# design 1

## src/rtl/memwrite_exp_table.sv

```systemverilog
// Expected-write table: DEPTH entries of {address, data}, one synchronous
// write port and one combinational read port. Contents are never reset.
module memwrite_exp_table #(
  parameter int ADDR_W = 32,
  parameter int DATA_W = 32,
  parameter int DEPTH  = 8
) (
  input  logic                     clk,
  input  logic                     we_i,
  input  logic [$clog2(DEPTH)-1:0] wr_idx_i,
  input  logic [ADDR_W-1:0]        wr_addr_i,
  input  logic [DATA_W-1:0]        wr_data_i,
  input  logic [$clog2(DEPTH)-1:0] rd_idx_i,
  output logic [ADDR_W-1:0]        rd_addr_o,
  output logic [DATA_W-1:0]        rd_data_o
);

  logic [ADDR_W-1:0] addr_q [DEPTH];
  logic [DATA_W-1:0] data_q [DEPTH];

  always_ff @(posedge clk) begin
    if (we_i) begin
      addr_q[wr_idx_i] <= wr_addr_i;
      data_q[wr_idx_i] <= wr_data_i;
    end
  end

  assign rd_addr_o = addr_q[rd_idx_i];
  assign rd_data_o = data_q[rd_idx_i];

endmodule

```

## config.mk

```make
export PLATFORM = sky130hd
export DESIGN_NAME = memwrite_exp_table
export DESIGN_NICKNAME = d
export VERILOG_FILES = /design/src/rtl/memwrite_exp_table.sv
export SDC_FILE = /design/constraint.sdc
export NUM_CORES = 1
export LEC_CHECK = 0
export ABC_CLOCK_PERIOD_IN_PS = 16500
export CAP_MARGIN = 5
export CORE_ASPECT_RATIO = 0.6
export CORE_MARGIN = 2
export CORE_UTILIZATION = 50
export DETAILED_ROUTE_END_ITERATION = 8
export PLACE_DENSITY = 0.7
export RECOVER_POWER = 50
export SETUP_SLACK_MARGIN = 0.5
export SLEW_MARGIN = 0
export SYNTH_ARGS = -nofsm -noshare
export SYNTH_HDL_FRONTEND = slang
export SYNTH_SLANG_ARGS = --single-unit
```

## constraint.sdc

```tcl
create_clock -name clk -period 16.5 [get_ports clk]
set_input_delay 1.65 -clock clk [delete_from_list [all_inputs] [get_ports clk]]
set_output_delay 1.65 -clock clk [all_outputs]
set_load 0.1 [all_outputs]
```

Fig. 1: design 1, routed metal, one colour a layer
The bar under the picture is 100 um long.
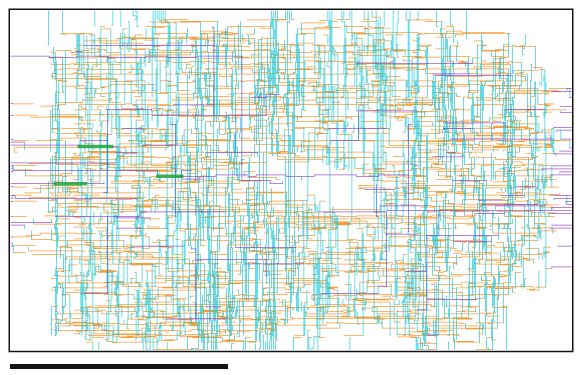
Key: met5 = green [wire length 39.6 um]; met1 = orange [wire length 16000 um]; met4 = blue [wire length 439 um]; met2 = cyan [wire length 17300 um]; met3 = purple [wire length 1910 um]
All-Layer GR Usage: 18.1%
Routed WL: 35.7 mm
number of vias in the routed layout: 8159
drt wl/cell: 24.4 um

==> summary.json <==
{
  "run_status": {
    "outcome": "complete, but fails checks",
    "failed_checks": "max-capacitance violations, max-slew violations"
  },
  "run": {
    "timing.max_cap.violations": 2
  },
  "sta": {
    "timing_max_transition_violations_final": 29,
    "min_period_over_period_pct": 40.2
  },
  "finish": {
    "finish.instance_area_mm2": 0.0225,
    "instances_no_fill": 1464,
    "dominant_cells": "flip-flops and latches",
    "layout.area.seq_mm2": 0.0154,
    "final_common_cell": "sky130_fd_sc_hd__edfxtp_1",
    "buffers": 149,
    "clkbuf_count": 58,
    "seq_share_pct": 68.2
  },
  "min_path": {
    "hold-path-cell-count": 1,
    "hold_path.startpoint": "wr_addr_i[20]"
  },
  "global_route": {
    "global_route.peak_usage_layer": "met2",
    "global_route.usage.met3_pct": 4.03
  },
  "setup_path": {
    "timing.critical_path.buf_inv": 3,
    "cpPeakStageDelay_ns": 0.98
  },
  "detailed_routing": {
    "met3_wire_len_mm": 1.91,
    "met1_length_mm": 16.0,
    "wl_met2_mm": 17.3
  },
  "pwr": {
    "total_leakage_power_nw": 7.02,
    "top_power_group": "registers"
  },
  "synth": {
    "synth.lib_cells_used.distinct": 12,
    "yosys-stat-area_mm2": 0.0193,
    "synth.area.mux_share_pct": 18.7
  }
}
Fig. 2: design 1, ports around the boundary
Pins as bars across the die edge, other pins in grey.
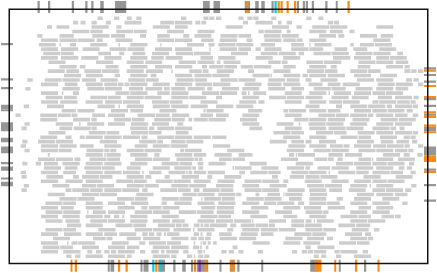
Key: wr_data_i = orange [pins 32, direction input, edge 15 bottom, 11 right, 6 top]; we_i = purple [pins 1, direction input, edge bottom]; rd_idx_i = cyan [pins 3, direction input, edge 2 bottom, 1 top]
All pins by edge: 47 bottom, 42 top, 26 right, 21 left.
Die Ht: 156 um
number of port buffers: 135
die span in x: 257 um


# design 2

Fig. 3: design 2, clock nets
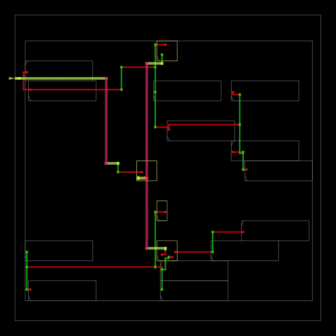
Fig. 4: design 2, sequential cells grouped by signal name
Other sequential cells in the stronger grey, the rest of the logic in the fainter grey.
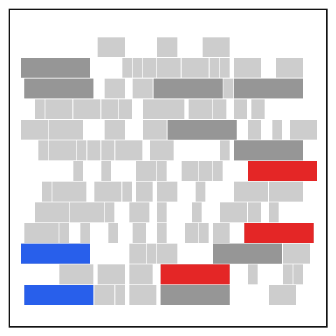
$ cat src/rtl/scan_pkg.sv
// Shared types and constants for the scan sequencer: state encoding and sizing.
package scan_pkg;
  localparam int unsigned PRESCALE_DEFAULT = 4;
  localparam int unsigned CODE_W           = 2;
  localparam int unsigned SWEEP_STEPS      = 4;
  localparam int unsigned SWEEP_CNT_W      = 3;

  typedef enum logic [1:0] {
    ST_IDLE  = 2'd0,
    ST_RUN   = 2'd1,
    ST_SWEEP = 2'd2,
    ST_DONE  = 2'd3
  } state_e;
endpackage

$ cat src/rtl/scan_sequencer_if.sv
// Control/status bundle between a scan sequencer and whatever drives it.
interface scan_sequencer_if;
  logic                          en;
  logic                          start;
  logic                          dir;
  logic                          load;
  logic [scan_pkg::CODE_W-1:0]   load_val;
  logic                          a;
  logic                          b;
  logic                          step;
  logic                          wrap;
  logic                          busy;
  logic                          done;

  modport master (output en, start, dir, load, load_val,
                  input  a, b, step, wrap, busy, done);
  modport slave  (input  en, start, dir, load, load_val,
                  output a, b, step, wrap, busy, done);
endinterface

$ cat src/rtl/scan_prescaler.sv
// Cycle divider: counts 0..PRESCALE-1 while run is high; tc marks the last count.
module scan_prescaler #(
  parameter int unsigned PRESCALE = scan_pkg::PRESCALE_DEFAULT
) (
  input  logic clk,
  input  logic rst,
  input  logic clr,
  input  logic run,
  output logic tc
);
  localparam int unsigned      CNT_W = (PRESCALE > 1) ? $clog2(PRESCALE) : 1;
  localparam logic [CNT_W-1:0] LAST  = CNT_W'(PRESCALE - 1);

  logic [CNT_W-1:0] cnt;

  assign tc = run && (cnt == LAST);

  always_ff @(posedge clk or posedge rst) begin
    if (rst) begin
      cnt <= '0;
    end else if (clr) begin
      cnt <= '0;
    end else if (run) begin
      cnt <= (cnt == LAST) ? '0 : cnt + CNT_W'(1);
    end
  end
endmodule

$ cat src/rtl/scan_sequencer.sv
// Two-bit scan code generator for a 2-to-4 decoder: free-running or single four-step sweep.
module scan_sequencer
  import scan_pkg::*;
#(
  parameter int unsigned PRESCALE = PRESCALE_DEFAULT
) (
  input  logic              clk,
  input  logic              rst,
  scan_sequencer_if.slave   bus
);
  state_e                 state, state_nxt;
  logic [CODE_W-1:0]      code, code_nxt;
  logic [SWEEP_CNT_W-1:0] sweep_cnt, sweep_cnt_nxt;
  logic                   step_q, wrap_q, busy_q, done_q;
  logic                   step_nxt, wrap_nxt, busy_nxt, done_nxt;
  logic                   tc, run_c, clr_c;
  logic [CODE_W-1:0]      stepped_c;
  logic                   wraps_c;

  // Prescaler restarts whenever stepping is not active, on a RUN load, and on leaving RUN.
  assign run_c = (state == ST_RUN) || (state == ST_SWEEP);
  assign clr_c = !run_c || ((state == ST_RUN) && (bus.load || !bus.en));

  scan_prescaler #(.PRESCALE(PRESCALE)) u_prescaler (
    .clk (clk),
    .rst (rst),
    .clr (clr_c),
    .run (run_c),
    .tc  (tc)
  );

  assign stepped_c = bus.dir ? (code - CODE_W'(1)) : (code + CODE_W'(1));
  assign wraps_c   = bus.dir ? (code == CODE_W'(0)) : (code == CODE_W'(3));

  always_comb begin
    state_nxt     = state;
    code_nxt      = code;
    sweep_cnt_nxt = sweep_cnt;
    step_nxt      = 1'b0;
    wrap_nxt      = 1'b0;
    done_nxt      = 1'b0;
    case (state)
      ST_IDLE: begin
        sweep_cnt_nxt = '0;
        if (bus.load) code_nxt = bus.load_val;
        if (bus.en) begin
          state_nxt = ST_RUN;
        end else if (bus.start) begin
          state_nxt = ST_SWEEP;
        end
      end
      ST_RUN: begin
        if (!bus.en) state_nxt = ST_IDLE;
        // A load wins over a coincident step.
        if (bus.load) begin
          code_nxt = bus.load_val;
        end else if (bus.en && tc) begin
          code_nxt = stepped_c;
          step_nxt = 1'b1;
          wrap_nxt = wraps_c;
        end
      end
      ST_SWEEP: begin
        // One settle cycle after the last step before DONE.
        if (sweep_cnt == SWEEP_CNT_W'(SWEEP_STEPS)) begin
          state_nxt = ST_DONE;
          done_nxt  = 1'b1;
        end else if (tc) begin
          code_nxt      = stepped_c;
          step_nxt      = 1'b1;
          wrap_nxt      = wraps_c;
          sweep_cnt_nxt = sweep_cnt + SWEEP_CNT_W'(1);
        end
      end
      ST_DONE: state_nxt = ST_IDLE;
      default: state_nxt = ST_IDLE;
    endcase
    busy_nxt = (state_nxt == ST_RUN) || (state_nxt == ST_SWEEP);
  end

  always_ff @(posedge clk or posedge rst) begin
    if (rst) begin
      state     <= ST_IDLE;
      code      <= '0;
      sweep_cnt <= '0;
      step_q    <= 1'b0;
      wrap_q    <= 1'b0;
      busy_q    <= 1'b0;
      done_q    <= 1'b0;
    end else begin
      state     <= state_nxt;
      code      <= code_nxt;
      sweep_cnt <= sweep_cnt_nxt;
      step_q    <= step_nxt;
      wrap_q    <= wrap_nxt;
      busy_q    <= busy_nxt;
      done_q    <= done_nxt;
    end
  end

  assign bus.a    = code[1];
  assign bus.b    = code[0];
  assign bus.step = step_q;
  assign bus.wrap = wrap_q;
  assign bus.busy = busy_q;
  assign bus.done = done_q;
endmodule

$ cat src/flat_wrapper.sv
// flat-port wrapper written by rule: the top's interface ports become plain ports
module scan_sequencer_flat import scan_pkg::*;
#(
  parameter int unsigned PRESCALE = PRESCALE_DEFAULT
)
  (clk, rst, bus_en, bus_start, bus_dir, bus_load, bus_load_val, bus_a, bus_b, bus_step, bus_wrap, bus_busy, bus_done);
  scan_sequencer_if bus_i ();
  input  logic clk;
  input  logic rst;
  input wire logic [$bits(bus_i.en)-1:0] bus_en;
  input wire logic [$bits(bus_i.start)-1:0] bus_start;
  input wire logic [$bits(bus_i.dir)-1:0] bus_dir;
  input wire logic [$bits(bus_i.load)-1:0] bus_load;
  input wire logic [$bits(bus_i.load_val)-1:0] bus_load_val;
  output wire logic [$bits(bus_i.a)-1:0] bus_a;
  output wire logic [$bits(bus_i.b)-1:0] bus_b;
  output wire logic [$bits(bus_i.step)-1:0] bus_step;
  output wire logic [$bits(bus_i.wrap)-1:0] bus_wrap;
  output wire logic [$bits(bus_i.busy)-1:0] bus_busy;
  output wire logic [$bits(bus_i.done)-1:0] bus_done;
  assign bus_i.en = bus_en;
  assign bus_i.start = bus_start;
  assign bus_i.dir = bus_dir;
  assign bus_i.load = bus_load;
  assign bus_i.load_val = bus_load_val;
  assign bus_a = bus_i.a;
  assign bus_b = bus_i.b;
  assign bus_step = bus_i.step;
  assign bus_wrap = bus_i.wrap;
  assign bus_busy = bus_i.busy;
  assign bus_done = bus_i.done;
  scan_sequencer #(.PRESCALE(PRESCALE)) u_core (.clk(clk), .rst(rst), .bus(bus_i));
endmodule
$ cat config.mk
export PLATFORM = sky130hd
export DESIGN_NAME = scan_sequencer_flat
export DESIGN_NICKNAME = d
export VERILOG_FILES = /design/src/rtl/scan_pkg.sv /design/src/rtl/scan_sequencer_if.sv /design/src/rtl/scan_prescaler.sv /design/src/rtl/scan_sequencer.sv /design/src/flat_wrapper.sv
export SDC_FILE = /design/constraint.sdc
export NUM_CORES = 1
export LEC_CHECK = 0
export CORE_UTILIZATION = 50
export CTS_CLUSTER_DIAMETER = 80
export DETAILED_ROUTE_END_ITERATION = 8
export HOLD_SLACK_MARGIN = 0.08
export PLACE_DENSITY = 0.76
export SYNTH_ARGS = -nofsm -noshare
export SYNTH_HDL_FRONTEND = slang
export SYNTH_SLANG_ARGS = --single-unit
export TNS_END_PERCENT = 5
$ cat constraint.sdc
create_clock -name clk -period 2.25 [get_ports clk]
set_input_delay 0.45 -clock clk [delete_from_list [all_inputs] [get_ports clk]]
set_output_delay 0.45 -clock clk [all_outputs]
set_load 0.005 [all_outputs]
==> summary.json <==
{
  "run_status": {
    "outcome": "finished, final reports clean"
  },
  "global_route": {
    "grt_first_pass_wirelength_mm": 2.68,
    "global_route.peak_usage_layer": "met2"
  },
  "synth": {
    "ys_async_sr_fraction_pct": 100,
    "adder_share_pct": 12.8,
    "edf_count": 0,
    "synth.area.mux_share_pct": 4.47,
    "top_cells_by_count": "13 x sky130_fd_sc_hd__dfrtp_1, 11 x sky130_fd_sc_hd__nand2_1, 10 x sky130_fd_sc_hd__nor2_1",
    "yosys-stat-area_um2": 785
  },
  "detailed_routing": {
    "routed_wl_mm": 1.45
  },
  "setup_path": {
    "path_class": "flip-flop to flip-flop",
    "critPathTopFamily": "simple AND/OR/NAND/NOR gates"
  },
  "sta": {
    "setup_ws_ns": 0.257
  },
  "place": {
    "gp_congestion": 0.797
  },
  "clocking": {
    "cts_hold_repair.buffers": 0
  },
  "finish": {
    "comb_area_share_pct": 43.7
  }
}
About Fig. 3:
number of sequential storage elements: 13
Worst-Skew Late Latency: 0.28 ns

About Fig. 4:
Key: u_core.state = blue [placed flops 2]; u_core.sweep_cnt = red [placed flops 3]
sequential cell area share: 34.3%
power in sequential cells: 0.000334 W


# design 3

Fig. 5: design 3, clock nets
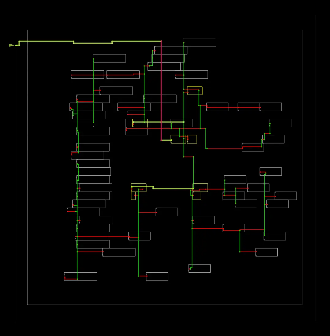
## src/rtl/chunked_seq_adder_if.sv

```systemverilog
// ----------------------------------------------------------------------------
// chunked_seq_adder_if
//   Handshake bundle for chunked_seq_adder.
//   Input side : in_valid / in_ready, operands a, b, carry/borrow-in c_in, sub.
//   Output side: out_valid / out_ready, result s, carry-out c_out, overflow ovf.
//   master: producer of operands and consumer of results (e.g. a testbench).
//   slave : the adder itself.
// ----------------------------------------------------------------------------
interface chunked_seq_adder_if #(
  parameter int WIDTH = 16
);
  logic             in_valid;
  logic             in_ready;
  logic [WIDTH-1:0] a;
  logic [WIDTH-1:0] b;
  logic             c_in;
  logic             sub;
  logic             out_valid;
  logic             out_ready;
  logic [WIDTH-1:0] s;
  logic             c_out;
  logic             ovf;

  modport master (
    output in_valid, a, b, c_in, sub, out_ready,
    input  in_ready, out_valid, s, c_out, ovf
  );

  modport slave (
    input  in_valid, a, b, c_in, sub, out_ready,
    output in_ready, out_valid, s, c_out, ovf
  );
endinterface

```

## src/rtl/chunked_seq_adder.sv

```systemverilog
// ----------------------------------------------------------------------------
// chunked_seq_adder
//   Multi-cycle adder/subtractor. A WIDTH-bit operand pair is added CHUNK bits
//   per clock, least significant chunk first, with the carry held in a register
//   between chunks. One operation takes NCH = WIDTH/CHUNK RUN cycles.
// Ports
//   clk    : rising-edge clock
//   rst_n  : synchronous active-low reset
//   bus    : chunked_seq_adder_if.slave
//            in_valid/in_ready, a, b, c_in, sub   (operand side)
//            out_valid/out_ready, s, c_out, ovf   (result side)
// ----------------------------------------------------------------------------
module chunked_seq_adder #(
  parameter int WIDTH = 16,
  parameter int CHUNK = 4
) (
  input  logic                 clk,
  input  logic                 rst_n,
  chunked_seq_adder_if.slave   bus
);
  localparam int            NCH  = WIDTH / CHUNK;
  localparam int            CW   = (NCH > 1) ? $clog2(NCH) : 1;
  localparam logic [CW-1:0] LAST = CW'(NCH - 1);

  typedef enum logic [1:0] {IDLE, RUN, DONE} state_t;

  state_t           state_q, state_d;
  logic [CW-1:0]    cnt_q, cnt_d;
  logic             carry_q, carry_d;
  logic [WIDTH-1:0] a_q, a_d;
  logic [WIDTH-1:0] b_q, b_d;      // b already inverted for subtraction
  logic [WIDTH-1:0] s_q, s_d;
  logic             c_out_q, c_out_d;
  logic             ovf_q, ovf_d;

  logic [CHUNK:0]   chunk_sum;
  int               base;

  always_comb begin
    state_d   = state_q;
    cnt_d     = cnt_q;
    carry_d   = carry_q;
    a_d       = a_q;
    b_d       = b_q;
    s_d       = s_q;
    c_out_d   = c_out_q;
    ovf_d     = ovf_q;
    base      = int'(cnt_q) * CHUNK;
    chunk_sum = {1'b0, a_q[base +: CHUNK]} + {1'b0, b_q[base +: CHUNK]}
              + {{CHUNK{1'b0}}, carry_q};

    case (state_q)
      IDLE: begin
        if (bus.in_valid) begin
          // Subtraction is a + ~b + ~borrow, so store the effective operand
          // and carry once; RUN then only ever adds.
          a_d     = bus.a;
          b_d     = bus.sub ? ~bus.b : bus.b;
          carry_d = bus.sub ? ~bus.c_in : bus.c_in;
          cnt_d   = '0;
          state_d = RUN;
        end
      end
      RUN: begin
        s_d[base +: CHUNK] = chunk_sum[CHUNK-1:0];
        carry_d            = chunk_sum[CHUNK];
        cnt_d              = cnt_q + CW'(1);
        if (cnt_q == LAST) begin
          c_out_d = chunk_sum[CHUNK];
          // Signed overflow: operands agree in sign but the result does not.
          ovf_d   = (a_q[WIDTH-1] == b_q[WIDTH-1]) &&
                    (chunk_sum[CHUNK-1] != a_q[WIDTH-1]);
          cnt_d   = '0;
          state_d = DONE;
        end
      end
      DONE: begin
        if (bus.out_ready) state_d = IDLE;
      end
      default: state_d = IDLE;
    endcase
  end

  always_ff @(posedge clk) begin
    if (!rst_n) begin
      state_q <= IDLE;
      cnt_q   <= '0;
      carry_q <= 1'b0;
      s_q     <= '0;
      c_out_q <= 1'b0;
      ovf_q   <= 1'b0;
    end else begin
      state_q <= state_d;
      cnt_q   <= cnt_d;
      carry_q <= carry_d;
      s_q     <= s_d;
      c_out_q <= c_out_d;
      ovf_q   <= ovf_d;
    end
  end

  // Operand holding registers carry no reset; they are always loaded on accept.
  always_ff @(posedge clk) begin
    a_q <= a_d;
    b_q <= b_d;
  end

  assign bus.in_ready  = (state_q == IDLE);
  assign bus.out_valid = (state_q == DONE);
  assign bus.s         = s_q;
  assign bus.c_out     = c_out_q;
  assign bus.ovf       = ovf_q;
endmodule

```

## src/flat_wrapper.sv

```systemverilog
// flat-port wrapper written by rule: the top's interface ports become plain ports
module chunked_seq_adder_flat 
#(
  parameter int WIDTH = 16,
  parameter int CHUNK = 4
)
  (clk, rst_n, bus_in_valid, bus_a, bus_b, bus_c_in, bus_sub, bus_out_ready, bus_in_ready, bus_out_valid, bus_s, bus_c_out, bus_ovf);
  chunked_seq_adder_if #(.WIDTH(WIDTH)) bus_i ();
  input  logic clk;
  input  logic rst_n;
  input wire logic [$bits(bus_i.in_valid)-1:0] bus_in_valid;
  input wire logic [$bits(bus_i.a)-1:0] bus_a;
  input wire logic [$bits(bus_i.b)-1:0] bus_b;
  input wire logic [$bits(bus_i.c_in)-1:0] bus_c_in;
  input wire logic [$bits(bus_i.sub)-1:0] bus_sub;
  input wire logic [$bits(bus_i.out_ready)-1:0] bus_out_ready;
  output wire logic [$bits(bus_i.in_ready)-1:0] bus_in_ready;
  output wire logic [$bits(bus_i.out_valid)-1:0] bus_out_valid;
  output wire logic [$bits(bus_i.s)-1:0] bus_s;
  output wire logic [$bits(bus_i.c_out)-1:0] bus_c_out;
  output wire logic [$bits(bus_i.ovf)-1:0] bus_ovf;
  assign bus_i.in_valid = bus_in_valid;
  assign bus_i.a = bus_a;
  assign bus_i.b = bus_b;
  assign bus_i.c_in = bus_c_in;
  assign bus_i.sub = bus_sub;
  assign bus_i.out_ready = bus_out_ready;
  assign bus_in_ready = bus_i.in_ready;
  assign bus_out_valid = bus_i.out_valid;
  assign bus_s = bus_i.s;
  assign bus_c_out = bus_i.c_out;
  assign bus_ovf = bus_i.ovf;
  chunked_seq_adder #(.WIDTH(WIDTH), .CHUNK(CHUNK)) u_core (.clk(clk), .rst_n(rst_n), .bus(bus_i));
endmodule
```

## config.mk

```make
export PLATFORM = sky130hd
export DESIGN_NAME = chunked_seq_adder_flat
export DESIGN_NICKNAME = d
export VERILOG_FILES = /design/src/rtl/chunked_seq_adder_if.sv /design/src/rtl/chunked_seq_adder.sv /design/src/flat_wrapper.sv
export SDC_FILE = /design/constraint.sdc
export NUM_CORES = 1
export LEC_CHECK = 0
export CAP_MARGIN = 25
export CORE_AREA = 4 4 97 99
export DETAILED_ROUTE_END_ITERATION = 8
export DIE_AREA = 0 0 101 103
export PLACE_DENSITY_LB_ADDON = 0.2
export SLEW_MARGIN = 30
export SYNTH_ARGS = -nofsm -noshare
export SYNTH_HDL_FRONTEND = slang
export SYNTH_SLANG_ARGS = --single-unit
```

## constraint.sdc

```tcl
create_clock -name clk -period 3.8 [get_ports clk]
set_input_delay 0.38 -clock clk [delete_from_list [all_inputs] [get_ports clk]]
set_output_delay 0.38 -clock clk [all_outputs]
set_load 0.02 [all_outputs]
```

==> summary.json <==
{
  "setup_path": {
    "critPathTopFamily": "adder cells",
    "critPathCaptureType": "flip-flop",
    "worst-endpoint-required_ns": 4.00
  },
  "die": {
    "core_area_mm2": 0.00855
  },
  "global_route": {
    "grt_first_pass_wirelength_mm": 8.09,
    "groute.layer.met2.usage_pct": 16.5
  },
  "detailed_routing": {
    "avgRoutedWirePerCell_um": 14.3
  },
  "finish": {
    "area_share_clock_buf_inv_pct": 2.71,
    "syn2layout_area_growth_pct": 30.6,
    "fin_nets": 295
  },
  "synth": {
    "prevailing_post_synth_register_cell": "sky130_fd_sc_hd__edfxtp_1"
  },
  "clocking": {
    "clkSlewWorstSetupHoldPaths_ns": 0.10
  },
  "sta": {
    "setup_violations": 0
  },
  "run_status": {
    "outcome": "finished, final reports clean"
  },
  "pwr": {
    "top_power_group": "registers"
  }
}
## Picture notes: Fig. 5
count of clock buffers in the final design: 6
total clock network power: 0.000323 W
clock skew after layout: 0.00983 ns


# design 4

Fig. 6: design 4, routed metal, one colour a layer
The bar under the picture is 20 um long.
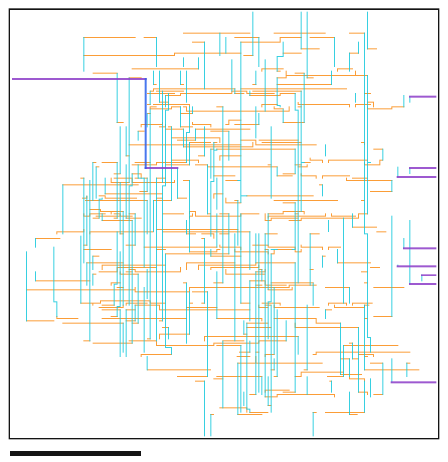
Fig. 7: design 4, sequential cells grouped by signal name
Other sequential cells in the stronger grey, the rest of the logic in the fainter grey.
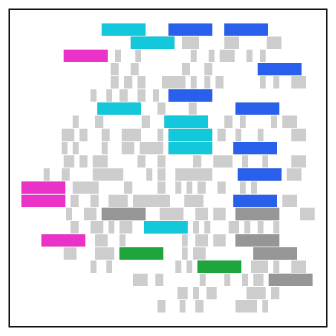
File: config.mk
export PLATFORM = sky130hd
export DESIGN_NAME = i2s_rx_ctrl
export DESIGN_NICKNAME = d
export VERILOG_FILES = /design/src/rtl/i2s_rx_ctrl.sv
export SDC_FILE = /design/constraint.sdc
export NUM_CORES = 1
export LEC_CHECK = 0
export ABC_AREA = 1
export CELL_PAD_IN_SITES_DETAIL_PLACEMENT = 1
export CELL_PAD_IN_SITES_GLOBAL_PLACEMENT = 2
export CORE_UTILIZATION = 29
export DETAILED_ROUTE_END_ITERATION = 10
export GPL_TIMING_DRIVEN = 0
export HOLD_SLACK_MARGIN = 0.15
export PLACE_DENSITY = 0.77
export SYNTH_ARGS = -nofsm -noshare
export SYNTH_HDL_FRONTEND = slang
export SYNTH_SLANG_ARGS = --single-unit
File: constraint.sdc
create_clock -name sck -period 1.45 [get_ports sck]
set_clock_uncertainty 0.15 [all_clocks]
set_input_delay 0.29 -clock sck [delete_from_list [all_inputs] [get_ports sck]]
set_output_delay 0.29 -clock sck [all_outputs]
set_load 0.01 [all_outputs]
File: src/rtl/i2s_rx_ctrl.sv
// I2S receive sequencer: samples lrck/sdata on posedge sck, frames each channel
// slot with the standard one-bit delay and assembles DATA_WIDTH-bit words
// MSB-first. Extra slot bits beyond DATA_WIDTH are ignored.
// Optional feature macro: I2S_RX_ERR_EN adds a saturating short-slot counter
// on port err_cnt.
module i2s_rx_ctrl #(
   parameter int DATA_WIDTH = 8,
   parameter bit WS_LEFT    = 1'b0
) (
   input  logic                  sck,
   input  logic                  rst_n,
   input  logic                  en,
   input  logic                  lrck,
   input  logic                  sdata,
   output logic [DATA_WIDTH-1:0] data,
   output logic                  l_vld,
   output logic                  r_vld,
   output logic                  synced
`ifdef I2S_RX_ERR_EN
   ,
   output logic [7:0]            err_cnt
`endif
);

   localparam int CNT_W = $clog2(DATA_WIDTH) + 1;

   typedef enum logic [1:0] {
      IDLE  = 2'd0,
      SHIFT = 2'd1,
      WAIT  = 2'd2
   } state_t;

   state_t                  state, state_nxt;
   logic                    lrck_q;
   logic                    ws_edge;
   logic                    chan_left_q, chan_left_nxt;
   logic [CNT_W-1:0]        bit_cnt, bit_cnt_nxt;
   logic [DATA_WIDTH-2:0]   shift_q, shift_nxt;
   logic [DATA_WIDTH-1:0]   word;
   logic                    last_bit;
   logic                    word_done;
   logic                    start_slot;

   // The bit sampled on a WS edge belongs to the previous slot, so a word is
   // always the held DATA_WIDTH-1 bits plus the bit arriving this cycle.
   assign ws_edge  = (lrck != lrck_q);
   assign word     = {shift_q, sdata};
   assign last_bit = (bit_cnt == CNT_W'(DATA_WIDTH - 1));

   // Word-select history, tracked in every state so edges are seen from IDLE.
   always_ff @(posedge sck or negedge rst_n) begin
      if (!rst_n) lrck_q <= 1'b0;
      else        lrck_q <= lrck;
   end

   // FSM state register together with the slot framing registers.
   always_ff @(posedge sck or negedge rst_n) begin
      if (!rst_n) begin
         state       <= IDLE;
         chan_left_q <= 1'b0;
         bit_cnt     <= '0;
         shift_q     <= '0;
      end else begin
         state       <= state_nxt;
         chan_left_q <= chan_left_nxt;
         bit_cnt     <= bit_cnt_nxt;
         shift_q     <= shift_nxt;
      end
   end

   // Next-state logic: a WS edge always opens a new slot; completing the last
   // bit on that same edge still emits the finished word.
   always_comb begin
      state_nxt     = state;
      chan_left_nxt = chan_left_q;
      bit_cnt_nxt   = bit_cnt;
      shift_nxt     = shift_q;
      word_done     = 1'b0;
      start_slot    = 1'b0;
      if (!en) begin
         state_nxt = IDLE;
      end else begin
         case (state)
            IDLE, WAIT: begin
               if (ws_edge) start_slot = 1'b1;
            end
            SHIFT: begin
               if (last_bit) begin
                  word_done = 1'b1;
                  state_nxt = WAIT;
               end else begin
                  shift_nxt   = word[DATA_WIDTH-2:0];
                  bit_cnt_nxt = bit_cnt + CNT_W'(1);
               end
               if (ws_edge) start_slot = 1'b1;
            end
            default: state_nxt = IDLE;
         endcase
      end
      if (start_slot) begin
         state_nxt     = SHIFT;
         chan_left_nxt = (lrck == WS_LEFT);
         bit_cnt_nxt   = '0;
         shift_nxt     = '0;
      end
   end

   // Output word and one-cycle channel strobes; data holds between words.
   always_ff @(posedge sck or negedge rst_n) begin
      if (!rst_n) begin
         data  <= '0;
         l_vld <= 1'b0;
         r_vld <= 1'b0;
      end else begin
         l_vld <= word_done & chan_left_q;
         r_vld <= word_done & ~chan_left_q;
         if (word_done) data <= word;
      end
   end

   // Sync flag: set by the first framed WS edge, dropped whenever disabled.
   always_ff @(posedge sck or negedge rst_n) begin
      if (!rst_n)          synced <= 1'b0;
      else if (!en)        synced <= 1'b0;
      else if (start_slot) synced <= 1'b1;
   end

`ifdef I2S_RX_ERR_EN
   logic short_slot;

   function automatic logic [7:0] sat_inc(input logic [7:0] v);
      return (v == 8'hFF) ? v : v + 8'd1;
   endfunction

   // A WS edge while still shifting means the slot ended before a full word.
   assign short_slot = en && (state == SHIFT) && ws_edge && !last_bit;

   // Short-slot counter, saturating, cleared only by reset.
   always_ff @(posedge sck or negedge rst_n) begin
      if (!rst_n)          err_cnt <= 8'h00;
      else if (short_slot) err_cnt <= sat_inc(err_cnt);
   end
`endif

endmodule

==> summary.json <==
{
  "die": {
    "floorplan.rows": 22,
    "die_h_um": 65.2
  },
  "detailed_routing": {
    "detail_route.first_pass.iterations": 4
  },
  "synth": {
    "prevailing_post_synth_register_cell": "sky130_fd_sc_hd__dfrtp_1",
    "netlist.top_cell.by_area": "sky130_fd_sc_hd__dfrtp_1",
    "ys_async_sr_fraction_pct": 100
  },
  "clocking": {
    "number_of_gates_given_a_new_drive_strength_after_cts": 14
  },
  "global_route": {
    "global_route.peak_usage_layer": "met2",
    "grt_start_max_net_pins": 27
  },
  "run_status": {
    "outcome": "finished, final reports clean"
  },
  "pwr": {
    "top_power_group": "registers",
    "finalPower_w": 0.00144
  },
  "min_path": {
    "hold-path-cell-count": 2
  },
  "sta": {
    "setup_ws_ns": 0.0369,
    "timing.max_slew.rel_slack_pct": 23.4
  },
  "setup_path": {
    "setup_slack_on_the_worst_flop_to_flop_path_ns": 0.04
  },
  "finish": {
    "antenna_cells": 0
  }
}
Notes on Fig. 6 above:
Key: met3 = purple [wire length 61.9 um]; met1 = orange [wire length 1300 um]; met4 = blue [wire length 13.6 um]; met2 = cyan [wire length 1360 um]
number of vias in the routed layout: 945
All-Layer GR Usage: 13.8%
Routed WL: 2.74 mm
drt wl/cell: 13.3 um

Notes on Fig. 7 above:
Key: data = blue [placed flops 8]; state = green [placed flops 2]; bit_cnt = magenta [placed flops 4]; shift_q = cyan [placed flops 7]
Another 5 sequential cells are not coloured.
Final Util: 40.8%
area of all sequential standard cells: 651 um2


# design 5

Fig. 8: design 5, sequential cells grouped by signal name
Other sequential cells in the stronger grey, the rest of the logic in the fainter grey.
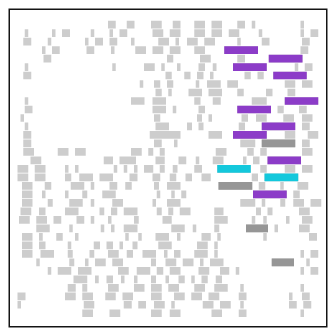
Fig. 9: design 5, clock nets
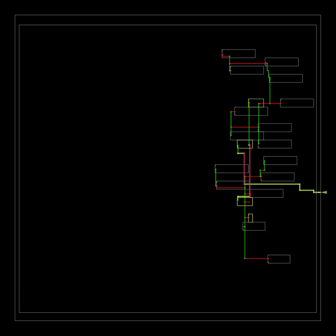
Fig. 10: design 5, routed clock nets over the placement
The bar under the picture is 20 um long.
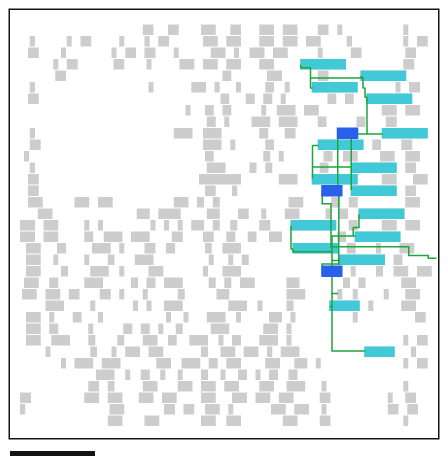
File: src/rtl/fcmp_pipe_if.sv
// Operand/result bundle for the pipelined FP compare unit (fcmp_pipe).
// Handshake: a beat moves on a side when valid && ready at a rising clk edge; the sender holds
//   its payload stable while valid && !ready, and valid never depends on ready.
interface fcmp_pipe_if #(
  parameter int EXP_W = 8,
  parameter int MAN_W = 23,
  parameter int TAG_W = 5
);
  localparam int W = 1 + EXP_W + MAN_W;

  logic             in_valid;
  logic             in_ready;
  logic [2:0]       in_op;
  logic [W-1:0]     in_x1;
  logic [W-1:0]     in_x2;
  logic [TAG_W-1:0] in_tag;
  logic             out_valid;
  logic             out_ready;
  logic             out_y;
  logic             out_nv;
  logic [W-1:0]     out_res;
  logic [TAG_W-1:0] out_tag;

  modport master (
    output in_valid, in_op, in_x1, in_x2, in_tag, out_ready,
    input  in_ready, out_valid, out_y, out_nv, out_res, out_tag
  );

  modport slave (
    input  in_valid, in_op, in_x1, in_x2, in_tag, out_ready,
    output in_ready, out_valid, out_y, out_nv, out_res, out_tag
  );
endinterface

File: src/rtl/fcmp_pipe.sv
// Elastic pipelined FEQ/FLT/FLE unit with RISC-V invalid flagging; stage 0 computes, later stages delay.
// Optional FMIN/FMAX (ops 3/4) is enabled by defining FCMP_MINMAX_EN.
module fcmp_pipe #(
  parameter int EXP_W   = 8,
  parameter int MAN_W   = 23,
  parameter int LATENCY = 2,
  parameter int TAG_W   = 5
) (
  input logic       clk,
  input logic       rstn,
  fcmp_pipe_if.slave bus
);
  localparam int W = 1 + EXP_W + MAN_W;

  localparam logic [2:0] OP_FEQ = 3'd0;
  localparam logic [2:0] OP_FLT = 3'd1;
  localparam logic [2:0] OP_FLE = 3'd2;
`ifdef FCMP_MINMAX_EN
  localparam logic [2:0] OP_FMIN = 3'd3;
  localparam logic [2:0] OP_FMAX = 3'd4;
  localparam logic [W-1:0] QNAN = {1'b0, {EXP_W{1'b1}}, 1'b1, {(MAN_W-1){1'b0}}};
`endif

  if (LATENCY < 1 || LATENCY > 4) begin : g_bad_latency
    $error("fcmp_pipe: LATENCY must be in 1..4");
  end

  logic             w_s1, w_s2;
  logic             w_nan1, w_nan2, w_snan1, w_snan2, w_zero1, w_zero2;
  logic             w_any_nan, w_any_snan, w_both_zero, w_eq, w_lt;
  logic             w_y, w_nv;
  logic [W-1:0]     w_res;
  logic [LATENCY-1:0] w_load;

  logic [LATENCY-1:0] r_v;
  logic               r_y   [LATENCY];
  logic               r_nv  [LATENCY];
  logic [W-1:0]       r_res [LATENCY];
  logic [TAG_W-1:0]   r_tag [LATENCY];

  assign w_s1    = bus.in_x1[W-1];
  assign w_s2    = bus.in_x2[W-1];
  assign w_nan1  = (&bus.in_x1[W-2:MAN_W]) && (|bus.in_x1[MAN_W-1:0]);
  assign w_nan2  = (&bus.in_x2[W-2:MAN_W]) && (|bus.in_x2[MAN_W-1:0]);
  assign w_snan1 = w_nan1 && !bus.in_x1[MAN_W-1];
  assign w_snan2 = w_nan2 && !bus.in_x2[MAN_W-1];
  assign w_zero1 = ~|bus.in_x1[W-2:0];
  assign w_zero2 = ~|bus.in_x2[W-2:0];

  assign w_any_nan   = w_nan1 || w_nan2;
  assign w_any_snan  = w_snan1 || w_snan2;
  assign w_both_zero = w_zero1 && w_zero2;
  assign w_eq        = (bus.in_x1 == bus.in_x2);

  // Sign-magnitude order: -0 sorts below +0 here; callers handle the both-zero case themselves.
  always_comb begin
    w_lt = 1'b0;
    if (w_s1 != w_s2)  w_lt = w_s1;
    else if (w_s1)     w_lt = (bus.in_x2[W-2:0] < bus.in_x1[W-2:0]);
    else               w_lt = (bus.in_x1[W-2:0] < bus.in_x2[W-2:0]);
  end

  always_comb begin
    w_y   = 1'b0;
    w_nv  = 1'b0;
    w_res = '0;
    case (bus.in_op)
      OP_FEQ: begin
        w_nv = w_any_snan;
        if (w_any_nan)        w_y = 1'b0;
        else if (w_both_zero) w_y = 1'b1;
        else                  w_y = w_eq;
      end
      OP_FLT, OP_FLE: begin
        if (w_any_nan) begin
          w_nv = 1'b1;
        end else if (w_both_zero) begin
          w_y = (bus.in_op == OP_FLE);
        end else begin
          w_y = w_lt || ((bus.in_op == OP_FLE) && w_eq);
        end
      end
`ifdef FCMP_MINMAX_EN
      OP_FMIN, OP_FMAX: begin
        w_nv = w_any_snan;
        if (w_nan1 && w_nan2)         w_res = QNAN;
        else if (w_nan1)              w_res = bus.in_x2;
        else if (w_nan2)              w_res = bus.in_x1;
        else if (bus.in_op == OP_FMIN) w_res = w_lt ? bus.in_x1 : bus.in_x2;
        else                          w_res = w_lt ? bus.in_x2 : bus.in_x1;
      end
`endif
      default: ;
    endcase
  end

  // Stage k may load if any stage at or after it is empty, or the consumer is taking the output.
  always_comb begin
    w_load = '0;
    for (int k = 0; k < LATENCY; k++) begin
      w_load[k] = bus.out_ready;
      for (int j = k; j < LATENCY; j++) begin
        if (!r_v[j]) w_load[k] = 1'b1;
      end
    end
  end

  always_ff @(posedge clk) begin
    if (!rstn) begin
      r_v <= '0;
      for (int k = 0; k < LATENCY; k++) begin
        r_y[k]   <= 1'b0;
        r_nv[k]  <= 1'b0;
        r_res[k] <= '0;
        r_tag[k] <= '0;
      end
    end else begin
      if (w_load[0]) begin
        r_v[0]   <= bus.in_valid;
        r_y[0]   <= w_y;
        r_nv[0]  <= w_nv;
        r_res[0] <= w_res;
        r_tag[0] <= bus.in_tag;
      end
      for (int k = 1; k < LATENCY; k++) begin
        if (w_load[k]) begin
          r_v[k]   <= r_v[k-1];
          r_y[k]   <= r_y[k-1];
          r_nv[k]  <= r_nv[k-1];
          r_res[k] <= r_res[k-1];
          r_tag[k] <= r_tag[k-1];
        end
      end
    end
  end

  assign bus.in_ready  = w_load[0];
  assign bus.out_valid = r_v[LATENCY-1];
  assign bus.out_y     = r_y[LATENCY-1];
  assign bus.out_nv    = r_nv[LATENCY-1];
  assign bus.out_res   = r_res[LATENCY-1];
  assign bus.out_tag   = r_tag[LATENCY-1];
endmodule
File: src/flat_wrapper.sv
// flat-port wrapper written by rule: the top's interface ports become plain ports
module fcmp_pipe_flat 
#(
  parameter int EXP_W   = 8,
  parameter int MAN_W   = 23,
  parameter int LATENCY = 2,
  parameter int TAG_W   = 5
)
  (clk, rstn, bus_in_valid, bus_in_op, bus_in_x1, bus_in_x2, bus_in_tag, bus_out_ready, bus_in_ready, bus_out_valid, bus_out_y, bus_out_nv, bus_out_res, bus_out_tag);
  fcmp_pipe_if #(.EXP_W(EXP_W), .MAN_W(MAN_W), .TAG_W(TAG_W)) bus_i ();
  input logic clk;
  input logic rstn;
  input wire logic [$bits(bus_i.in_valid)-1:0] bus_in_valid;
  input wire logic [$bits(bus_i.in_op)-1:0] bus_in_op;
  input wire logic [$bits(bus_i.in_x1)-1:0] bus_in_x1;
  input wire logic [$bits(bus_i.in_x2)-1:0] bus_in_x2;
  input wire logic [$bits(bus_i.in_tag)-1:0] bus_in_tag;
  input wire logic [$bits(bus_i.out_ready)-1:0] bus_out_ready;
  output wire logic [$bits(bus_i.in_ready)-1:0] bus_in_ready;
  output wire logic [$bits(bus_i.out_valid)-1:0] bus_out_valid;
  output wire logic [$bits(bus_i.out_y)-1:0] bus_out_y;
  output wire logic [$bits(bus_i.out_nv)-1:0] bus_out_nv;
  output wire logic [$bits(bus_i.out_res)-1:0] bus_out_res;
  output wire logic [$bits(bus_i.out_tag)-1:0] bus_out_tag;
  assign bus_i.in_valid = bus_in_valid;
  assign bus_i.in_op = bus_in_op;
  assign bus_i.in_x1 = bus_in_x1;
  assign bus_i.in_x2 = bus_in_x2;
  assign bus_i.in_tag = bus_in_tag;
  assign bus_i.out_ready = bus_out_ready;
  assign bus_in_ready = bus_i.in_ready;
  assign bus_out_valid = bus_i.out_valid;
  assign bus_out_y = bus_i.out_y;
  assign bus_out_nv = bus_i.out_nv;
  assign bus_out_res = bus_i.out_res;
  assign bus_out_tag = bus_i.out_tag;
  fcmp_pipe #(.EXP_W(EXP_W), .MAN_W(MAN_W), .LATENCY(LATENCY), .TAG_W(TAG_W)) u_core (.clk(clk), .rstn(rstn), .bus(bus_i));
endmodule
File: config.mk
export PLATFORM = sky130hd
export DESIGN_NAME = fcmp_pipe_flat
export DESIGN_NICKNAME = d
export VERILOG_FILES = /design/src/rtl/fcmp_pipe_if.sv /design/src/rtl/fcmp_pipe.sv /design/src/flat_wrapper.sv
export SDC_FILE = /design/constraint.sdc
export NUM_CORES = 1
export LEC_CHECK = 0
export CAP_MARGIN = 20
export CELL_PAD_IN_SITES_DETAIL_PLACEMENT = 2
export CELL_PAD_IN_SITES_GLOBAL_PLACEMENT = 2
export CORE_UTILIZATION = 20
export DETAILED_ROUTE_END_ITERATION = 12
export GPL_TIMING_DRIVEN = 0
export PLACE_DENSITY = 0.79
export SLEW_MARGIN = 20
export SYNTH_ARGS = -nofsm -noshare
export SYNTH_HDL_FRONTEND = slang
export SYNTH_SLANG_ARGS = --single-unit
File: constraint.sdc
create_clock -name clk -period 3.3 [get_ports clk]
set_clock_uncertainty 0.2 [all_clocks]
set_input_delay 0.66 -clock clk [delete_from_list [all_inputs] [get_ports clk]]
set_output_delay 0.66 -clock clk [all_outputs]
set_load 0.05 [all_outputs]
==> summary.json <==
{
  "run_status": {
    "outcome": "finished, final reports clean"
  },
  "synth": {
    "synthMostInstantiatedCell": "sky130_fd_sc_hd__buf_4",
    "edf_count": 14,
    "synth-xor-area-share_pct": 0.889,
    "postSynthRegisterBits": 16,
    "yosysCellCount": 234
  },
  "die": {
    "chip_area_mm2": 0.0102,
    "die_h_um": 101
  },
  "global_route": {
    "first_global_vias": 2200,
    "global_route.peak_usage_layer": "met2",
    "grt-ovfl-total": 0
  },
  "min_path": {
    "hold_path.startpoint": "u_core.r_nv[0][0]",
    "timing.hold.worst.class": "flip-flop to flip-flop",
    "hold-path-endpoint": "u_core.r_nv[0][1]"
  },
  "place": {
    "io_buffers": 84
  },
  "detailed_routing": {
    "route.detailed.drc": 0
  },
  "setup_path": {
    "r2r.worst_path.cells": 6,
    "r2r_start": "u_core.r_v[1]"
  },
  "finish": {
    "inverters": 34,
    "buffers": 122
  },
  "sta": {
    "setup_ws_ns": 0.147,
    "maxClockFrequency_mhz": 317
  }
}
Notes on Fig. 8 above:
Key: u_core.r_nv = cyan [placed flops 2]; u_core.r_tag = purple [placed flops 10]
Another 4 sequential cells are not coloured.
Final Util: 33.4%
power in sequential cells: 0.000233 W
sequential cell area share: 14.7%
area of all sequential standard cells: 460 um2

Notes on Fig. 9 above:
count of clock buffers in the final design: 3
number of sequential storage elements: 16

Notes on Fig. 10 above:
Key: clock wires = green [length 221 um]; cells driving clock nets = blue [count 3]; flip-flops = cyan [count 16]
There are 4 routed clock nets.
Worst-Skew Late Latency: 0.25 ns
clock share of power: 19.4%
total clock network power: 0.000146 W


# design 6

[src/rtl/pipelined_add_sub_pkg.sv]
// Shared definitions for the pipelined add/sub datapath and its sibling
// pipelined arithmetic blocks.
//   - default operand width and slice width, and the derived stage count
//   - slice index helper
//   - handshake advance-enable expression used by every stall-together pipeline
package pipelined_add_sub_pkg;

    localparam int unsigned DefaultWidth = 32;
    localparam int unsigned DefaultChunk = 8;

    // Number of pipeline stages: one slice resolved per stage.
    function automatic int unsigned calc_stages(input int unsigned width,
                                                input int unsigned chunk);
        return width / chunk;
    endfunction

    localparam int unsigned DefaultStages = calc_stages(DefaultWidth, DefaultChunk);

    // LSB position of slice idx.
    function automatic int unsigned slice_lo(input int unsigned idx, input int unsigned chunk);
        return idx * chunk;
    endfunction

    // The whole pipeline advances unless the output stage holds a result that
    // downstream is refusing.
    function automatic logic pipe_advance(input logic out_valid, input logic out_ready);
        return !out_valid || out_ready;
    endfunction

endpackage

[src/rtl/pipelined_add_sub_add_chunk.sv]
// Combinational CHUNK-bit ripple adder made of one-bit full-adder cells.
// Ports:
//   a_i, b_i  slice operands
//   cin_i     carry into bit 0
//   sum_o     slice sum
//   cout_o    carry out of the top bit
//   cmsb_o    carry into the top bit (used for signed overflow)
module add_chunk
    import pipelined_add_sub_pkg::*;
#(
    parameter int unsigned CHUNK = DefaultChunk
) (
    input  logic [CHUNK-1:0] a_i,
    input  logic [CHUNK-1:0] b_i,
    input  logic             cin_i,
    output logic [CHUNK-1:0] sum_o,
    output logic             cout_o,
    output logic             cmsb_o
);

    logic [CHUNK:0] carry;

    always_comb begin
        carry    = '0;
        sum_o    = '0;
        carry[0] = cin_i;
        for (int unsigned i = 0; i < CHUNK; i++) begin
            sum_o[i]     = a_i[i] ^ b_i[i] ^ carry[i];
            carry[i + 1] = (a_i[i] & b_i[i]) | (carry[i] & (a_i[i] ^ b_i[i]));
        end
        cout_o = carry[CHUNK];
        cmsb_o = carry[CHUNK-1];
    end

endmodule

[src/rtl/pipelined_add_sub.sv]
// Pipelined WIDTH-bit adder/subtractor, one CHUNK-bit slice per stage with the
// carry registered between stages. Lower result slices travel down a de-skew
// path so the full result emerges aligned after STAGES cycles.
// Ports:
//   clk, reset           clock, synchronous active-high reset
//   in_valid / in_ready  operand handshake (in_ready = pipeline advance enable)
//   a, b, c_in, sub      operands; sub=1 computes a + ~b + 1 and ignores c_in
//   out_valid/out_ready  result handshake
//   sum, c_out, overflow result mod 2^WIDTH, MSB carry out, signed overflow
module pipelined_add_sub
    import pipelined_add_sub_pkg::*;
#(
    parameter int unsigned WIDTH = DefaultWidth,
    parameter int unsigned CHUNK = DefaultChunk
) (
    input  logic             clk,
    input  logic             reset,
    input  logic             in_valid,
    output logic             in_ready,
    input  logic [WIDTH-1:0] a,
    input  logic [WIDTH-1:0] b,
    input  logic             c_in,
    input  logic             sub,
    output logic             out_valid,
    input  logic             out_ready,
    output logic [WIDTH-1:0] sum,
    output logic             c_out,
    output logic             overflow
);

    localparam int unsigned STAGES = calc_stages(WIDTH, CHUNK);

    if (WIDTH % CHUNK != 0) begin : g_bad_width
        $error("pipelined_add_sub: WIDTH must be a multiple of CHUNK");
    end

    logic en;
    assign en       = pipe_advance(out_valid, out_ready);
    assign in_ready = en;

    // Bubbles enter with all-zero data so idle stages stay at zero.
    logic [WIDTH-1:0] a_in, b_in;
    logic             cin_in;
    always_comb begin
        a_in   = in_valid ? a : '0;
        b_in   = in_valid ? (sub ? ~b : b) : '0;
        cin_in = in_valid & (sub | c_in);
    end

    logic             valid_q [STAGES];
    logic             valid_d [STAGES];
    logic [WIDTH-1:0] a_q     [STAGES];
    logic [WIDTH-1:0] a_d     [STAGES];
    logic [WIDTH-1:0] b_q     [STAGES];
    logic [WIDTH-1:0] b_d     [STAGES];
    logic [WIDTH-1:0] sum_q   [STAGES];
    logic [WIDTH-1:0] sum_d   [STAGES];
    logic             carry_q [STAGES];
    logic             carry_d [STAGES];
    logic             cmsb_q  [STAGES];
    logic             cmsb_d  [STAGES];

    logic [CHUNK-1:0] chunk_a    [STAGES];
    logic [CHUNK-1:0] chunk_b    [STAGES];
    logic [CHUNK-1:0] chunk_sum  [STAGES];
    logic             chunk_cin  [STAGES];
    logic             chunk_cout [STAGES];
    logic             chunk_cmsb [STAGES];

    for (genvar g = 0; g < STAGES; g++) begin : g_stage
        if (g == 0) begin : g_first
            assign chunk_a[g]   = a_in[CHUNK-1:0];
            assign chunk_b[g]   = b_in[CHUNK-1:0];
            assign chunk_cin[g] = cin_in;
        end else begin : g_rest
            assign chunk_a[g]   = a_q[g-1][slice_lo(g, CHUNK) +: CHUNK];
            assign chunk_b[g]   = b_q[g-1][slice_lo(g, CHUNK) +: CHUNK];
            assign chunk_cin[g] = carry_q[g-1];
        end

        add_chunk #(
            .CHUNK (CHUNK)
        ) u_add_chunk (
            .a_i    (chunk_a[g]),
            .b_i    (chunk_b[g]),
            .cin_i  (chunk_cin[g]),
            .sum_o  (chunk_sum[g]),
            .cout_o (chunk_cout[g]),
            .cmsb_o (chunk_cmsb[g])
        );
    end

    always_comb begin
        for (int unsigned s = 0; s < STAGES; s++) begin
            valid_d[s] = valid_q[s];
            a_d[s]     = a_q[s];
            b_d[s]     = b_q[s];
            sum_d[s]   = sum_q[s];
            carry_d[s] = carry_q[s];
            cmsb_d[s]  = cmsb_q[s];
        end
        if (en) begin
            valid_d[0]            = in_valid;
            a_d[0]                = a_in;
            b_d[0]                = b_in;
            sum_d[0]              = '0;
            sum_d[0][CHUNK-1:0]   = chunk_sum[0];
            carry_d[0]            = chunk_cout[0];
            cmsb_d[0]             = chunk_cmsb[0];
            for (int unsigned k = 1; k < STAGES; k++) begin
                valid_d[k]                    = valid_q[k-1];
                a_d[k]                        = a_q[k-1];
                b_d[k]                        = b_q[k-1];
                // Carry lower slices forward and insert this stage's slice.
                sum_d[k]                      = sum_q[k-1];
                sum_d[k][k * CHUNK +: CHUNK]  = chunk_sum[k];
                carry_d[k]                    = chunk_cout[k];
                cmsb_d[k]                     = chunk_cmsb[k];
            end
        end
    end

    always_ff @(posedge clk) begin
        if (reset) begin
            for (int unsigned s = 0; s < STAGES; s++) begin
                valid_q[s] <= 1'b0;
                a_q[s]     <= '0;
                b_q[s]     <= '0;
                sum_q[s]   <= '0;
                carry_q[s] <= 1'b0;
                cmsb_q[s]  <= 1'b0;
            end
        end else begin
            for (int unsigned s = 0; s < STAGES; s++) begin
                valid_q[s] <= valid_d[s];
                a_q[s]     <= a_d[s];
                b_q[s]     <= b_d[s];
                sum_q[s]   <= sum_d[s];
                carry_q[s] <= carry_d[s];
                cmsb_q[s]  <= cmsb_d[s];
            end
        end
    end

    assign out_valid = valid_q[STAGES-1];
    assign sum       = sum_q[STAGES-1];
    assign c_out     = carry_q[STAGES-1];
    assign overflow  = cmsb_q[STAGES-1] ^ carry_q[STAGES-1];

endmodule
[config.mk]
export PLATFORM = sky130hd
export DESIGN_NAME = pipelined_add_sub
export DESIGN_NICKNAME = d
export VERILOG_FILES = /design/src/rtl/pipelined_add_sub_pkg.sv /design/src/rtl/pipelined_add_sub_add_chunk.sv /design/src/rtl/pipelined_add_sub.sv
export SDC_FILE = /design/constraint.sdc
export NUM_CORES = 1
export LEC_CHECK = 0
export ABC_AREA = 0
export CORE_MARGIN = 2
export CORE_UTILIZATION = 54
export CTS_CLUSTER_SIZE = 8
export DETAILED_ROUTE_END_ITERATION = 8
export PLACE_DENSITY = 0.89
export RECOVER_POWER = 50
export SLEW_MARGIN = 20
export SYNTH_ARGS = -nofsm -noshare
export SYNTH_HDL_FRONTEND = slang
export SYNTH_SLANG_ARGS = --single-unit
[constraint.sdc]
create_clock -name clk -period 5.8 [get_ports clk]
set_input_delay 0.58 -clock clk [delete_from_list [all_inputs] [get_ports clk]]
set_output_delay 0.58 -clock clk [all_outputs]
set_load 0.02 [all_outputs]
Fig. 11: design 6, clock nets
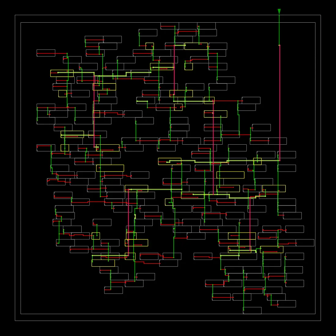
Worst-Skew Late Latency: 0.43 ns
total clock network power: 0.00121 W

Fig. 12: design 6, ports around the boundary
Pins as bars across the die edge, other pins in grey.
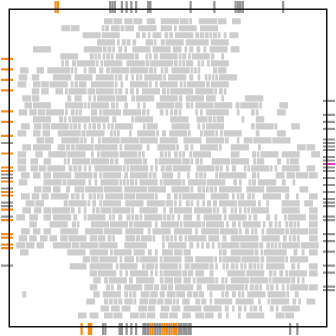
Key: b = orange [pins 32, direction input, edge 19 left, 11 bottom, 2 top]; out_ready = magenta [pins 1, direction input, edge right]
All pins by edge: 33 bottom, 28 right, 27 left, 18 top.
Die Ht: 123 um
number of port buffers: 105
die span in x: 123 um

==> summary.json <==
{
  "run_status": {
    "outcome": "complete, but fails checks",
    "failed_checks": "max-capacitance violations, max-slew violations"
  },
  "detailed_routing": {
    "route.antenna.remaining_nets": 0,
    "detail_route.vias_per_cell": 5.20
  },
  "pwr": {
    "switch_share_pct": 23.7,
    "seq_power_share_pct": 48.5,
    "ir_worst_vdd_mv": 0.190,
    "internal_portion_of_total_power_w": 0.00213
  },
  "synth": {
    "yosys.stat.seqShare_pct": 48.7,
    "ys_async_sr_fraction_pct": 0,
    "yosysCellCount": 856,
    "prevailing_post_synth_register_cell": "sky130_fd_sc_hd__dfxtp_1",
    "synth.comb.largest_family": "simple AND/OR/NAND/NOR gates"
  },
  "finish": {
    "dominant_cells": "flip-flops and latches",
    "area_share_nonclk_buffers_pct": 11.9,
    "registers.top_by_ff_count": "sum_q",
    "clkbuf_count": 17
  },
  "min_path": {
    "hold_path.startpoint": "sum_q[3][11]"
  },
  "sta": {
    "timing_max_transition_violations_final": 289
  },
  "setup_path": {
    "worst_setup_path_start_kind": "input port",
    "worst-endpoint-required_ns": 6.12
  },
  "run": {
    "timing.max_cap.violations": 3
  },
  "global_route": {
    "groute.layer.met2.usage_pct": 34.9
  },
  "clocking": {
    "post-cts-setup-buffers": 0,
    "clkSlewWorstSetupHoldPaths_ns": 0.07,
    "cts_hold_repair.buffers": 0
  }
}

# design 7

Fig. 13: design 7, clock nets
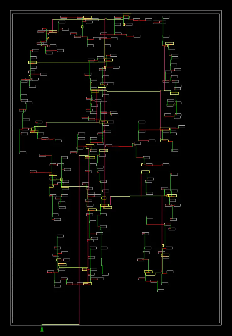
Fig. 14: design 7, ports around the boundary
Pins as bars across the die edge, other pins in grey.
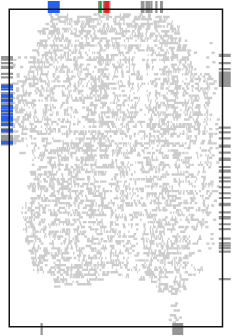
==> config.mk <==
export PLATFORM = sky130hd
export DESIGN_NAME = hilo_muldiv_unit
export DESIGN_NICKNAME = d
export VERILOG_FILES = /design/src/rtl/hilo_muldiv_unit.sv
export SDC_FILE = /design/constraint.sdc
export NUM_CORES = 1
export LEC_CHECK = 0
export ABC_AREA = 1
export CORE_ASPECT_RATIO = 1.5
export CORE_MARGIN = 2
export CORE_UTILIZATION = 30
export DETAILED_ROUTE_END_ITERATION = 10
export PLACE_DENSITY = 0.55
export SLEW_MARGIN = 20
export SYNTH_ARGS = -nofsm -noshare
export SYNTH_HDL_FRONTEND = slang
export SYNTH_SLANG_ARGS = --single-unit
==> constraint.sdc <==
create_clock -name Clk -period 8.91 [get_ports Clk]
set_clock_uncertainty 0.2 [all_clocks]
set_input_delay 1.3365 -clock Clk [delete_from_list [all_inputs] [get_ports Clk]]
set_output_delay 1.3365 -clock Clk [all_outputs]
set_load 0.005 [all_outputs]
==> src/rtl/hilo_muldiv_unit.sv <==
// HI/LO multiply/divide unit: iterative shift-add multiplier and restoring
// divider sharing one working register pair, plus direct HI/LO moves.
module hilo_muldiv_unit #(
  parameter int WIDTH     = 32,
  parameter bit SIGNED_EN = 1'b1
) (
  input  logic             Clk,
  input  logic             Reset,
  input  logic             Start,
  input  logic [2:0]       Op,
  input  logic [WIDTH-1:0] A,
  input  logic [WIDTH-1:0] B,
  input  logic             Flush,
  output logic             Busy,
  output logic             Done,
  output logic             DivByZero,
  output logic [WIDTH-1:0] HI,
  output logic [WIDTH-1:0] LO
);

  localparam int CW = $clog2(WIDTH) + 1;
  localparam logic [CW-1:0] CNT_LAST = CW'(WIDTH - 1);

  localparam logic [2:0] OP_MULT  = 3'b000;
  localparam logic [2:0] OP_MULTU = 3'b001;
  localparam logic [2:0] OP_DIV   = 3'b010;
  localparam logic [2:0] OP_DIVU  = 3'b011;
  localparam logic [2:0] OP_MADD  = 3'b100;
  localparam logic [2:0] OP_MSUB  = 3'b101;
  localparam logic [2:0] OP_MTHI  = 3'b110;
  localparam logic [2:0] OP_MTLO  = 3'b111;

  typedef enum logic [1:0] {
    IDLE,
    MUL,
    DIV,
    FIX
  } state_t;

  state_t           state_q, state_d;
  logic [CW-1:0]    cnt_q, cnt_d;
  logic [2:0]       op_q, op_d;
  logic             sgn_q, sgn_d;
  logic [WIDTH-1:0] a_q, a_d;
  logic [WIDTH-1:0] b_q, b_d;
  logic [WIDTH-1:0] wh_q, wh_d;
  logic [WIDTH-1:0] wl_q, wl_d;
  logic [WIDTH-1:0] hi_q, hi_d;
  logic [WIDTH-1:0] lo_q, lo_d;
  logic             dbz_q, dbz_d;
  logic             done_q, done_d;

  logic             in_sgn;
  logic [WIDTH-1:0] in_mag_a, in_mag_b;
  logic             a_neg, b_neg;
  logic [WIDTH-1:0] mag_a, mag_b;
  logic [WIDTH:0]   mul_sum;
  logic [WIDTH:0]   div_shift;
  logic             div_ge;
  logic [WIDTH-1:0] div_diff;
  logic [2*WIDTH-1:0] prod_mag, prod_val, acc_val, res_val;
  logic [WIDTH-1:0] quo_val, rem_val;

  assign Busy      = (state_q != IDLE);
  assign Done      = done_q;
  assign DivByZero = dbz_q;
  assign HI        = hi_q;
  assign LO        = lo_q;

  // Operand magnitudes and one step of each iterative datapath
  always_comb begin
    in_sgn    = SIGNED_EN && ((Op == OP_MULT) || (Op == OP_DIV) ||
                              (Op == OP_MADD) || (Op == OP_MSUB));
    in_mag_a  = (in_sgn && A[WIDTH-1]) ? -A : A;
    in_mag_b  = (in_sgn && B[WIDTH-1]) ? -B : B;
    a_neg     = sgn_q && a_q[WIDTH-1];
    b_neg     = sgn_q && b_q[WIDTH-1];
    mag_a     = a_neg ? -a_q : a_q;
    mag_b     = b_neg ? -b_q : b_q;
    mul_sum   = {1'b0, wh_q} + {1'b0, (wl_q[0] ? mag_a : '0)};
    div_shift = {wh_q, wl_q[WIDTH-1]};
    div_ge    = (div_shift >= {1'b0, mag_b});
    div_diff  = div_shift[WIDTH-1:0] - mag_b;
    prod_mag  = {wh_q, wl_q};
    prod_val  = (a_neg ^ b_neg) ? -prod_mag : prod_mag;
    acc_val   = {hi_q, lo_q};
    case (op_q)
      OP_MADD: res_val = acc_val + prod_val;
      OP_MSUB: res_val = acc_val - prod_val;
      default: res_val = prod_val;
    endcase
    quo_val   = (a_neg ^ b_neg) ? -wl_q : wl_q;
    rem_val   = a_neg ? -wh_q : wh_q;
  end

  // Next-state and register-update logic for the sequencer
  always_comb begin
    state_d = state_q;
    cnt_d   = cnt_q;
    op_d    = op_q;
    sgn_d   = sgn_q;
    a_d     = a_q;
    b_d     = b_q;
    wh_d    = wh_q;
    wl_d    = wl_q;
    hi_d    = hi_q;
    lo_d    = lo_q;
    dbz_d   = dbz_q;
    done_d  = 1'b0;
    case (state_q)
      IDLE: begin
        if (Start && !Flush) begin
          dbz_d = 1'b0;
          op_d  = Op;
          sgn_d = in_sgn;
          a_d   = A;
          b_d   = B;
          cnt_d = '0;
          case (Op)
            OP_MTHI: begin
              hi_d   = A;
              done_d = 1'b1;
            end
            OP_MTLO: begin
              lo_d   = A;
              done_d = 1'b1;
            end
            OP_DIV, OP_DIVU: begin
              state_d = DIV;
              wh_d    = '0;
              wl_d    = in_mag_a;
            end
            default: begin
              state_d = MUL;
              wh_d    = '0;
              wl_d    = in_mag_b;
            end
          endcase
        end
      end
      MUL: begin
        wh_d  = mul_sum[WIDTH:1];
        wl_d  = {mul_sum[0], wl_q[WIDTH-1:1]};
        cnt_d = cnt_q + 1'b1;
        if (cnt_q == CNT_LAST) state_d = FIX;
      end
      DIV: begin
        wh_d  = div_ge ? div_diff : div_shift[WIDTH-1:0];
        wl_d  = {wl_q[WIDTH-2:0], div_ge};
        cnt_d = cnt_q + 1'b1;
        if (cnt_q == CNT_LAST) state_d = FIX;
      end
      FIX: begin
        state_d = IDLE;
        done_d  = 1'b1;
        if ((op_q == OP_DIV) || (op_q == OP_DIVU)) begin
          if (b_q == '0) begin
            hi_d  = a_q;
            lo_d  = '1;
            dbz_d = 1'b1;
          end else begin
            hi_d = rem_val;
            lo_d = quo_val;
          end
        end else begin
          {hi_d, lo_d} = res_val;
        end
      end
      default: state_d = IDLE;
    endcase
    if (Flush && (state_q != IDLE)) begin
      state_d = IDLE;
      done_d  = 1'b0;
      hi_d    = hi_q;
      lo_d    = lo_q;
      dbz_d   = dbz_q;
    end
  end

  // State and datapath registers with synchronous reset
  always_ff @(posedge Clk) begin
    if (Reset) begin
      state_q <= IDLE;
      cnt_q   <= '0;
      op_q    <= '0;
      sgn_q   <= 1'b0;
      a_q     <= '0;
      b_q     <= '0;
      wh_q    <= '0;
      wl_q    <= '0;
      hi_q    <= '0;
      lo_q    <= '0;
      dbz_q   <= 1'b0;
      done_q  <= 1'b0;
    end else begin
      state_q <= state_d;
      cnt_q   <= cnt_d;
      op_q    <= op_d;
      sgn_q   <= sgn_d;
      a_q     <= a_d;
      b_q     <= b_d;
      wh_q    <= wh_d;
      wl_q    <= wl_d;
      hi_q    <= hi_d;
      lo_q    <= lo_d;
      dbz_q   <= dbz_d;
      done_q  <= done_d;
    end
  end

endmodule

==> summary.json <==
{
  "run_status": {
    "outcome": "finished, final reports clean"
  },
  "synth": {
    "prevailing_post_synth_register_cell": "sky130_fd_sc_hd__dfxtp_1",
    "yosys-stat-area_mm2": 0.0254,
    "netlist.top_cell.by_area": "sky130_fd_sc_hd__dfxtp_1",
    "ys_sh_simple_pct": 32.5,
    "post_synth.cell_area_avg_um2": 5.71,
    "ys_sh_aoi_pct": 26.7
  },
  "sta": {
    "setup-tns-final_ns": 0,
    "timing_max_transition_violations_final": 0
  },
  "setup_path": {
    "setup_slack_on_the_worst_flop_to_flop_path_ns": 1.57,
    "path_class": "flip-flop to flip-flop",
    "timing.critical_path.buf_inv": 4
  },
  "die": {
    "taps": 1122,
    "floorplan.rows": 130
  },
  "detailed_routing": {
    "detail_route.vias_per_cell": 5.44,
    "avgRoutedWirePerCell_um": 22.9,
    "routed_wl_mm": 129,
    "detail_route.first_pass.iterations": 8,
    "met3_wire_len_mm": 7.05,
    "route.antenna.remaining_nets": 0
  },
  "finish": {
    "finish.utilization_pct": 34.2,
    "instances_no_fill": 5616,
    "syn2layout_area_growth_pct": 13.0
  },
  "global_route": {
    "antenna_violations_before_repair": 0,
    "grt_use_total_pct": 28.9
  },
  "pwr": {
    "power_per_cell_area_mw_per_mm2": 297
  },
  "min_path": {
    "hold-path-cell-count": 2
  }
}
## Picture notes: Fig. 13
number of buffers inserted during clock tree synthesis: 25
number of sequential storage elements: 206

## Picture notes: Fig. 14
Key: B = blue [pins 32, direction input, edge 20 left, 12 top]; Op = red [pins 3, direction input, edge top]; Start = green [pins 1, direction input, edge top]
All pins by edge: 48 left, 45 right, 32 top, 13 bottom.
Die Ht: 360 um
number of port buffers: 137


# design 8

Fig. 15: design 8, clock nets
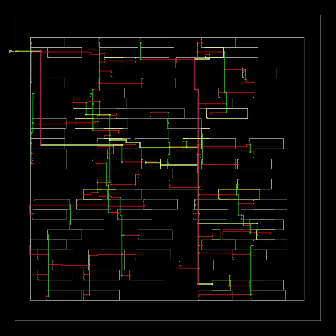
Fig. 16: design 8, sequential cells grouped by signal name
Other sequential cells in the stronger grey, the rest of the logic in the fainter grey.
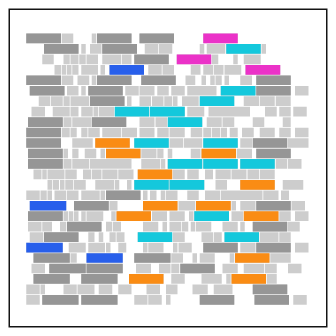
**src/rtl/matrix_key_scan_pkg.sv**
```systemverilog
// matrix_key_pkg: keypad geometry, row states and key index shared by the keypad path
package matrix_key_pkg;
  localparam int KEY_ROWS = 4;
  localparam int KEY_COLS = 4;
  localparam int KEY_W = KEY_ROWS * KEY_COLS;
  typedef enum logic [1:0] {ROW0, ROW1, ROW2, ROW3} row_e;
  function automatic int key_idx(int row, int col);
    return row * KEY_COLS + col;
  endfunction
endpackage

```
**src/rtl/matrix_key_scan_if.sv**
```systemverilog
// matrix_key_scan_if: keypad pins and debounced key bus; master is the scanner side
interface matrix_key_scan_if;
  import matrix_key_pkg::*;
  logic [KEY_COLS-1:0] col_n;
  logic [KEY_ROWS-1:0] row_n;
  logic [KEY_W-1:0] key;
  logic key_update;
  modport master(input col_n, output row_n, key, key_update);
  modport slave(output col_n, input row_n, key, key_update);
endinterface

```
**src/rtl/matrix_key_debounce.sv**
```systemverilog
// matrix_key_debounce: whole-frame debounce; MATRIX_KEY_GHOST_REJECT_EN drops frames with >2 keys
module matrix_key_debounce
  import matrix_key_pkg::*;
#(
  parameter int DEBOUNCE_SCANS = 4
) (
  input  logic             clk,
  input  logic             rst,
  input  logic [KEY_W-1:0] frame,
  input  logic             frame_valid,
  output logic [KEY_W-1:0] key,
  output logic             key_update
);
  localparam int CW = $clog2(DEBOUNCE_SCANS + 1);
  logic [KEY_W-1:0] cand;
  logic [CW-1:0] cnt, cnt_nx;
  logic valid, upd;
`ifdef MATRIX_KEY_GHOST_REJECT_EN
  assign valid = $countones(frame) <= 2;
`else
  assign valid = 1'b1;
`endif
  // an invalid frame zeroes the count so it can never reach the update threshold
  always_comb begin
    cnt_nx = !valid ? '0 : frame != cand ? CW'(1) : cnt == CW'(DEBOUNCE_SCANS) ? cnt : cnt + 1'b1;
    upd = frame_valid && cnt_nx >= CW'(DEBOUNCE_SCANS) && frame != key;
  end
  always_ff @(posedge clk or posedge rst)
    if (rst) begin
      cand <= '0;
      cnt <= '0;
      key <= '0;
      key_update <= 1'b0;
    end else begin
      key_update <= upd;
      if (upd) key <= frame;
      if (frame_valid) begin
        cand <= frame;
        cnt <= cnt_nx;
      end
    end
endmodule

```
**src/rtl/matrix_key_scan.sv**
```systemverilog
// matrix_key_scan: 4x4 keypad row scanner and frame assembler; MATRIX_KEY_GHOST_REJECT_EN enables ghost rejection
module matrix_key_scan
  import matrix_key_pkg::*;
#(
  parameter int SCAN_DIV = 50000,
  parameter int DEBOUNCE_SCANS = 4
) (
  input logic clk,
  input logic rst,
  matrix_key_scan_if.master bus
);
  localparam int DW = $clog2(SCAN_DIV);
  logic [DW-1:0] div;
  row_e row, row_nx;
  logic [KEY_COLS-1:0] col_m, col_s;
  logic [KEY_W-KEY_COLS-1:0] part;
  logic sample, frame_valid;
  logic [KEY_W-1:0] frame;
  assign sample = div == DW'(SCAN_DIV - 1);
  assign row_nx = row_e'(row + 2'd1);
  assign frame_valid = sample && row == ROW3;
  // the last row is merged straight from the synchronizer on the completion cycle
  assign frame = {~col_s, part};
  always_ff @(posedge clk or posedge rst)
    if (rst) begin
      col_m <= '1;
      col_s <= '1;
      div <= '0;
      row <= ROW0;
      bus.row_n <= 4'b1110;
      part <= '0;
    end else begin
      col_m <= bus.col_n;
      col_s <= col_m;
      div <= sample ? '0 : div + 1'b1;
      if (sample) begin
        row <= row_nx;
        bus.row_n <= ~(KEY_ROWS'(1) << row_nx);
        if (row != ROW3) part[row*KEY_COLS +: KEY_COLS] <= ~col_s;
      end
    end
  matrix_key_debounce #(.DEBOUNCE_SCANS(DEBOUNCE_SCANS)) u_debounce (
    .clk(clk),
    .rst(rst),
    .frame(frame),
    .frame_valid(frame_valid),
    .key(bus.key),
    .key_update(bus.key_update)
  );
endmodule

```
**src/flat_wrapper.sv**
```systemverilog
// flat-port wrapper written by rule: the top's interface ports become plain ports
module matrix_key_scan_flat import matrix_key_pkg::*;
#(
  parameter int SCAN_DIV = 50000,
  parameter int DEBOUNCE_SCANS = 4
)
  (clk, rst, bus_col_n, bus_row_n, bus_key, bus_key_update);
  matrix_key_scan_if bus_i ();
  input logic clk;
  input logic rst;
  input wire logic [$bits(bus_i.col_n)-1:0] bus_col_n;
  output wire logic [$bits(bus_i.row_n)-1:0] bus_row_n;
  output wire logic [$bits(bus_i.key)-1:0] bus_key;
  output wire logic [$bits(bus_i.key_update)-1:0] bus_key_update;
  assign bus_i.col_n = bus_col_n;
  assign bus_row_n = bus_i.row_n;
  assign bus_key = bus_i.key;
  assign bus_key_update = bus_i.key_update;
  matrix_key_scan #(.SCAN_DIV(SCAN_DIV), .DEBOUNCE_SCANS(DEBOUNCE_SCANS)) u_core (.clk(clk), .rst(rst), .bus(bus_i));
endmodule
```
**config.mk**
```make
export PLATFORM = sky130hd
export DESIGN_NAME = matrix_key_scan_flat
export DESIGN_NICKNAME = d
export VERILOG_FILES = /design/src/rtl/matrix_key_scan_pkg.sv /design/src/rtl/matrix_key_scan_if.sv /design/src/rtl/matrix_key_debounce.sv /design/src/rtl/matrix_key_scan.sv /design/src/flat_wrapper.sv
export SDC_FILE = /design/constraint.sdc
export NUM_CORES = 1
export LEC_CHECK = 0
export CORE_MARGIN = 4
export CORE_UTILIZATION = 65
export CTS_BUF_LIST = sky130_fd_sc_hd__clkbuf_4 sky130_fd_sc_hd__clkbuf_8
export DETAILED_ROUTE_END_ITERATION = 8
export GPL_ROUTABILITY_DRIVEN = 0
export HOLD_SLACK_MARGIN = 0.15
export PLACE_DENSITY_LB_ADDON = 0.15
export SLEW_MARGIN = 30
export SYNTH_ARGS = -nofsm -noshare
export SYNTH_HDL_FRONTEND = slang
export SYNTH_SLANG_ARGS = --single-unit
```
**constraint.sdc**
```tcl
create_clock -name clk -period 4 [get_ports clk]
set_clock_uncertainty 0.2 [all_clocks]
set_input_delay 0.4 -clock clk [delete_from_list [all_inputs] [get_ports clk]]
set_output_delay 0.4 -clock clk [all_outputs]
set_load 0.01 [all_outputs]
```
==> summary.json <==
{
  "clocking": {
    "cts-buffers-inserted": 9,
    "cts-root-to-sink-buffers": 2,
    "tritoncts": "yes",
    "cts_root_buffer": "sky130_fd_sc_hd__clkbuf_8"
  },
  "synth": {
    "synth-xor-area-share_pct": 11.5,
    "synth.lib_cells_used.distinct": 39,
    "synth.comb.largest_family": "multiplexers",
    "post_synth.cell_area_avg_um2": 12.5,
    "synth.area.mux_share_pct": 13.0,
    "ys_sh_simple_pct": 12.4
  },
  "detailed_routing": {
    "route.detailed.drc": 0
  },
  "setup_path": {
    "timing.critical_path.to": "u_core.u_debounce.key[1]",
    "timing.critical_path.buf_inv": 1,
    "crit_path_max_fanout": 27,
    "crit_cells": 7
  },
  "pwr": {
    "pg_seq_w": 0.000802,
    "seq_power_share_pct": 51.4,
    "p_sw_w": 0.000307
  },
  "die": {
    "core_area_mm2": 0.00520
  },
  "finish": {
    "area_share_clock_buf_inv_pct": 6.13
  },
  "run_status": {
    "outcome": "finished, final reports clean"
  },
  "global_route": {
    "groute.layer.met2.usage_pct": 38.9
  }
}
About Fig. 15:
number of sequential storage elements: 78
clock sinks: 78
total clock network power: 0.000730 W
Worst-Skew Late Latency: 0.35 ns

About Fig. 16:
Key: u_core.u_debounce.cand = cyan [placed flops 16]; u_core.u_debounce.cnt = magenta [placed flops 3]; u_core.part = orange [placed flops 12]; u_core.bus.row_n = blue [placed flops 4]
Another 43 sequential cells are not coloured.
area of all sequential standard cells: 0.00197 mm2
Final Util: 79.6%


# design 9

Fig. 17: design 9, routed metal, one colour a layer
The bar under the picture is 100 um long.
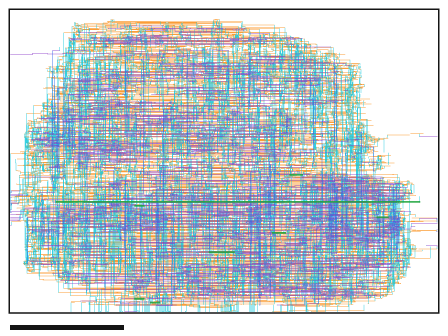
Fig. 18: design 9, sequential cells grouped by signal name
Other sequential cells in the stronger grey, the rest of the logic in the fainter grey.
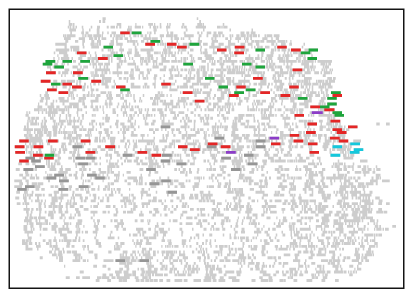
Fig. 19: design 9, clock nets
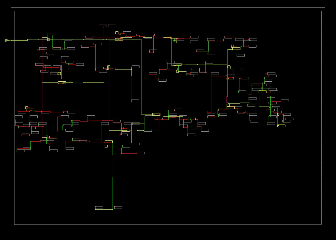
File: config.mk
export PLATFORM = sky130hd
export DESIGN_NAME = alu_mc
export DESIGN_NICKNAME = d
export VERILOG_FILES = /design/src/rtl/alu_mc.sv
export SDC_FILE = /design/constraint.sdc
export NUM_CORES = 2
export LEC_CHECK = 0
export ABC_AREA = 1
export CORE_ASPECT_RATIO = 0.7
export CORE_MARGIN = 4
export CORE_UTILIZATION = 30
export CTS_BUF_LIST = sky130_fd_sc_hd__clkbuf_16
export CTS_CLUSTER_SIZE = 25
export DETAILED_ROUTE_END_ITERATION = 7
export SETUP_SLACK_MARGIN = 0.5
export SYNTH_ARGS = -nofsm -noshare
export SYNTH_HDL_FRONTEND = slang
export SYNTH_SLANG_ARGS = --single-unit
File: constraint.sdc
create_clock -name clk -period 5.8 [get_ports clk]
set_input_delay 0.58 -clock clk [delete_from_list [all_inputs] [get_ports clk]]
set_output_delay 0.58 -clock clk [all_outputs]
set_load 0.03 [all_outputs]
File: src/rtl/alu_mc.sv
// Handshaked execute-stage ALU: single-cycle RV32I ops plus an iterative
// shift-add multiplier / restoring divider for RV32M.
module alu_mc #(
  parameter int XLEN     = 32,
  parameter bit ENABLE_M = 1'b1
) (
  input  logic            clk,
  input  logic            rst,
  input  logic            valid_in,
  output logic            ready_out,
  input  logic [6:0]      opcode_in,
  input  logic [2:0]      funct3_in,
  input  logic [6:0]      funct7_in,
  input  logic [XLEN-1:0] rs1_value_in,
  input  logic [XLEN-1:0] mux_result_in,
  output logic            result_valid_out,
  input  logic            result_ready_in,
  output logic [XLEN-1:0] result_out,
  output logic            illegal_out
);

  localparam int SW = $clog2(XLEN);
  localparam logic [6:0] OPC_OP    = 7'b0110011;
  localparam logic [6:0] OPC_IMM   = 7'b0010011;
  localparam logic [6:0] OPC_LUI   = 7'b0110111;
  localparam logic [6:0] OPC_LOAD  = 7'b0000011;
  localparam logic [6:0] OPC_STORE = 7'b0100011;
  localparam logic [6:0] OPC_BR    = 7'b1100011;
  localparam logic [XLEN-1:0] MIN_NEG = {1'b1, {(XLEN-1){1'b0}}};

  typedef enum logic [1:0] {S_IDLE, S_BUSY, S_DONE} state_e;

  state_e            state_q, state_d;
  logic [SW-1:0]     cnt_q;
  logic [XLEN-1:0]   result_q;
  logic              illegal_q;
  logic [2*XLEN-1:0] work_q, work_d;
  logic [XLEN-1:0]   addend_q;
  logic              neg_q;
  logic [2:0]        f3_q;

  logic            accept;
  logic [XLEN-1:0] a, b;
  logic [SW-1:0]   shamt;
  logic            alt, lt, ltu, taken;
  logic [XLEN-1:0] alu_res, single_res;
  logic            illegal, start_m;
  logic            a_signed, b_signed, neg_a, neg_b;
  logic [XLEN-1:0] mag_a, mag_b;

  assign a     = rs1_value_in;
  assign b     = mux_result_in;
  assign shamt = b[SW-1:0];

  // Decode and single-cycle datapath
  always_comb begin
    alt = funct7_in[5] & ((opcode_in == OPC_OP) | (funct3_in == 3'b101));
    lt  = $signed(a) < $signed(b);
    ltu = a < b;
    case (funct3_in)
      3'b000:  alu_res = alt ? (a - b) : (a + b);
      3'b001:  alu_res = a << shamt;
      3'b010:  alu_res = {{(XLEN-1){1'b0}}, lt};
      3'b011:  alu_res = {{(XLEN-1){1'b0}}, ltu};
      3'b100:  alu_res = a ^ b;
      3'b101:  alu_res = alt ? XLEN'($signed(a) >>> shamt) : (a >> shamt);
      3'b110:  alu_res = a | b;
      default: alu_res = a & b;
    endcase
    case (funct3_in)
      3'b000:  taken = (a == b);
      3'b001:  taken = (a != b);
      3'b100:  taken = lt;
      3'b101:  taken = ~lt;
      3'b110:  taken = ltu;
      default: taken = ~ltu;
    endcase

    a_signed = (funct3_in == 3'b001) | (funct3_in == 3'b010) |
               (funct3_in == 3'b100) | (funct3_in == 3'b110);
    b_signed = (funct3_in == 3'b001) | (funct3_in == 3'b100) | (funct3_in == 3'b110);
    neg_a = a_signed & a[XLEN-1];
    neg_b = b_signed & b[XLEN-1];
    mag_a = neg_a ? -a : a;
    mag_b = neg_b ? -b : b;

    single_res = '0;
    illegal    = 1'b0;
    start_m    = 1'b0;
    case (opcode_in)
      OPC_OP: begin
        if (funct7_in == 7'b0000000) begin
          single_res = alu_res;
        end else if (funct7_in == 7'b0100000 &&
                     (funct3_in == 3'b000 || funct3_in == 3'b101)) begin
          single_res = alu_res;
        end else if (funct7_in == 7'b0000001 && ENABLE_M) begin
          // Divide corner cases finish immediately
          if (funct3_in[2] && b == '0)
            single_res = funct3_in[1] ? a : '1;
          else if (funct3_in[2] && b_signed && a == MIN_NEG && b == '1)
            single_res = funct3_in[1] ? '0 : a;
          else
            start_m = 1'b1;
        end else begin
          illegal = 1'b1;
        end
      end
      OPC_IMM: begin
        if (funct3_in == 3'b001 && funct7_in != 7'b0000000)
          illegal = 1'b1;
        else if (funct3_in == 3'b101 && funct7_in != 7'b0000000 && funct7_in != 7'b0100000)
          illegal = 1'b1;
        else
          single_res = alu_res;
      end
      OPC_LUI:              single_res = b;
      OPC_LOAD, OPC_STORE:  single_res = a + b;
      OPC_BR: begin
        if (funct3_in[2:1] == 2'b01) illegal = 1'b1;
        else single_res = {{(XLEN-1){1'b0}}, taken};
      end
      default: illegal = 1'b1;
    endcase
  end

  // Iterative engine: work_q is {acc_hi, multiplier} or {remainder, quotient}
  logic [XLEN:0]     msum, shifted, dsub;
  logic [2*XLEN-1:0] mul_next, div_next, prod_s;
  logic [XLEN-1:0]   qr, m_res;
  logic              ge;

  always_comb begin
    msum     = {1'b0, work_q[2*XLEN-1:XLEN]} + (work_q[0] ? {1'b0, addend_q} : '0);
    mul_next = {msum, work_q[XLEN-1:1]};
    shifted  = {work_q[2*XLEN-1:XLEN], work_q[XLEN-1]};
    dsub     = shifted - {1'b0, addend_q};
    ge       = ~dsub[XLEN];
    div_next = {(ge ? dsub[XLEN-1:0] : shifted[XLEN-1:0]), work_q[XLEN-2:0], ge};
    work_d   = f3_q[2] ? div_next : mul_next;
    prod_s   = neg_q ? -work_d : work_d;
    qr       = f3_q[1] ? work_d[2*XLEN-1:XLEN] : work_d[XLEN-1:0];
    if (f3_q[2])
      m_res = neg_q ? -qr : qr;
    else
      m_res = (f3_q[1:0] == 2'b00) ? prod_s[XLEN-1:0] : prod_s[2*XLEN-1:XLEN];
  end

  always_ff @(posedge clk or posedge rst) begin
    if (rst) state_q <= S_IDLE;
    else     state_q <= state_d;
  end

  always_comb begin
    state_d = state_q;
    case (state_q)
      S_IDLE:  if (accept) state_d = start_m ? S_BUSY : S_DONE;
      S_BUSY:  if (cnt_q == '0) state_d = S_DONE;
      S_DONE: begin
        if (accept)               state_d = start_m ? S_BUSY : S_DONE;
        else if (result_ready_in) state_d = S_IDLE;
      end
      default: state_d = S_IDLE;
    endcase
  end

  always_comb begin
    ready_out        = (state_q == S_IDLE) | ((state_q == S_DONE) & result_ready_in);
    result_valid_out = (state_q == S_DONE);
    accept           = valid_in & ready_out;
  end

  always_ff @(posedge clk or posedge rst) begin
    if (rst) begin
      cnt_q     <= '0;
      result_q  <= '0;
      illegal_q <= 1'b0;
      work_q    <= '0;
      addend_q  <= '0;
      neg_q     <= 1'b0;
      f3_q      <= '0;
    end else if (accept) begin
      illegal_q <= illegal;
      if (start_m) begin
        cnt_q    <= SW'(XLEN-1);
        f3_q     <= funct3_in;
        neg_q    <= (funct3_in[2] & funct3_in[1]) ? neg_a : (neg_a ^ neg_b);
        work_q   <= funct3_in[2] ? {{XLEN{1'b0}}, mag_a} : {{XLEN{1'b0}}, mag_b};
        addend_q <= funct3_in[2] ? mag_b : mag_a;
      end else begin
        result_q <= single_res;
      end
    end else if (state_q == S_BUSY) begin
      work_q <= work_d;
      cnt_q  <= cnt_q - SW'(1);
      if (cnt_q == '0) result_q <= m_res;
    end
  end

  assign result_out  = result_q;
  assign illegal_out = illegal_q;

endmodule

==> summary.json <==
{
  "run_status": {
    "outcome": "finished, final reports clean"
  },
  "setup_path": {
    "timing.critical_path.to": "result_out[29]",
    "path_class": "input port to flip-flop",
    "crit_cells": 16
  },
  "pwr": {
    "finalPower_w": 0.00438
  },
  "finish": {
    "finish.instance_area_mm2": 0.0322,
    "final_common_cell": "sky130_fd_sc_hd__nand2_1",
    "syn2layout_area_growth_pct": 13.4
  },
  "clocking": {
    "clkSlewWorstSetupHoldPaths_ns": 0.08
  },
  "synth": {
    "synthesis.nets": 5394,
    "synth-xor-area-share_pct": 3.86,
    "prevailing_post_synth_register_cell": "sky130_fd_sc_hd__dfrtp_1"
  },
  "min_path": {
    "hold_path.startpoint": "cnt_q[4]"
  },
  "sta": {
    "timing_max_transition_violations_final": 0
  },
  "global_route": {
    "globalRouteMet1Util_pct": 55.2,
    "groute.layer.met2.usage_pct": 43.2
  },
  "die": {
    "fp-utilization_pct": 30.2
  }
}
Notes on Fig. 17 above:
Key: met1 = orange [wire length 85.5 mm]; met2 = cyan [wire length 63.8 mm]; met3 = purple [wire length 33.7 mm]; met4 = blue [wire length 4850 um]; met5 = green [wire length 392 um]
All-Layer GR Usage: 36.2%
Routed WL: 188 mm

Notes on Fig. 18 above:
Key: cnt_q = cyan [placed flops 5, where middle right]; f3_q = purple [placed flops 3]; work_q = red [placed flops 64]; addend_q = green [placed flops 32, where a horizontal strip, top]
Another 36 sequential cells are not coloured.
area of all sequential standard cells: 0.00351 mm2
power in sequential cells: 0.00108 W
Final Util: 34.3%
sequential cell area share: 10.9%

Notes on Fig. 19 above:
number of sequential storage elements: 140
clock sinks: 140
Worst-Skew Late Latency: 0.53 ns
clock skew after layout: 0.0228 ns
total clock network power: 0.00118 W


# design 10

Fig. 20: design 10, routed metal, one colour a layer
The bar under the picture is 20 um long.
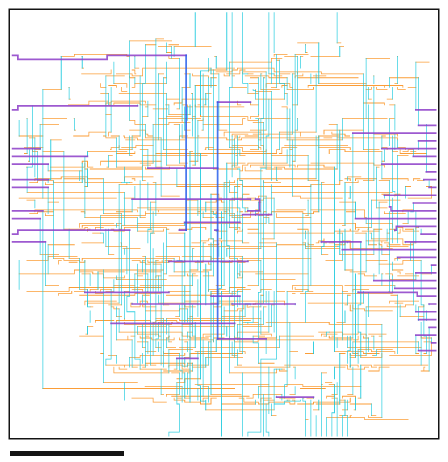
Fig. 21: design 10, sequential cells grouped by signal name
Other sequential cells in the stronger grey, the rest of the logic in the fainter grey.
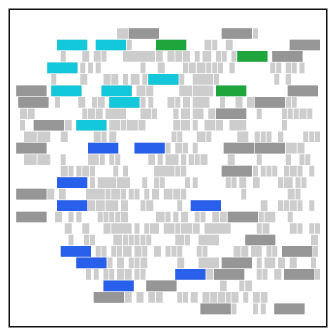
Fig. 22: design 10, ports around the boundary
Pins as bars across the die edge, other pins in grey.
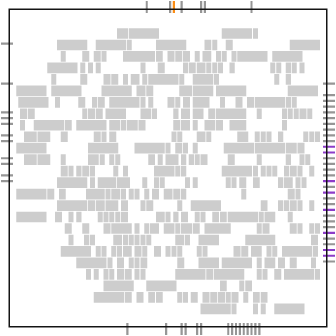
[src/rtl/tt_pin_host.sv]
// tt_pin_host: byte-command host that drives and senses the pins
// of a Tiny Tapeout style DUT and single-steps its clock.
module tt_pin_host (
  input  logic       clock,
  input  logic       reset,
  input  logic [7:0] io_cmd_data,
  input  logic       io_cmd_valid,
  output logic       io_cmd_ready,
  output logic [7:0] io_rsp_data,
  output logic       io_rsp_valid,
  input  logic       io_rsp_ready,
  output logic [7:0] io_ui_drive,
  output logic [7:0] io_uio_drive,
  input  logic [7:0] io_uo_sense,
  input  logic [7:0] io_uio_sense,
  input  logic [7:0] io_uio_oe_sense,
  output logic       io_dut_clk,
  output logic       io_dut_rst_n
);

  typedef enum logic [2:0] {
    IDLE,
    OPERAND,
    STEP_HI,
    STEP_LO,
    RESP
  } state_t;

  localparam logic [7:0] OP_SET_UI  = 8'h01;
  localparam logic [7:0] OP_SET_UIO = 8'h02;
  localparam logic [7:0] OP_RD_UO   = 8'h03;
  localparam logic [7:0] OP_RD_UIO  = 8'h04;
  localparam logic [7:0] OP_STEP    = 8'h05;
  localparam logic [7:0] OP_DUT_RST = 8'h06;

  state_t     state;
  logic [7:0] opcode;
  logic [8:0] count;
  logic [8:0] count_dec;
  logic       cmd_fire;
  logic       is_operand;
  logic       is_rd_uo;
  logic       is_rd_uio;
  logic [7:0] uio_read;

  assign io_cmd_ready = (state == IDLE) || (state == OPERAND);
  assign io_rsp_valid = (state == RESP);
  assign cmd_fire     = io_cmd_valid && io_cmd_ready;
  assign count_dec    = count - 9'd1;

  assign is_operand = (io_cmd_data == OP_SET_UI)
                   || (io_cmd_data == OP_SET_UIO)
                   || (io_cmd_data == OP_STEP)
                   || (io_cmd_data == OP_DUT_RST);
  assign is_rd_uo   = (io_cmd_data == OP_RD_UO);
  assign is_rd_uio  = (io_cmd_data == OP_RD_UIO);

  // bidir pins read back what the DUT drives, else what we drive
  assign uio_read = (io_uio_sense & io_uio_oe_sense)
                  | (io_uio_drive & ~io_uio_oe_sense);

  // command FSM with registered pin drives and stepped DUT clock
  always_ff @(posedge clock) begin
    if (reset) begin
      state        <= IDLE;
      opcode       <= 8'h00;
      count        <= 9'd0;
      io_rsp_data  <= 8'h00;
      io_ui_drive  <= 8'h00;
      io_uio_drive <= 8'h00;
      io_dut_clk   <= 1'b0;
      io_dut_rst_n <= 1'b0;
    end else begin
      unique case (state)
        IDLE: begin
          if (cmd_fire) begin
            unique case (1'b1)
              is_operand: begin
                opcode <= io_cmd_data;
                state  <= OPERAND;
              end
              is_rd_uo: begin
                io_rsp_data <= io_uo_sense;
                state       <= RESP;
              end
              is_rd_uio: begin
                io_rsp_data <= uio_read;
                state       <= RESP;
              end
              default: begin
                io_rsp_data <= 8'hEE;
                state       <= RESP;
              end
            endcase
          end
        end
        OPERAND: begin
          if (cmd_fire) begin
            state <= IDLE;
            case (opcode)
              OP_SET_UI:  io_ui_drive  <= io_cmd_data;
              OP_SET_UIO: io_uio_drive <= io_cmd_data;
              OP_DUT_RST: io_dut_rst_n <= io_cmd_data[0];
              OP_STEP: begin
                count      <= (io_cmd_data == 8'h00) ? 9'd256
                                                     : {1'b0, io_cmd_data};
                io_dut_clk <= 1'b1;
                state      <= STEP_HI;
              end
              default: ;
            endcase
          end
        end
        STEP_HI: begin
          io_dut_clk <= 1'b0;
          state      <= STEP_LO;
        end
        STEP_LO: begin
          count <= count_dec;
          if (count_dec != 9'd0) begin
            io_dut_clk <= 1'b1;
            state      <= STEP_HI;
          end else begin
            io_rsp_data <= 8'hA5;
            state       <= RESP;
          end
        end
        RESP: begin
          if (io_rsp_ready) state <= IDLE;
        end
        default: state <= IDLE;
      endcase
    end
  end

endmodule
[config.mk]
export PLATFORM = sky130hd
export DESIGN_NAME = tt_pin_host
export DESIGN_NICKNAME = d
export VERILOG_FILES = /design/src/rtl/tt_pin_host.sv
export SDC_FILE = /design/constraint.sdc
export NUM_CORES = 1
export LEC_CHECK = 0
export ABC_AREA = 1
export CAP_MARGIN = 5
export CORE_UTILIZATION = 45
export CTS_BUF_LIST = sky130_fd_sc_hd__clkbuf_8
export CTS_CLUSTER_SIZE = 20
export DETAILED_ROUTE_END_ITERATION = 8
export DONT_BUFFER_PORTS = 1
export HOLD_SLACK_MARGIN = 0.12
export PLACE_DENSITY_LB_ADDON = 0.2
export REMOVE_ABC_BUFFERS = 1
export SLEW_MARGIN = 20
export SYNTH_ARGS = -nofsm -noshare
export SYNTH_HDL_FRONTEND = slang
export SYNTH_SLANG_ARGS = --single-unit
[constraint.sdc]
create_clock -name clock -period 2.16 [get_ports clock]
set_input_delay 0.648 -clock clock [delete_from_list [all_inputs] [get_ports clock]]
set_output_delay 0.648 -clock clock [all_outputs]
set_load 0.005 [all_outputs]
==> summary.json <==
{
  "clocking": {
    "post-cts-setup-buffers": 0,
    "number_of_gates_given_a_new_drive_strength_after_cts": 0,
    "cts-buffers-inserted": 5,
    "clkSlewWorstSetupHoldPaths_ns": 0.09,
    "h-tree-depth": 2,
    "cts-root-to-sink-buffers": 2
  },
  "pwr": {
    "p_sw_w": 0.000708,
    "powerClk_w": 0.000591,
    "clock_power_share_pct": 28.2
  },
  "die": {
    "floorplan.rows": 26,
    "chip_area_mm2": 0.00561
  },
  "place": {
    "placed_cells": 428,
    "detailed_place_hpwl_mm": 4.50
  },
  "synth": {
    "ys.warnings.count": 0,
    "post_synth.cell_area_avg_um2": 6.63
  },
  "setup_path": {
    "critical_path.startpoint": "count[0]",
    "timing.critical_path.to": "io_rsp_data[0]",
    "worst_setup_path_start_kind": "flip-flop",
    "worst-endpoint-arrival_ns": 2.05,
    "r2r.worst_path.cells": 12,
    "r2r_start": "count[0]"
  },
  "finish": {
    "clkbuf_count": 7
  },
  "sta": {
    "timing_max_transition_violations_final": 0
  },
  "run_status": {
    "outcome": "finished, final reports clean"
  },
  "min_path": {
    "hold-path-endpoint": "io_uio_drive[0]"
  }
}
About Fig. 20:
Key: met3 = purple [wire length 472 um]; met2 = cyan [wire length 2670 um]; met1 = orange [wire length 2780 um]; met4 = blue [wire length 72.1 um]
All-Layer GR Usage: 22.7%
Routed WL: 5.99 mm
number of vias in the routed layout: 2214

About Fig. 21:
Key: state = green [placed flops 3]; count = blue [placed flops 9]; opcode = cyan [placed flops 8]
Another 26 sequential cells are not coloured.
Final Util: 50.7%
sequential cell area share: 35.6%
power in sequential cells: 0.000969 W
area of all sequential standard cells: 921 um2

About Fig. 22:
Key: io_cmd_valid = orange [pins 1, direction input, edge top]; io_uo_sense = purple [pins 8, direction input, edge right]
Die Ht: 74.9 um
die span in x: 74.9 um
number of port buffers: 0


# design 11

[src/rtl/uart_pkg.sv]
// Shared UART definitions: receiver state encoding, frame constants and
// the parity helper used by both ends of the link.
package uart_pkg;

  typedef enum logic [2:0] {
    IDLE   = 3'd0,
    START  = 3'd1,
    DATA   = 3'd2,
    PARITY = 3'd3,
    STOP   = 3'd4
  } rx_state_t;

  localparam int   DATA_BITS   = 8;
  localparam logic PARITY_EVEN = 1'b0;
  localparam logic PARITY_ODD  = 1'b1;

  // Parity bit the transmitter appends: even parity when sel = 0, odd when sel = 1.
  function automatic logic parity_bit(input logic [DATA_BITS-1:0] data, input logic sel);
    return (^data) ^ sel;
  endfunction

endpackage

[src/rtl/uart_rx_if.sv]
// Byte-side and line-side signals of the UART receiver.
// master = the side driving the line (pad / test source), slave = the receiver.
interface uart_rx_if;
  import uart_pkg::*;

  logic                 rx_in;
  logic                 p_sel;
  logic [DATA_BITS-1:0] rx_data;
  logic                 rx_valid;
  logic                 parity_err;
  logic                 frame_err;
  logic                 busy;

  modport master (
    output rx_in, p_sel,
    input  rx_data, rx_valid, parity_err, frame_err, busy
  );

  modport slave (
    input  rx_in, p_sel,
    output rx_data, rx_valid, parity_err, frame_err, busy
  );

endinterface

[src/rtl/uart_sync.sv]
// Multi-flop synchronizer for an asynchronous input that idles high.
module uart_sync #(
  parameter int STAGES = 2
) (
  input  logic clk,
  input  logic reset,
  input  logic i_d,
  output logic o_q
);

  logic [STAGES-1:0] r_chain;

  // Shift the async input through the chain; reset to the idle (high) level.
  always_ff @(posedge clk) begin
    if (reset) r_chain <= '1;
    else       r_chain <= {r_chain[STAGES-2:0], i_d};
  end

  assign o_q = r_chain[STAGES-1];

endmodule

[src/rtl/uart_rx.sv]
// UART receiver: start + 8 data (LSB first) + parity + stop, mid-bit sampled.
module uart_rx
  import uart_pkg::*;
#(
  parameter int CLKS_PER_BIT = 16,
  parameter int SYNC_STAGES  = 2
) (
  input  logic     clk,
  input  logic     reset,
  uart_rx_if.slave bus
);

  localparam int CW = $clog2(CLKS_PER_BIT);
  localparam int BW = $clog2(DATA_BITS);
  localparam logic [CW-1:0] HALF_M1  = CW'(CLKS_PER_BIT / 2 - 1);
  localparam logic [CW-1:0] FULL_M1  = CW'(CLKS_PER_BIT - 1);
  localparam logic [BW-1:0] LAST_BIT = BW'(DATA_BITS - 1);

  logic                 w_rx_s;
  rx_state_t            r_state;
  logic [CW-1:0]        r_cnt;
  logic [BW-1:0]        r_bit_idx;
  logic [DATA_BITS-1:0] r_shift;
  logic                 r_rx_prev;
  logic                 r_perr_pend;
  logic                 r_stop_smp;
  logic                 r_fin;
  logic [DATA_BITS-1:0] r_rx_data;
  logic                 r_rx_valid;
  logic                 r_perr;
  logic                 r_ferr;

  uart_sync #(.STAGES(SYNC_STAGES)) u_sync (
    .clk   (clk),
    .reset (reset),
    .i_d   (bus.rx_in),
    .o_q   (w_rx_s)
  );

  // Previous synchronized level, for 1->0 start-edge detection.
  always_ff @(posedge clk) begin
    if (reset) r_rx_prev <= 1'b1;
    else       r_rx_prev <= w_rx_s;
  end

  // Staging register for data bits; kept apart from rx_data so the output holds mid-frame.
  always_ff @(posedge clk) begin
    if (r_state == DATA && r_cnt == FULL_M1) r_shift[r_bit_idx] <= w_rx_s;
  end

  // Frame FSM: sample at bit centres and deliver the byte one clock after the stop sample.
  always_ff @(posedge clk) begin
    if (reset) begin
      r_state     <= IDLE;
      r_cnt       <= '0;
      r_bit_idx   <= '0;
      r_perr_pend <= 1'b0;
      r_stop_smp  <= 1'b1;
      r_fin       <= 1'b0;
      r_rx_data   <= '0;
      r_rx_valid  <= 1'b0;
      r_perr      <= 1'b0;
      r_ferr      <= 1'b0;
    end else begin
      r_rx_valid <= 1'b0;
      case (r_state)
        IDLE: begin
          r_cnt <= '0;
          if (r_rx_prev && !w_rx_s) r_state <= START;
        end
        START: begin
          if (r_cnt == HALF_M1) begin
            r_cnt     <= '0;
            r_bit_idx <= '0;
            r_state   <= w_rx_s ? IDLE : DATA;
          end else begin
            r_cnt <= r_cnt + 1'b1;
          end
        end
        DATA: begin
          if (r_cnt == FULL_M1) begin
            r_cnt <= '0;
            if (r_bit_idx == LAST_BIT) r_state   <= PARITY;
            else                       r_bit_idx <= r_bit_idx + 1'b1;
          end else begin
            r_cnt <= r_cnt + 1'b1;
          end
        end
        PARITY: begin
          if (r_cnt == FULL_M1) begin
            r_cnt       <= '0;
            r_perr_pend <= (w_rx_s != parity_bit(r_shift, bus.p_sel));
            r_state     <= STOP;
          end else begin
            r_cnt <= r_cnt + 1'b1;
          end
        end
        STOP: begin
          if (r_fin) begin
            r_fin      <= 1'b0;
            r_rx_valid <= 1'b1;
            r_rx_data  <= r_shift;
            r_perr     <= r_perr_pend;
            r_ferr     <= !r_stop_smp;
            r_state    <= IDLE;
          end else if (r_cnt == FULL_M1) begin
            r_cnt      <= '0;
            r_stop_smp <= w_rx_s;
            r_fin      <= 1'b1;
          end else begin
            r_cnt <= r_cnt + 1'b1;
          end
        end
        default: r_state <= IDLE;
      endcase
    end
  end

  assign bus.rx_data    = r_rx_data;
  assign bus.rx_valid   = r_rx_valid;
  assign bus.parity_err = r_perr;
  assign bus.frame_err  = r_ferr;
  assign bus.busy       = (r_state != IDLE);

endmodule

[src/flat_wrapper.sv]
// flat-port wrapper written by rule: the top's interface ports become plain ports
module uart_rx_flat import uart_pkg::*;
#(
  parameter int CLKS_PER_BIT = 16,
  parameter int SYNC_STAGES  = 2
)
  (clk, reset, bus_rx_in, bus_p_sel, bus_rx_data, bus_rx_valid, bus_parity_err, bus_frame_err, bus_busy);
  uart_rx_if bus_i ();
  input  logic clk;
  input  logic reset;
  input wire logic [$bits(bus_i.rx_in)-1:0] bus_rx_in;
  input wire logic [$bits(bus_i.p_sel)-1:0] bus_p_sel;
  output wire logic [$bits(bus_i.rx_data)-1:0] bus_rx_data;
  output wire logic [$bits(bus_i.rx_valid)-1:0] bus_rx_valid;
  output wire logic [$bits(bus_i.parity_err)-1:0] bus_parity_err;
  output wire logic [$bits(bus_i.frame_err)-1:0] bus_frame_err;
  output wire logic [$bits(bus_i.busy)-1:0] bus_busy;
  assign bus_i.rx_in = bus_rx_in;
  assign bus_i.p_sel = bus_p_sel;
  assign bus_rx_data = bus_i.rx_data;
  assign bus_rx_valid = bus_i.rx_valid;
  assign bus_parity_err = bus_i.parity_err;
  assign bus_frame_err = bus_i.frame_err;
  assign bus_busy = bus_i.busy;
  uart_rx #(.CLKS_PER_BIT(CLKS_PER_BIT), .SYNC_STAGES(SYNC_STAGES)) u_core (.clk(clk), .reset(reset), .bus(bus_i));
endmodule
[config.mk]
export PLATFORM = sky130hd
export DESIGN_NAME = uart_rx_flat
export DESIGN_NICKNAME = d
export VERILOG_FILES = /design/src/rtl/uart_pkg.sv /design/src/rtl/uart_rx_if.sv /design/src/rtl/uart_sync.sv /design/src/rtl/uart_rx.sv /design/src/flat_wrapper.sv
export SDC_FILE = /design/constraint.sdc
export NUM_CORES = 1
export LEC_CHECK = 0
export CORE_ASPECT_RATIO = 1.75
export CORE_UTILIZATION = 25
export DETAILED_ROUTE_END_ITERATION = 10
export REMOVE_ABC_BUFFERS = 1
export SYNTH_ARGS = -nofsm -noshare
export SYNTH_HDL_FRONTEND = slang
export SYNTH_SLANG_ARGS = --single-unit
export TNS_END_PERCENT = 30
[constraint.sdc]
create_clock -name clk -period 2.7 [get_ports clk]
set_input_delay 0.27 -clock clk [delete_from_list [all_inputs] [get_ports clk]]
set_output_delay 0.27 -clock clk [all_outputs]
set_load 0.03 [all_outputs]
Fig. 23: design 11, routed clock nets over the placement
The bar under the picture is 20 um long.
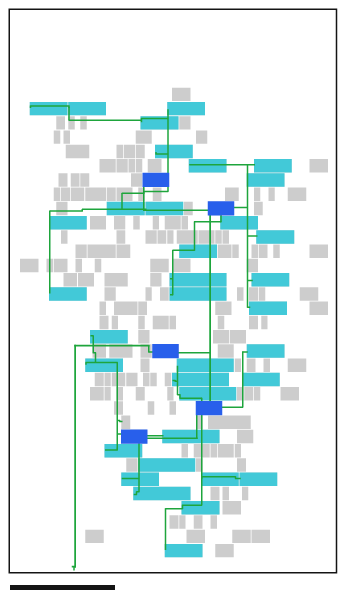
Key: flip-flops = cyan [count 35]; cells driving clock nets = blue [count 5]; clock wires = green [length 446 um]
There are 6 routed clock nets.
Worst-Skew Late Latency: 0.28 ns
clock share of power: 35.5%
clock skew after layout: 0.00811 ns
total clock network power: 0.000353 W

Fig. 24: design 11, ports around the boundary
Pins as bars across the die edge, other pins in grey.
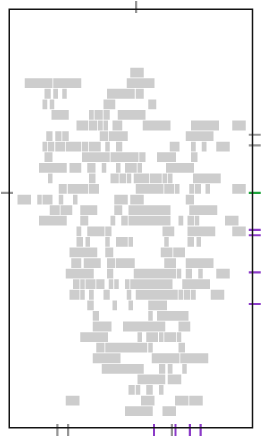
Key: bus_parity_err = green [pins 1, direction output, edge right]; bus_rx_data = purple [pins 8, direction output, edge 4 bottom, 4 right]
All pins by edge: 7 right, 7 bottom, 1 left, 1 top.
number of port buffers: 15
die span in x: 62.1 um
Die Ht: 107 um

==> summary.json <==
{
  "place": {
    "dp_slack_ns": 0.775
  },
  "clocking": {
    "post-cts-setup-buffers": 0,
    "cts-root-to-sink-buffers": 2
  },
  "pwr": {
    "pg_seq_w": 0.000559,
    "ir_worst_vdd_mv": 0.153,
    "internal_portion_of_total_power_w": 0.000765,
    "power_per_cell_area_mw_per_mm2": 527
  },
  "detailed_routing": {
    "detail_route.first_pass.iterations": 4,
    "wl_met2_mm": 1.61,
    "via_count": 1198,
    "starting_drt_drc_count": 6
  },
  "die": {
    "taps": 80,
    "ios": 16
  },
  "run_status": {
    "outcome": "finished, final reports clean"
  },
  "run": {
    "timing.max_cap.violations": 0
  },
  "synth": {
    "syn_inst": 173,
    "ys_sh_aoi_pct": 10.8,
    "edf_count": 8,
    "yosys.stat.seqShare_pct": 49.4
  },
  "setup_path": {
    "path_class": "flip-flop to output pin",
    "r2r.worst_path.cells": 6
  },
  "global_route": {
    "global_route.peak_usage_layer": "met2"
  },
  "finish": {
    "finish.utilization_pct": 30.8
  },
  "sta": {
    "maxClockFrequency_mhz": 459
  }
}

# design 12

<file path="src/rtl/byte_pkg.sv">
// Shared byte type and lane-mask helper for the byte-to-word packer.
package byte_pkg;

  typedef logic [7:0] t_byte;

  localparam int MAX_BYTES = 8;

  // One-hot lane for the lane-th byte of a word; big-endian fills from the top lane down.
  function automatic logic [MAX_BYTES-1:0] keep_mask(input int unsigned lane,
                                                     input logic        big_endian,
                                                     input int unsigned n_bytes);
    int unsigned pos;
    pos = big_endian ? (n_bytes - 1 - lane) : lane;
    return MAX_BYTES'(1) << pos;
  endfunction

endpackage

</file>
<file path="src/rtl/byte_word_packer_if.sv">
// Byte-in / word-out handshake bundle; master drives bytes and out_ready, slave is the packer.
interface byte_word_packer_if #(
  parameter int OUT_BYTES = 2
);
  import byte_pkg::*;

  logic                   in_valid;
  logic                   in_ready;
  t_byte                  in_data;
  logic                   in_last;
  logic                   out_valid;
  logic                   out_ready;
  logic [8*OUT_BYTES-1:0] out_data;
  logic [OUT_BYTES-1:0]   out_keep;
  logic                   out_last;

  modport master (
    output in_valid, in_data, in_last, out_ready,
    input  in_ready, out_valid, out_data, out_keep, out_last
  );

  modport slave (
    input  in_valid, in_data, in_last, out_ready,
    output in_ready, out_valid, out_data, out_keep, out_last
  );

endinterface

</file>
<file path="src/rtl/packer_fifo.sv">
// Pointer/count synchronous FIFO with registered full/empty; push_rdy depends only on state.
// Read data shows the head entry, or the last popped word while empty so the output never goes X.
module packer_fifo #(
  parameter int WIDTH = 8,
  parameter int DEPTH = 2
) (
  input  logic             clk,
  input  logic             rst_n,
  input  logic             push_vld,
  output logic             push_rdy,
  input  logic [WIDTH-1:0] push_dat,
  output logic             pop_vld,
  input  logic             pop_rdy,
  output logic [WIDTH-1:0] pop_dat
);

  localparam int AW = (DEPTH > 1) ? $clog2(DEPTH) : 1;
  localparam int CW = $clog2(DEPTH + 1);
  localparam logic [AW-1:0] LAST_PTR = AW'(DEPTH - 1);
  localparam logic [CW-1:0] FULL_CNT = CW'(DEPTH);

  logic [WIDTH-1:0] mem [DEPTH];
  logic [AW-1:0]    wr_ptr;
  logic [AW-1:0]    rd_ptr;
  logic [CW-1:0]    cnt;
  logic [CW-1:0]    cnt_nxt;
  logic             full_q;
  logic             empty_q;
  logic [WIDTH-1:0] hold_q;
  logic             push;
  logic             pop;

  assign push_rdy = !full_q;
  assign pop_vld  = !empty_q;
  assign push     = push_vld && !full_q;
  assign pop      = pop_rdy && !empty_q;
  assign pop_dat  = empty_q ? hold_q : mem[rd_ptr];

  always_comb begin
    cnt_nxt = cnt;
    case ({push, pop})
      2'b10:   cnt_nxt = cnt + CW'(1);
      2'b01:   cnt_nxt = cnt - CW'(1);
      default: cnt_nxt = cnt;
    endcase
  end

  always_ff @(posedge clk or negedge rst_n) begin
    if (!rst_n) begin
      wr_ptr  <= '0;
      rd_ptr  <= '0;
      cnt     <= '0;
      full_q  <= 1'b0;
      empty_q <= 1'b1;
      hold_q  <= '0;
      for (int i = 0; i < DEPTH; i++) begin
        mem[i] <= '0;
      end
    end else begin
      if (push) begin
        mem[wr_ptr] <= push_dat;
        wr_ptr      <= (wr_ptr == LAST_PTR) ? '0 : wr_ptr + AW'(1);
      end
      if (pop) begin
        hold_q <= mem[rd_ptr];
        rd_ptr <= (rd_ptr == LAST_PTR) ? '0 : rd_ptr + AW'(1);
      end
      cnt     <= cnt_nxt;
      full_q  <= (cnt_nxt == FULL_CNT);
      empty_q <= (cnt_nxt == '0);
    end
  end

endmodule

</file>
<file path="src/rtl/byte_word_packer.sv">
// Packs a valid/ready byte stream into OUT_BYTES-wide words with keep/last; a completing byte
// is visible on the output the next cycle. in_ready is registered state only (FIFO not full).
module byte_word_packer
  import byte_pkg::*;
#(
  parameter int OUT_BYTES  = 2,
  parameter int FIFO_DEPTH = 2,
  parameter bit BIG_ENDIAN = 1'b0
) (
  input  logic                    clk,
  input  logic                    rst_n,
  byte_word_packer_if.slave       bus
);

  localparam int DW = 8 * OUT_BYTES;
  localparam int WW = DW + OUT_BYTES + 1;
  localparam int LW = $clog2(OUT_BYTES);
  localparam logic [LW-1:0] LAST_LANE = LW'(OUT_BYTES - 1);

  logic [LW-1:0]        lane_cnt;
  logic [DW-1:0]        asm_data;
  logic [OUT_BYTES-1:0] asm_keep;
  logic [DW-1:0]        byte_word;
  logic [OUT_BYTES-1:0] lane_keep;
  logic                 run_q;
  logic                 fifo_rdy;
  logic                 accept;
  logic                 complete;
  logic [WW-1:0]        push_dat;
  logic [WW-1:0]        pop_dat;

  assign lane_keep = OUT_BYTES'(keep_mask(32'(lane_cnt), BIG_ENDIAN, OUT_BYTES));

  // Byte placement follows the keep bit, so endianness is decided in one place.
  always_comb begin
    byte_word = '0;
    for (int i = 0; i < OUT_BYTES; i++) begin
      if (lane_keep[i]) begin
        byte_word[8*i +: 8] = bus.in_data;
      end
    end
  end

  // run_q holds in_ready low until the first edge after reset release.
  assign bus.in_ready = run_q && fifo_rdy;
  assign accept       = bus.in_valid && bus.in_ready;
  assign complete     = accept && (bus.in_last || (lane_cnt == LAST_LANE));
  assign push_dat     = {asm_data | byte_word, asm_keep | lane_keep, bus.in_last};

  always_ff @(posedge clk or negedge rst_n) begin
    if (!rst_n) begin
      run_q    <= 1'b0;
      lane_cnt <= '0;
      asm_data <= '0;
      asm_keep <= '0;
    end else begin
      run_q <= 1'b1;
      if (accept) begin
        if (complete) begin
          lane_cnt <= '0;
          asm_data <= '0;
          asm_keep <= '0;
        end else begin
          lane_cnt <= lane_cnt + LW'(1);
          asm_data <= asm_data | byte_word;
          asm_keep <= asm_keep | lane_keep;
        end
      end
    end
  end

  packer_fifo #(
    .WIDTH (WW),
    .DEPTH (FIFO_DEPTH)
  ) u_fifo (
    .clk      (clk),
    .rst_n    (rst_n),
    .push_vld (complete),
    .push_rdy (fifo_rdy),
    .push_dat (push_dat),
    .pop_vld  (bus.out_valid),
    .pop_rdy  (bus.out_ready),
    .pop_dat  (pop_dat)
  );

  assign {bus.out_data, bus.out_keep, bus.out_last} = pop_dat;

endmodule

</file>
<file path="src/flat_wrapper.sv">
// flat-port wrapper written by rule: the top's interface ports become plain ports
module byte_word_packer_flat import byte_pkg::*;
#(
  parameter int OUT_BYTES  = 2,
  parameter int FIFO_DEPTH = 2,
  parameter bit BIG_ENDIAN = 1'b0
)
  (clk, rst_n, bus_in_valid, bus_in_data, bus_in_last, bus_out_ready, bus_in_ready, bus_out_valid, bus_out_data, bus_out_keep, bus_out_last);
  byte_word_packer_if #(.OUT_BYTES(OUT_BYTES)) bus_i ();
  input  logic clk;
  input  logic rst_n;
  input wire logic [$bits(bus_i.in_valid)-1:0] bus_in_valid;
  input wire logic [$bits(bus_i.in_data)-1:0] bus_in_data;
  input wire logic [$bits(bus_i.in_last)-1:0] bus_in_last;
  input wire logic [$bits(bus_i.out_ready)-1:0] bus_out_ready;
  output wire logic [$bits(bus_i.in_ready)-1:0] bus_in_ready;
  output wire logic [$bits(bus_i.out_valid)-1:0] bus_out_valid;
  output wire logic [$bits(bus_i.out_data)-1:0] bus_out_data;
  output wire logic [$bits(bus_i.out_keep)-1:0] bus_out_keep;
  output wire logic [$bits(bus_i.out_last)-1:0] bus_out_last;
  assign bus_i.in_valid = bus_in_valid;
  assign bus_i.in_data = bus_in_data;
  assign bus_i.in_last = bus_in_last;
  assign bus_i.out_ready = bus_out_ready;
  assign bus_in_ready = bus_i.in_ready;
  assign bus_out_valid = bus_i.out_valid;
  assign bus_out_data = bus_i.out_data;
  assign bus_out_keep = bus_i.out_keep;
  assign bus_out_last = bus_i.out_last;
  byte_word_packer #(.OUT_BYTES(OUT_BYTES), .FIFO_DEPTH(FIFO_DEPTH), .BIG_ENDIAN(BIG_ENDIAN)) u_core (.clk(clk), .rst_n(rst_n), .bus(bus_i));
endmodule
</file>
<file path="config.mk">
export PLATFORM = sky130hd
export DESIGN_NAME = byte_word_packer_flat
export DESIGN_NICKNAME = d
export VERILOG_FILES = /design/src/rtl/byte_pkg.sv /design/src/rtl/byte_word_packer_if.sv /design/src/rtl/packer_fifo.sv /design/src/rtl/byte_word_packer.sv /design/src/flat_wrapper.sv
export SDC_FILE = /design/constraint.sdc
export NUM_CORES = 1
export LEC_CHECK = 0
export ABC_CLOCK_PERIOD_IN_PS = 2200
export CAP_MARGIN = 20
export CORE_AREA = 3 3 101 93
export DETAILED_ROUTE_END_ITERATION = 12
export DIE_AREA = 0 0 104 96
export DONT_BUFFER_PORTS = 1
export GPL_ROUTABILITY_DRIVEN = 1
export PLACE_DENSITY_LB_ADDON = 0.05
export SYNTH_ARGS = -nofsm -noshare
export SYNTH_HDL_FRONTEND = slang
export SYNTH_SLANG_ARGS = --single-unit
</file>
<file path="constraint.sdc">
create_clock -name clk -period 2.2 [get_ports clk]
set_input_delay 0.44 -clock clk [delete_from_list [all_inputs] [get_ports clk]]
set_output_delay 0.44 -clock clk [all_outputs]
set_load 0.02 [all_outputs]
</file>
Fig. 25: design 12, ports around the boundary
Pins as bars across the die edge, other pins in grey.
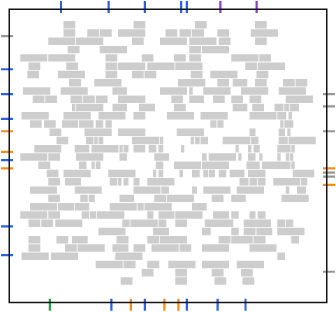
Key: bus_out_keep = purple [pins 2, direction output, edge top]; bus_in_data = orange [pins 8, direction input, edge 3 left, 3 bottom, 2 right]; bus_out_data = blue [pins 16, direction output, edge 6 left, 5 top, 5 bottom]; bus_out_valid = green [pins 1, direction output, edge bottom]
All pins by edge: 10 left, 9 bottom, 8 right, 7 top.
number of port buffers: 0
die span in x: 104 um
Die Ht: 96 um

Fig. 26: design 12, sequential cells grouped by signal name
Other sequential cells in the stronger grey, the rest of the logic in the fainter grey.
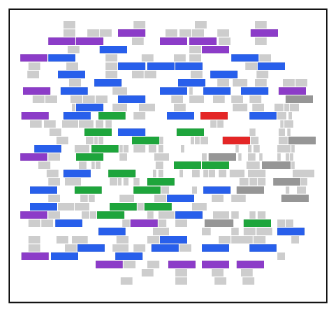
Key: u_core.asm_keep = red [placed flops 2]; u_core.u_fifo.mem = blue [placed flops 38, where all over the die]; u_core.asm_data = green [placed flops 16]; u_core.u_fifo.hold_q = purple [placed flops 19, where all over the die]
Another 8 sequential cells are not coloured.
Final Util: 48.2%
power in sequential cells: 0.00242 W
sequential cell area share: 50.8%

Fig. 27: design 12, routed clock nets over the placement
The bar under the picture is 20 um long.
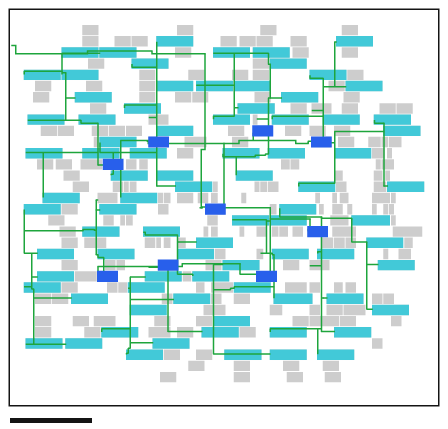
Key: flip-flops = cyan [count 83]; clock wires = green [length 1040 um]; cells driving clock nets = blue [count 9]
Position of the flops: all over the die.
total clock network power: 0.00104 W
clock share of power: 18.1%
Worst-Skew Late Latency: 0.34 ns

==> summary.json <==
{
  "synth": {
    "ys.warnings.count": 0,
    "edf_count": 0,
    "postSynthRegisterBits": 83,
    "adder_share_pct": 0.334
  },
  "clocking": {
    "clkSlewWorstSetupHoldPaths_ns": 0.08,
    "tritoncts_num_sinks": 83
  },
  "place": {
    "detailed_place_hpwl_mm": 4.36,
    "dp_slack_ns": 0.295
  },
  "finish": {
    "layout.area.seq_mm2": 0.00208,
    "buffers": 11
  },
  "sta": {
    "maxClockFrequency_mhz": 485,
    "clock_skew_after_layout_ns": 0.00558,
    "worst_hold_slack_ns": -0.215,
    "finalHoldViolCount": 83
  },
  "run_status": {
    "failed_checks": "negative hold slack",
    "outcome": "complete, but fails checks"
  },
  "setup_path": {
    "r2r.worst_path.cells": 7
  },
  "global_route": {
    "grt-ovfl-total": 0
  }
}

# design 13

==> config.mk <==
export PLATFORM = sky130hd
export DESIGN_NAME = dso100fb_lcd_timing
export DESIGN_NICKNAME = d
export VERILOG_FILES = /design/src/rtl/dso100fb_lcd_timing.sv
export SDC_FILE = /design/constraint.sdc
export NUM_CORES = 1
export LEC_CHECK = 0
export CORE_MARGIN = 2
export CORE_UTILIZATION = 40
export CTS_CLUSTER_SIZE = 40
export DETAILED_ROUTE_END_ITERATION = 7
export PLACE_DENSITY_LB_ADDON = 0.15
export SLEW_MARGIN = 30
export SYNTH_ARGS = -nofsm -noshare
export SYNTH_HDL_FRONTEND = slang
export SYNTH_SLANG_ARGS = --single-unit
==> constraint.sdc <==
create_clock -name clk_i -period 1.82 [get_ports clk_i]
set_input_delay 0.273 -clock clk_i [delete_from_list [all_inputs] [get_ports clk_i]]
set_output_delay 0.273 -clock clk_i [all_outputs]
set_load 0.01 [all_outputs]
==> src/rtl/dso100fb_lcd_timing.sv <==
// LCD raster timing generator for the DSO100 framebuffer: H/V counters, FRAME pacing
// pulse, show-ahead FIFO pop and a registered HSYNC/VSYNC/DE/DATA panel stage.
module dso100fb_lcd_timing #(
  parameter int          H_ACTIVE  = 800,
  parameter int          H_FP      = 40,
  parameter int          H_SYNC    = 48,
  parameter int          H_BP      = 40,
  parameter int          V_ACTIVE  = 480,
  parameter int          V_FP      = 13,
  parameter int          V_SYNC    = 3,
  parameter int          V_BP      = 29,
  parameter logic        HSYNC_POL = 1'b0,
  parameter logic        VSYNC_POL = 1'b0,
  parameter int          DATA_W    = 24,
  parameter int          CNT_W     = 11
) (
  input  logic              clk_i,
  input  logic              rst_i,
  input  logic              sync_enable_i,
  output logic              frame_o,
  input  logic [DATA_W-1:0] fifo_data_i,
  input  logic              fifo_empty_i,
  output logic              fifo_rd_o,
  output logic              underflow_o,
  input  logic              underflow_clr_i,
  output logic              lcd_hsync_o,
  output logic              lcd_vsync_o,
  output logic              lcd_de_o,
  output logic [DATA_W-1:0] lcd_data_o
);

  localparam int H_TOTAL = H_ACTIVE + H_FP + H_SYNC + H_BP;
  localparam int V_TOTAL = V_ACTIVE + V_FP + V_SYNC + V_BP;

  localparam logic [CNT_W-1:0] H_LAST     = CNT_W'(H_TOTAL - 1);
  localparam logic [CNT_W-1:0] V_LAST     = CNT_W'(V_TOTAL - 1);
  localparam logic [CNT_W-1:0] H_ACT_END  = CNT_W'(H_ACTIVE);
  localparam logic [CNT_W-1:0] V_ACT_END  = CNT_W'(V_ACTIVE);
  localparam logic [CNT_W-1:0] HS_START   = CNT_W'(H_ACTIVE + H_FP);
  localparam logic [CNT_W-1:0] HS_END     = CNT_W'(H_ACTIVE + H_FP + H_SYNC);
  localparam logic [CNT_W-1:0] VS_START   = CNT_W'(V_ACTIVE + V_FP);
  localparam logic [CNT_W-1:0] VS_END     = CNT_W'(V_ACTIVE + V_FP + V_SYNC);

  logic [CNT_W-1:0]  hc_q, hc_d;
  logic [CNT_W-1:0]  vc_q, vc_d;
  logic              en_q, en_d;
  logic              act0, hs0, vs0;
  logic              de_q, de_d;
  logic              hsync_q, hsync_d;
  logic              vsync_q, vsync_d;
  logic [DATA_W-1:0] data_q, data_d;
  logic              underflow_q, underflow_d;

  // Counters hold at (0,0) for the first enabled cycle, so a restart always begins at the origin.
  always_comb begin
    en_d = sync_enable_i;
    hc_d = hc_q;
    vc_d = vc_q;
    if (!sync_enable_i) begin
      hc_d = '0;
      vc_d = '0;
    end else if (en_q) begin
      if (hc_q == H_LAST) begin
        hc_d = '0;
        vc_d = (vc_q == V_LAST) ? '0 : vc_q + CNT_W'(1);
      end else begin
        hc_d = hc_q + CNT_W'(1);
      end
    end
  end

  always_comb begin
    act0 = en_q && (hc_q < H_ACT_END) && (vc_q < V_ACT_END);
    hs0  = en_q && (hc_q >= HS_START) && (hc_q < HS_END);
    vs0  = en_q && (vc_q >= VS_START) && (vc_q < VS_END);
  end

  assign frame_o   = en_q && (hc_q == H_LAST) && (vc_q == V_LAST);
  assign fifo_rd_o = act0 && !fifo_empty_i;

  // Underflowed pixel is blanked and skipped; setting beats a simultaneous clear.
  always_comb begin
    de_d        = act0;
    hsync_d     = hs0 ? HSYNC_POL : ~HSYNC_POL;
    vsync_d     = vs0 ? VSYNC_POL : ~VSYNC_POL;
    data_d      = (act0 && !fifo_empty_i) ? fifo_data_i : '0;
    underflow_d = (act0 && fifo_empty_i) || (underflow_q && !underflow_clr_i);
  end

  always_ff @(posedge clk_i) begin
    if (rst_i) begin
      hc_q        <= '0;
      vc_q        <= '0;
      en_q        <= 1'b0;
      de_q        <= 1'b0;
      hsync_q     <= ~HSYNC_POL;
      vsync_q     <= ~VSYNC_POL;
      data_q      <= '0;
      underflow_q <= 1'b0;
    end else begin
      hc_q        <= hc_d;
      vc_q        <= vc_d;
      en_q        <= en_d;
      de_q        <= de_d;
      hsync_q     <= hsync_d;
      vsync_q     <= vsync_d;
      data_q      <= data_d;
      underflow_q <= underflow_d;
    end
  end

  assign lcd_de_o    = de_q;
  assign lcd_hsync_o = hsync_q;
  assign lcd_vsync_o = vsync_q;
  assign lcd_data_o  = data_q;
  assign underflow_o = underflow_q;

endmodule
Fig. 28: design 13, clock nets
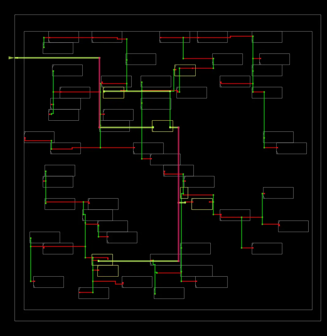
count of clock buffers in the final design: 6
number of buffers inserted during clock tree synthesis: 5
Worst-Skew Late Latency: 0.30 ns

==> summary.json <==
{
  "place": {
    "gp_congestion": 0.867
  },
  "global_route": {
    "grt_first_pass_wirelength_mm": 7.48,
    "globalRouteMet1Util_pct": 21.2,
    "first_global_vias": 1729
  },
  "min_path": {
    "hold_path.startpoint": "underflow_o"
  },
  "pwr": {
    "finalPower_w": 0.00194,
    "internal_portion_of_total_power_w": 0.00153,
    "switch_share_pct": 20.8
  },
  "synth": {
    "top_cell_area_share_pct": 50.9,
    "synth.cell_area_mm2": 0.00200,
    "ys_sh_aoi_pct": 7.05,
    "synthesis.nets": 238
  },
  "setup_path": {
    "worst-endpoint-required_ns": 1.55,
    "setup_slack_on_the_worst_flop_to_flop_path_ns": -0.05,
    "r2r_start": "vc_q[10]",
    "critPathCaptureType": "output pin"
  },
  "finish": {
    "antenna_cells": 0,
    "comb_area_share_pct": 30.6,
    "finish.instance_area_mm2": 0.00316
  },
  "run_status": {
    "outcome": "complete, but fails checks",
    "failed_checks": "negative setup slack"
  },
  "clocking": {
    "cts_root_buffer": "sky130_fd_sc_hd__clkbuf_8"
  },
  "detailed_routing": {
    "met3_wire_len_um": 337,
    "avgRoutedWirePerCell_um": 12.1
  },
  "die": {
    "die_w_um": 74.8,
    "taps": 67
  },
  "sta": {
    "setup_violations": 17,
    "timing_max_transition_violations_final": 0,
    "worst_hold_slack_ns": 0.509,
    "setup_ws_ns": -0.0582
  }
}
Fig. 29: design 13, sequential cells grouped by signal name
Other sequential cells in the stronger grey, the rest of the logic in the fainter grey.
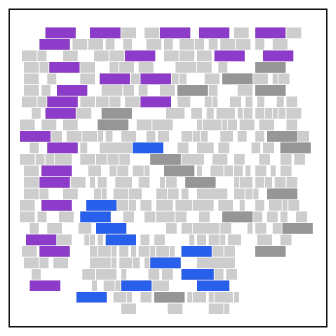
Key: hc_q = blue [placed flops 11]; lcd_data_o = purple [placed flops 24]
Another 16 sequential cells are not coloured.
power in sequential cells: 0.00113 W
sequential cell area share: 32.4%
area of all sequential standard cells: 0.00102 mm2
Final Util: 66.1%



==> gallery <==
Sequential cells grouped by signal name.
Other sequential cells in the stronger grey, the rest of the logic in the fainter grey.
panel A
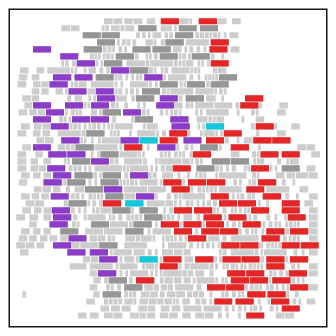
panel B
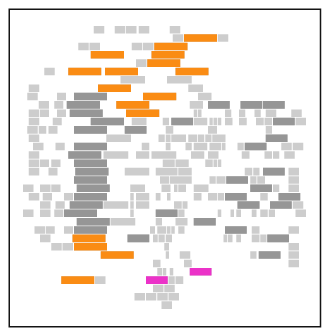
panel C
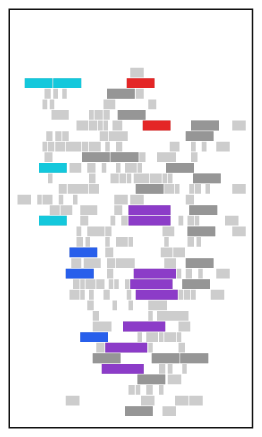
The one with the fewest cells is panel C.
The one with the most sequential cells is panel A.
design 6: panel A
design 11: panel C
design 3: panel B

Key to panel B:
Key: u_core.state_q = magenta [placed flops 2]; u_core.a_q = orange [placed flops 16]
Another 37 sequential cells are not coloured.


==> gallery <==
Clock nets.
image #1
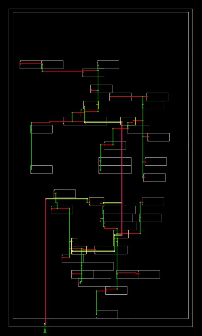
image #2
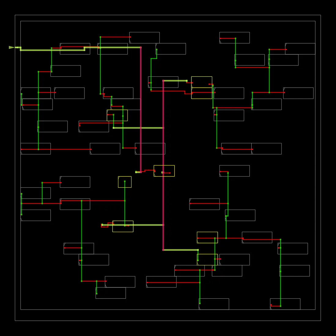
image #3
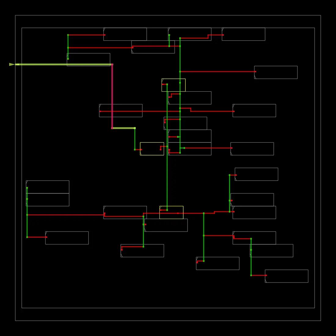
image #4
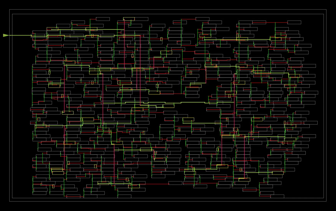
image #5
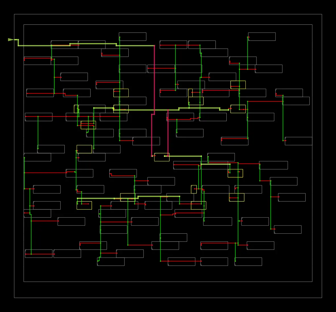
Of these, most sequential cells: image #4
Of these, fewest sequential cells: image #3
image #3 -> design 4
image #4 -> design 1
image #5 -> design 12
image #2 -> design 10
image #1 -> design 11

Power is estimated from default activity; no workload was simulated.
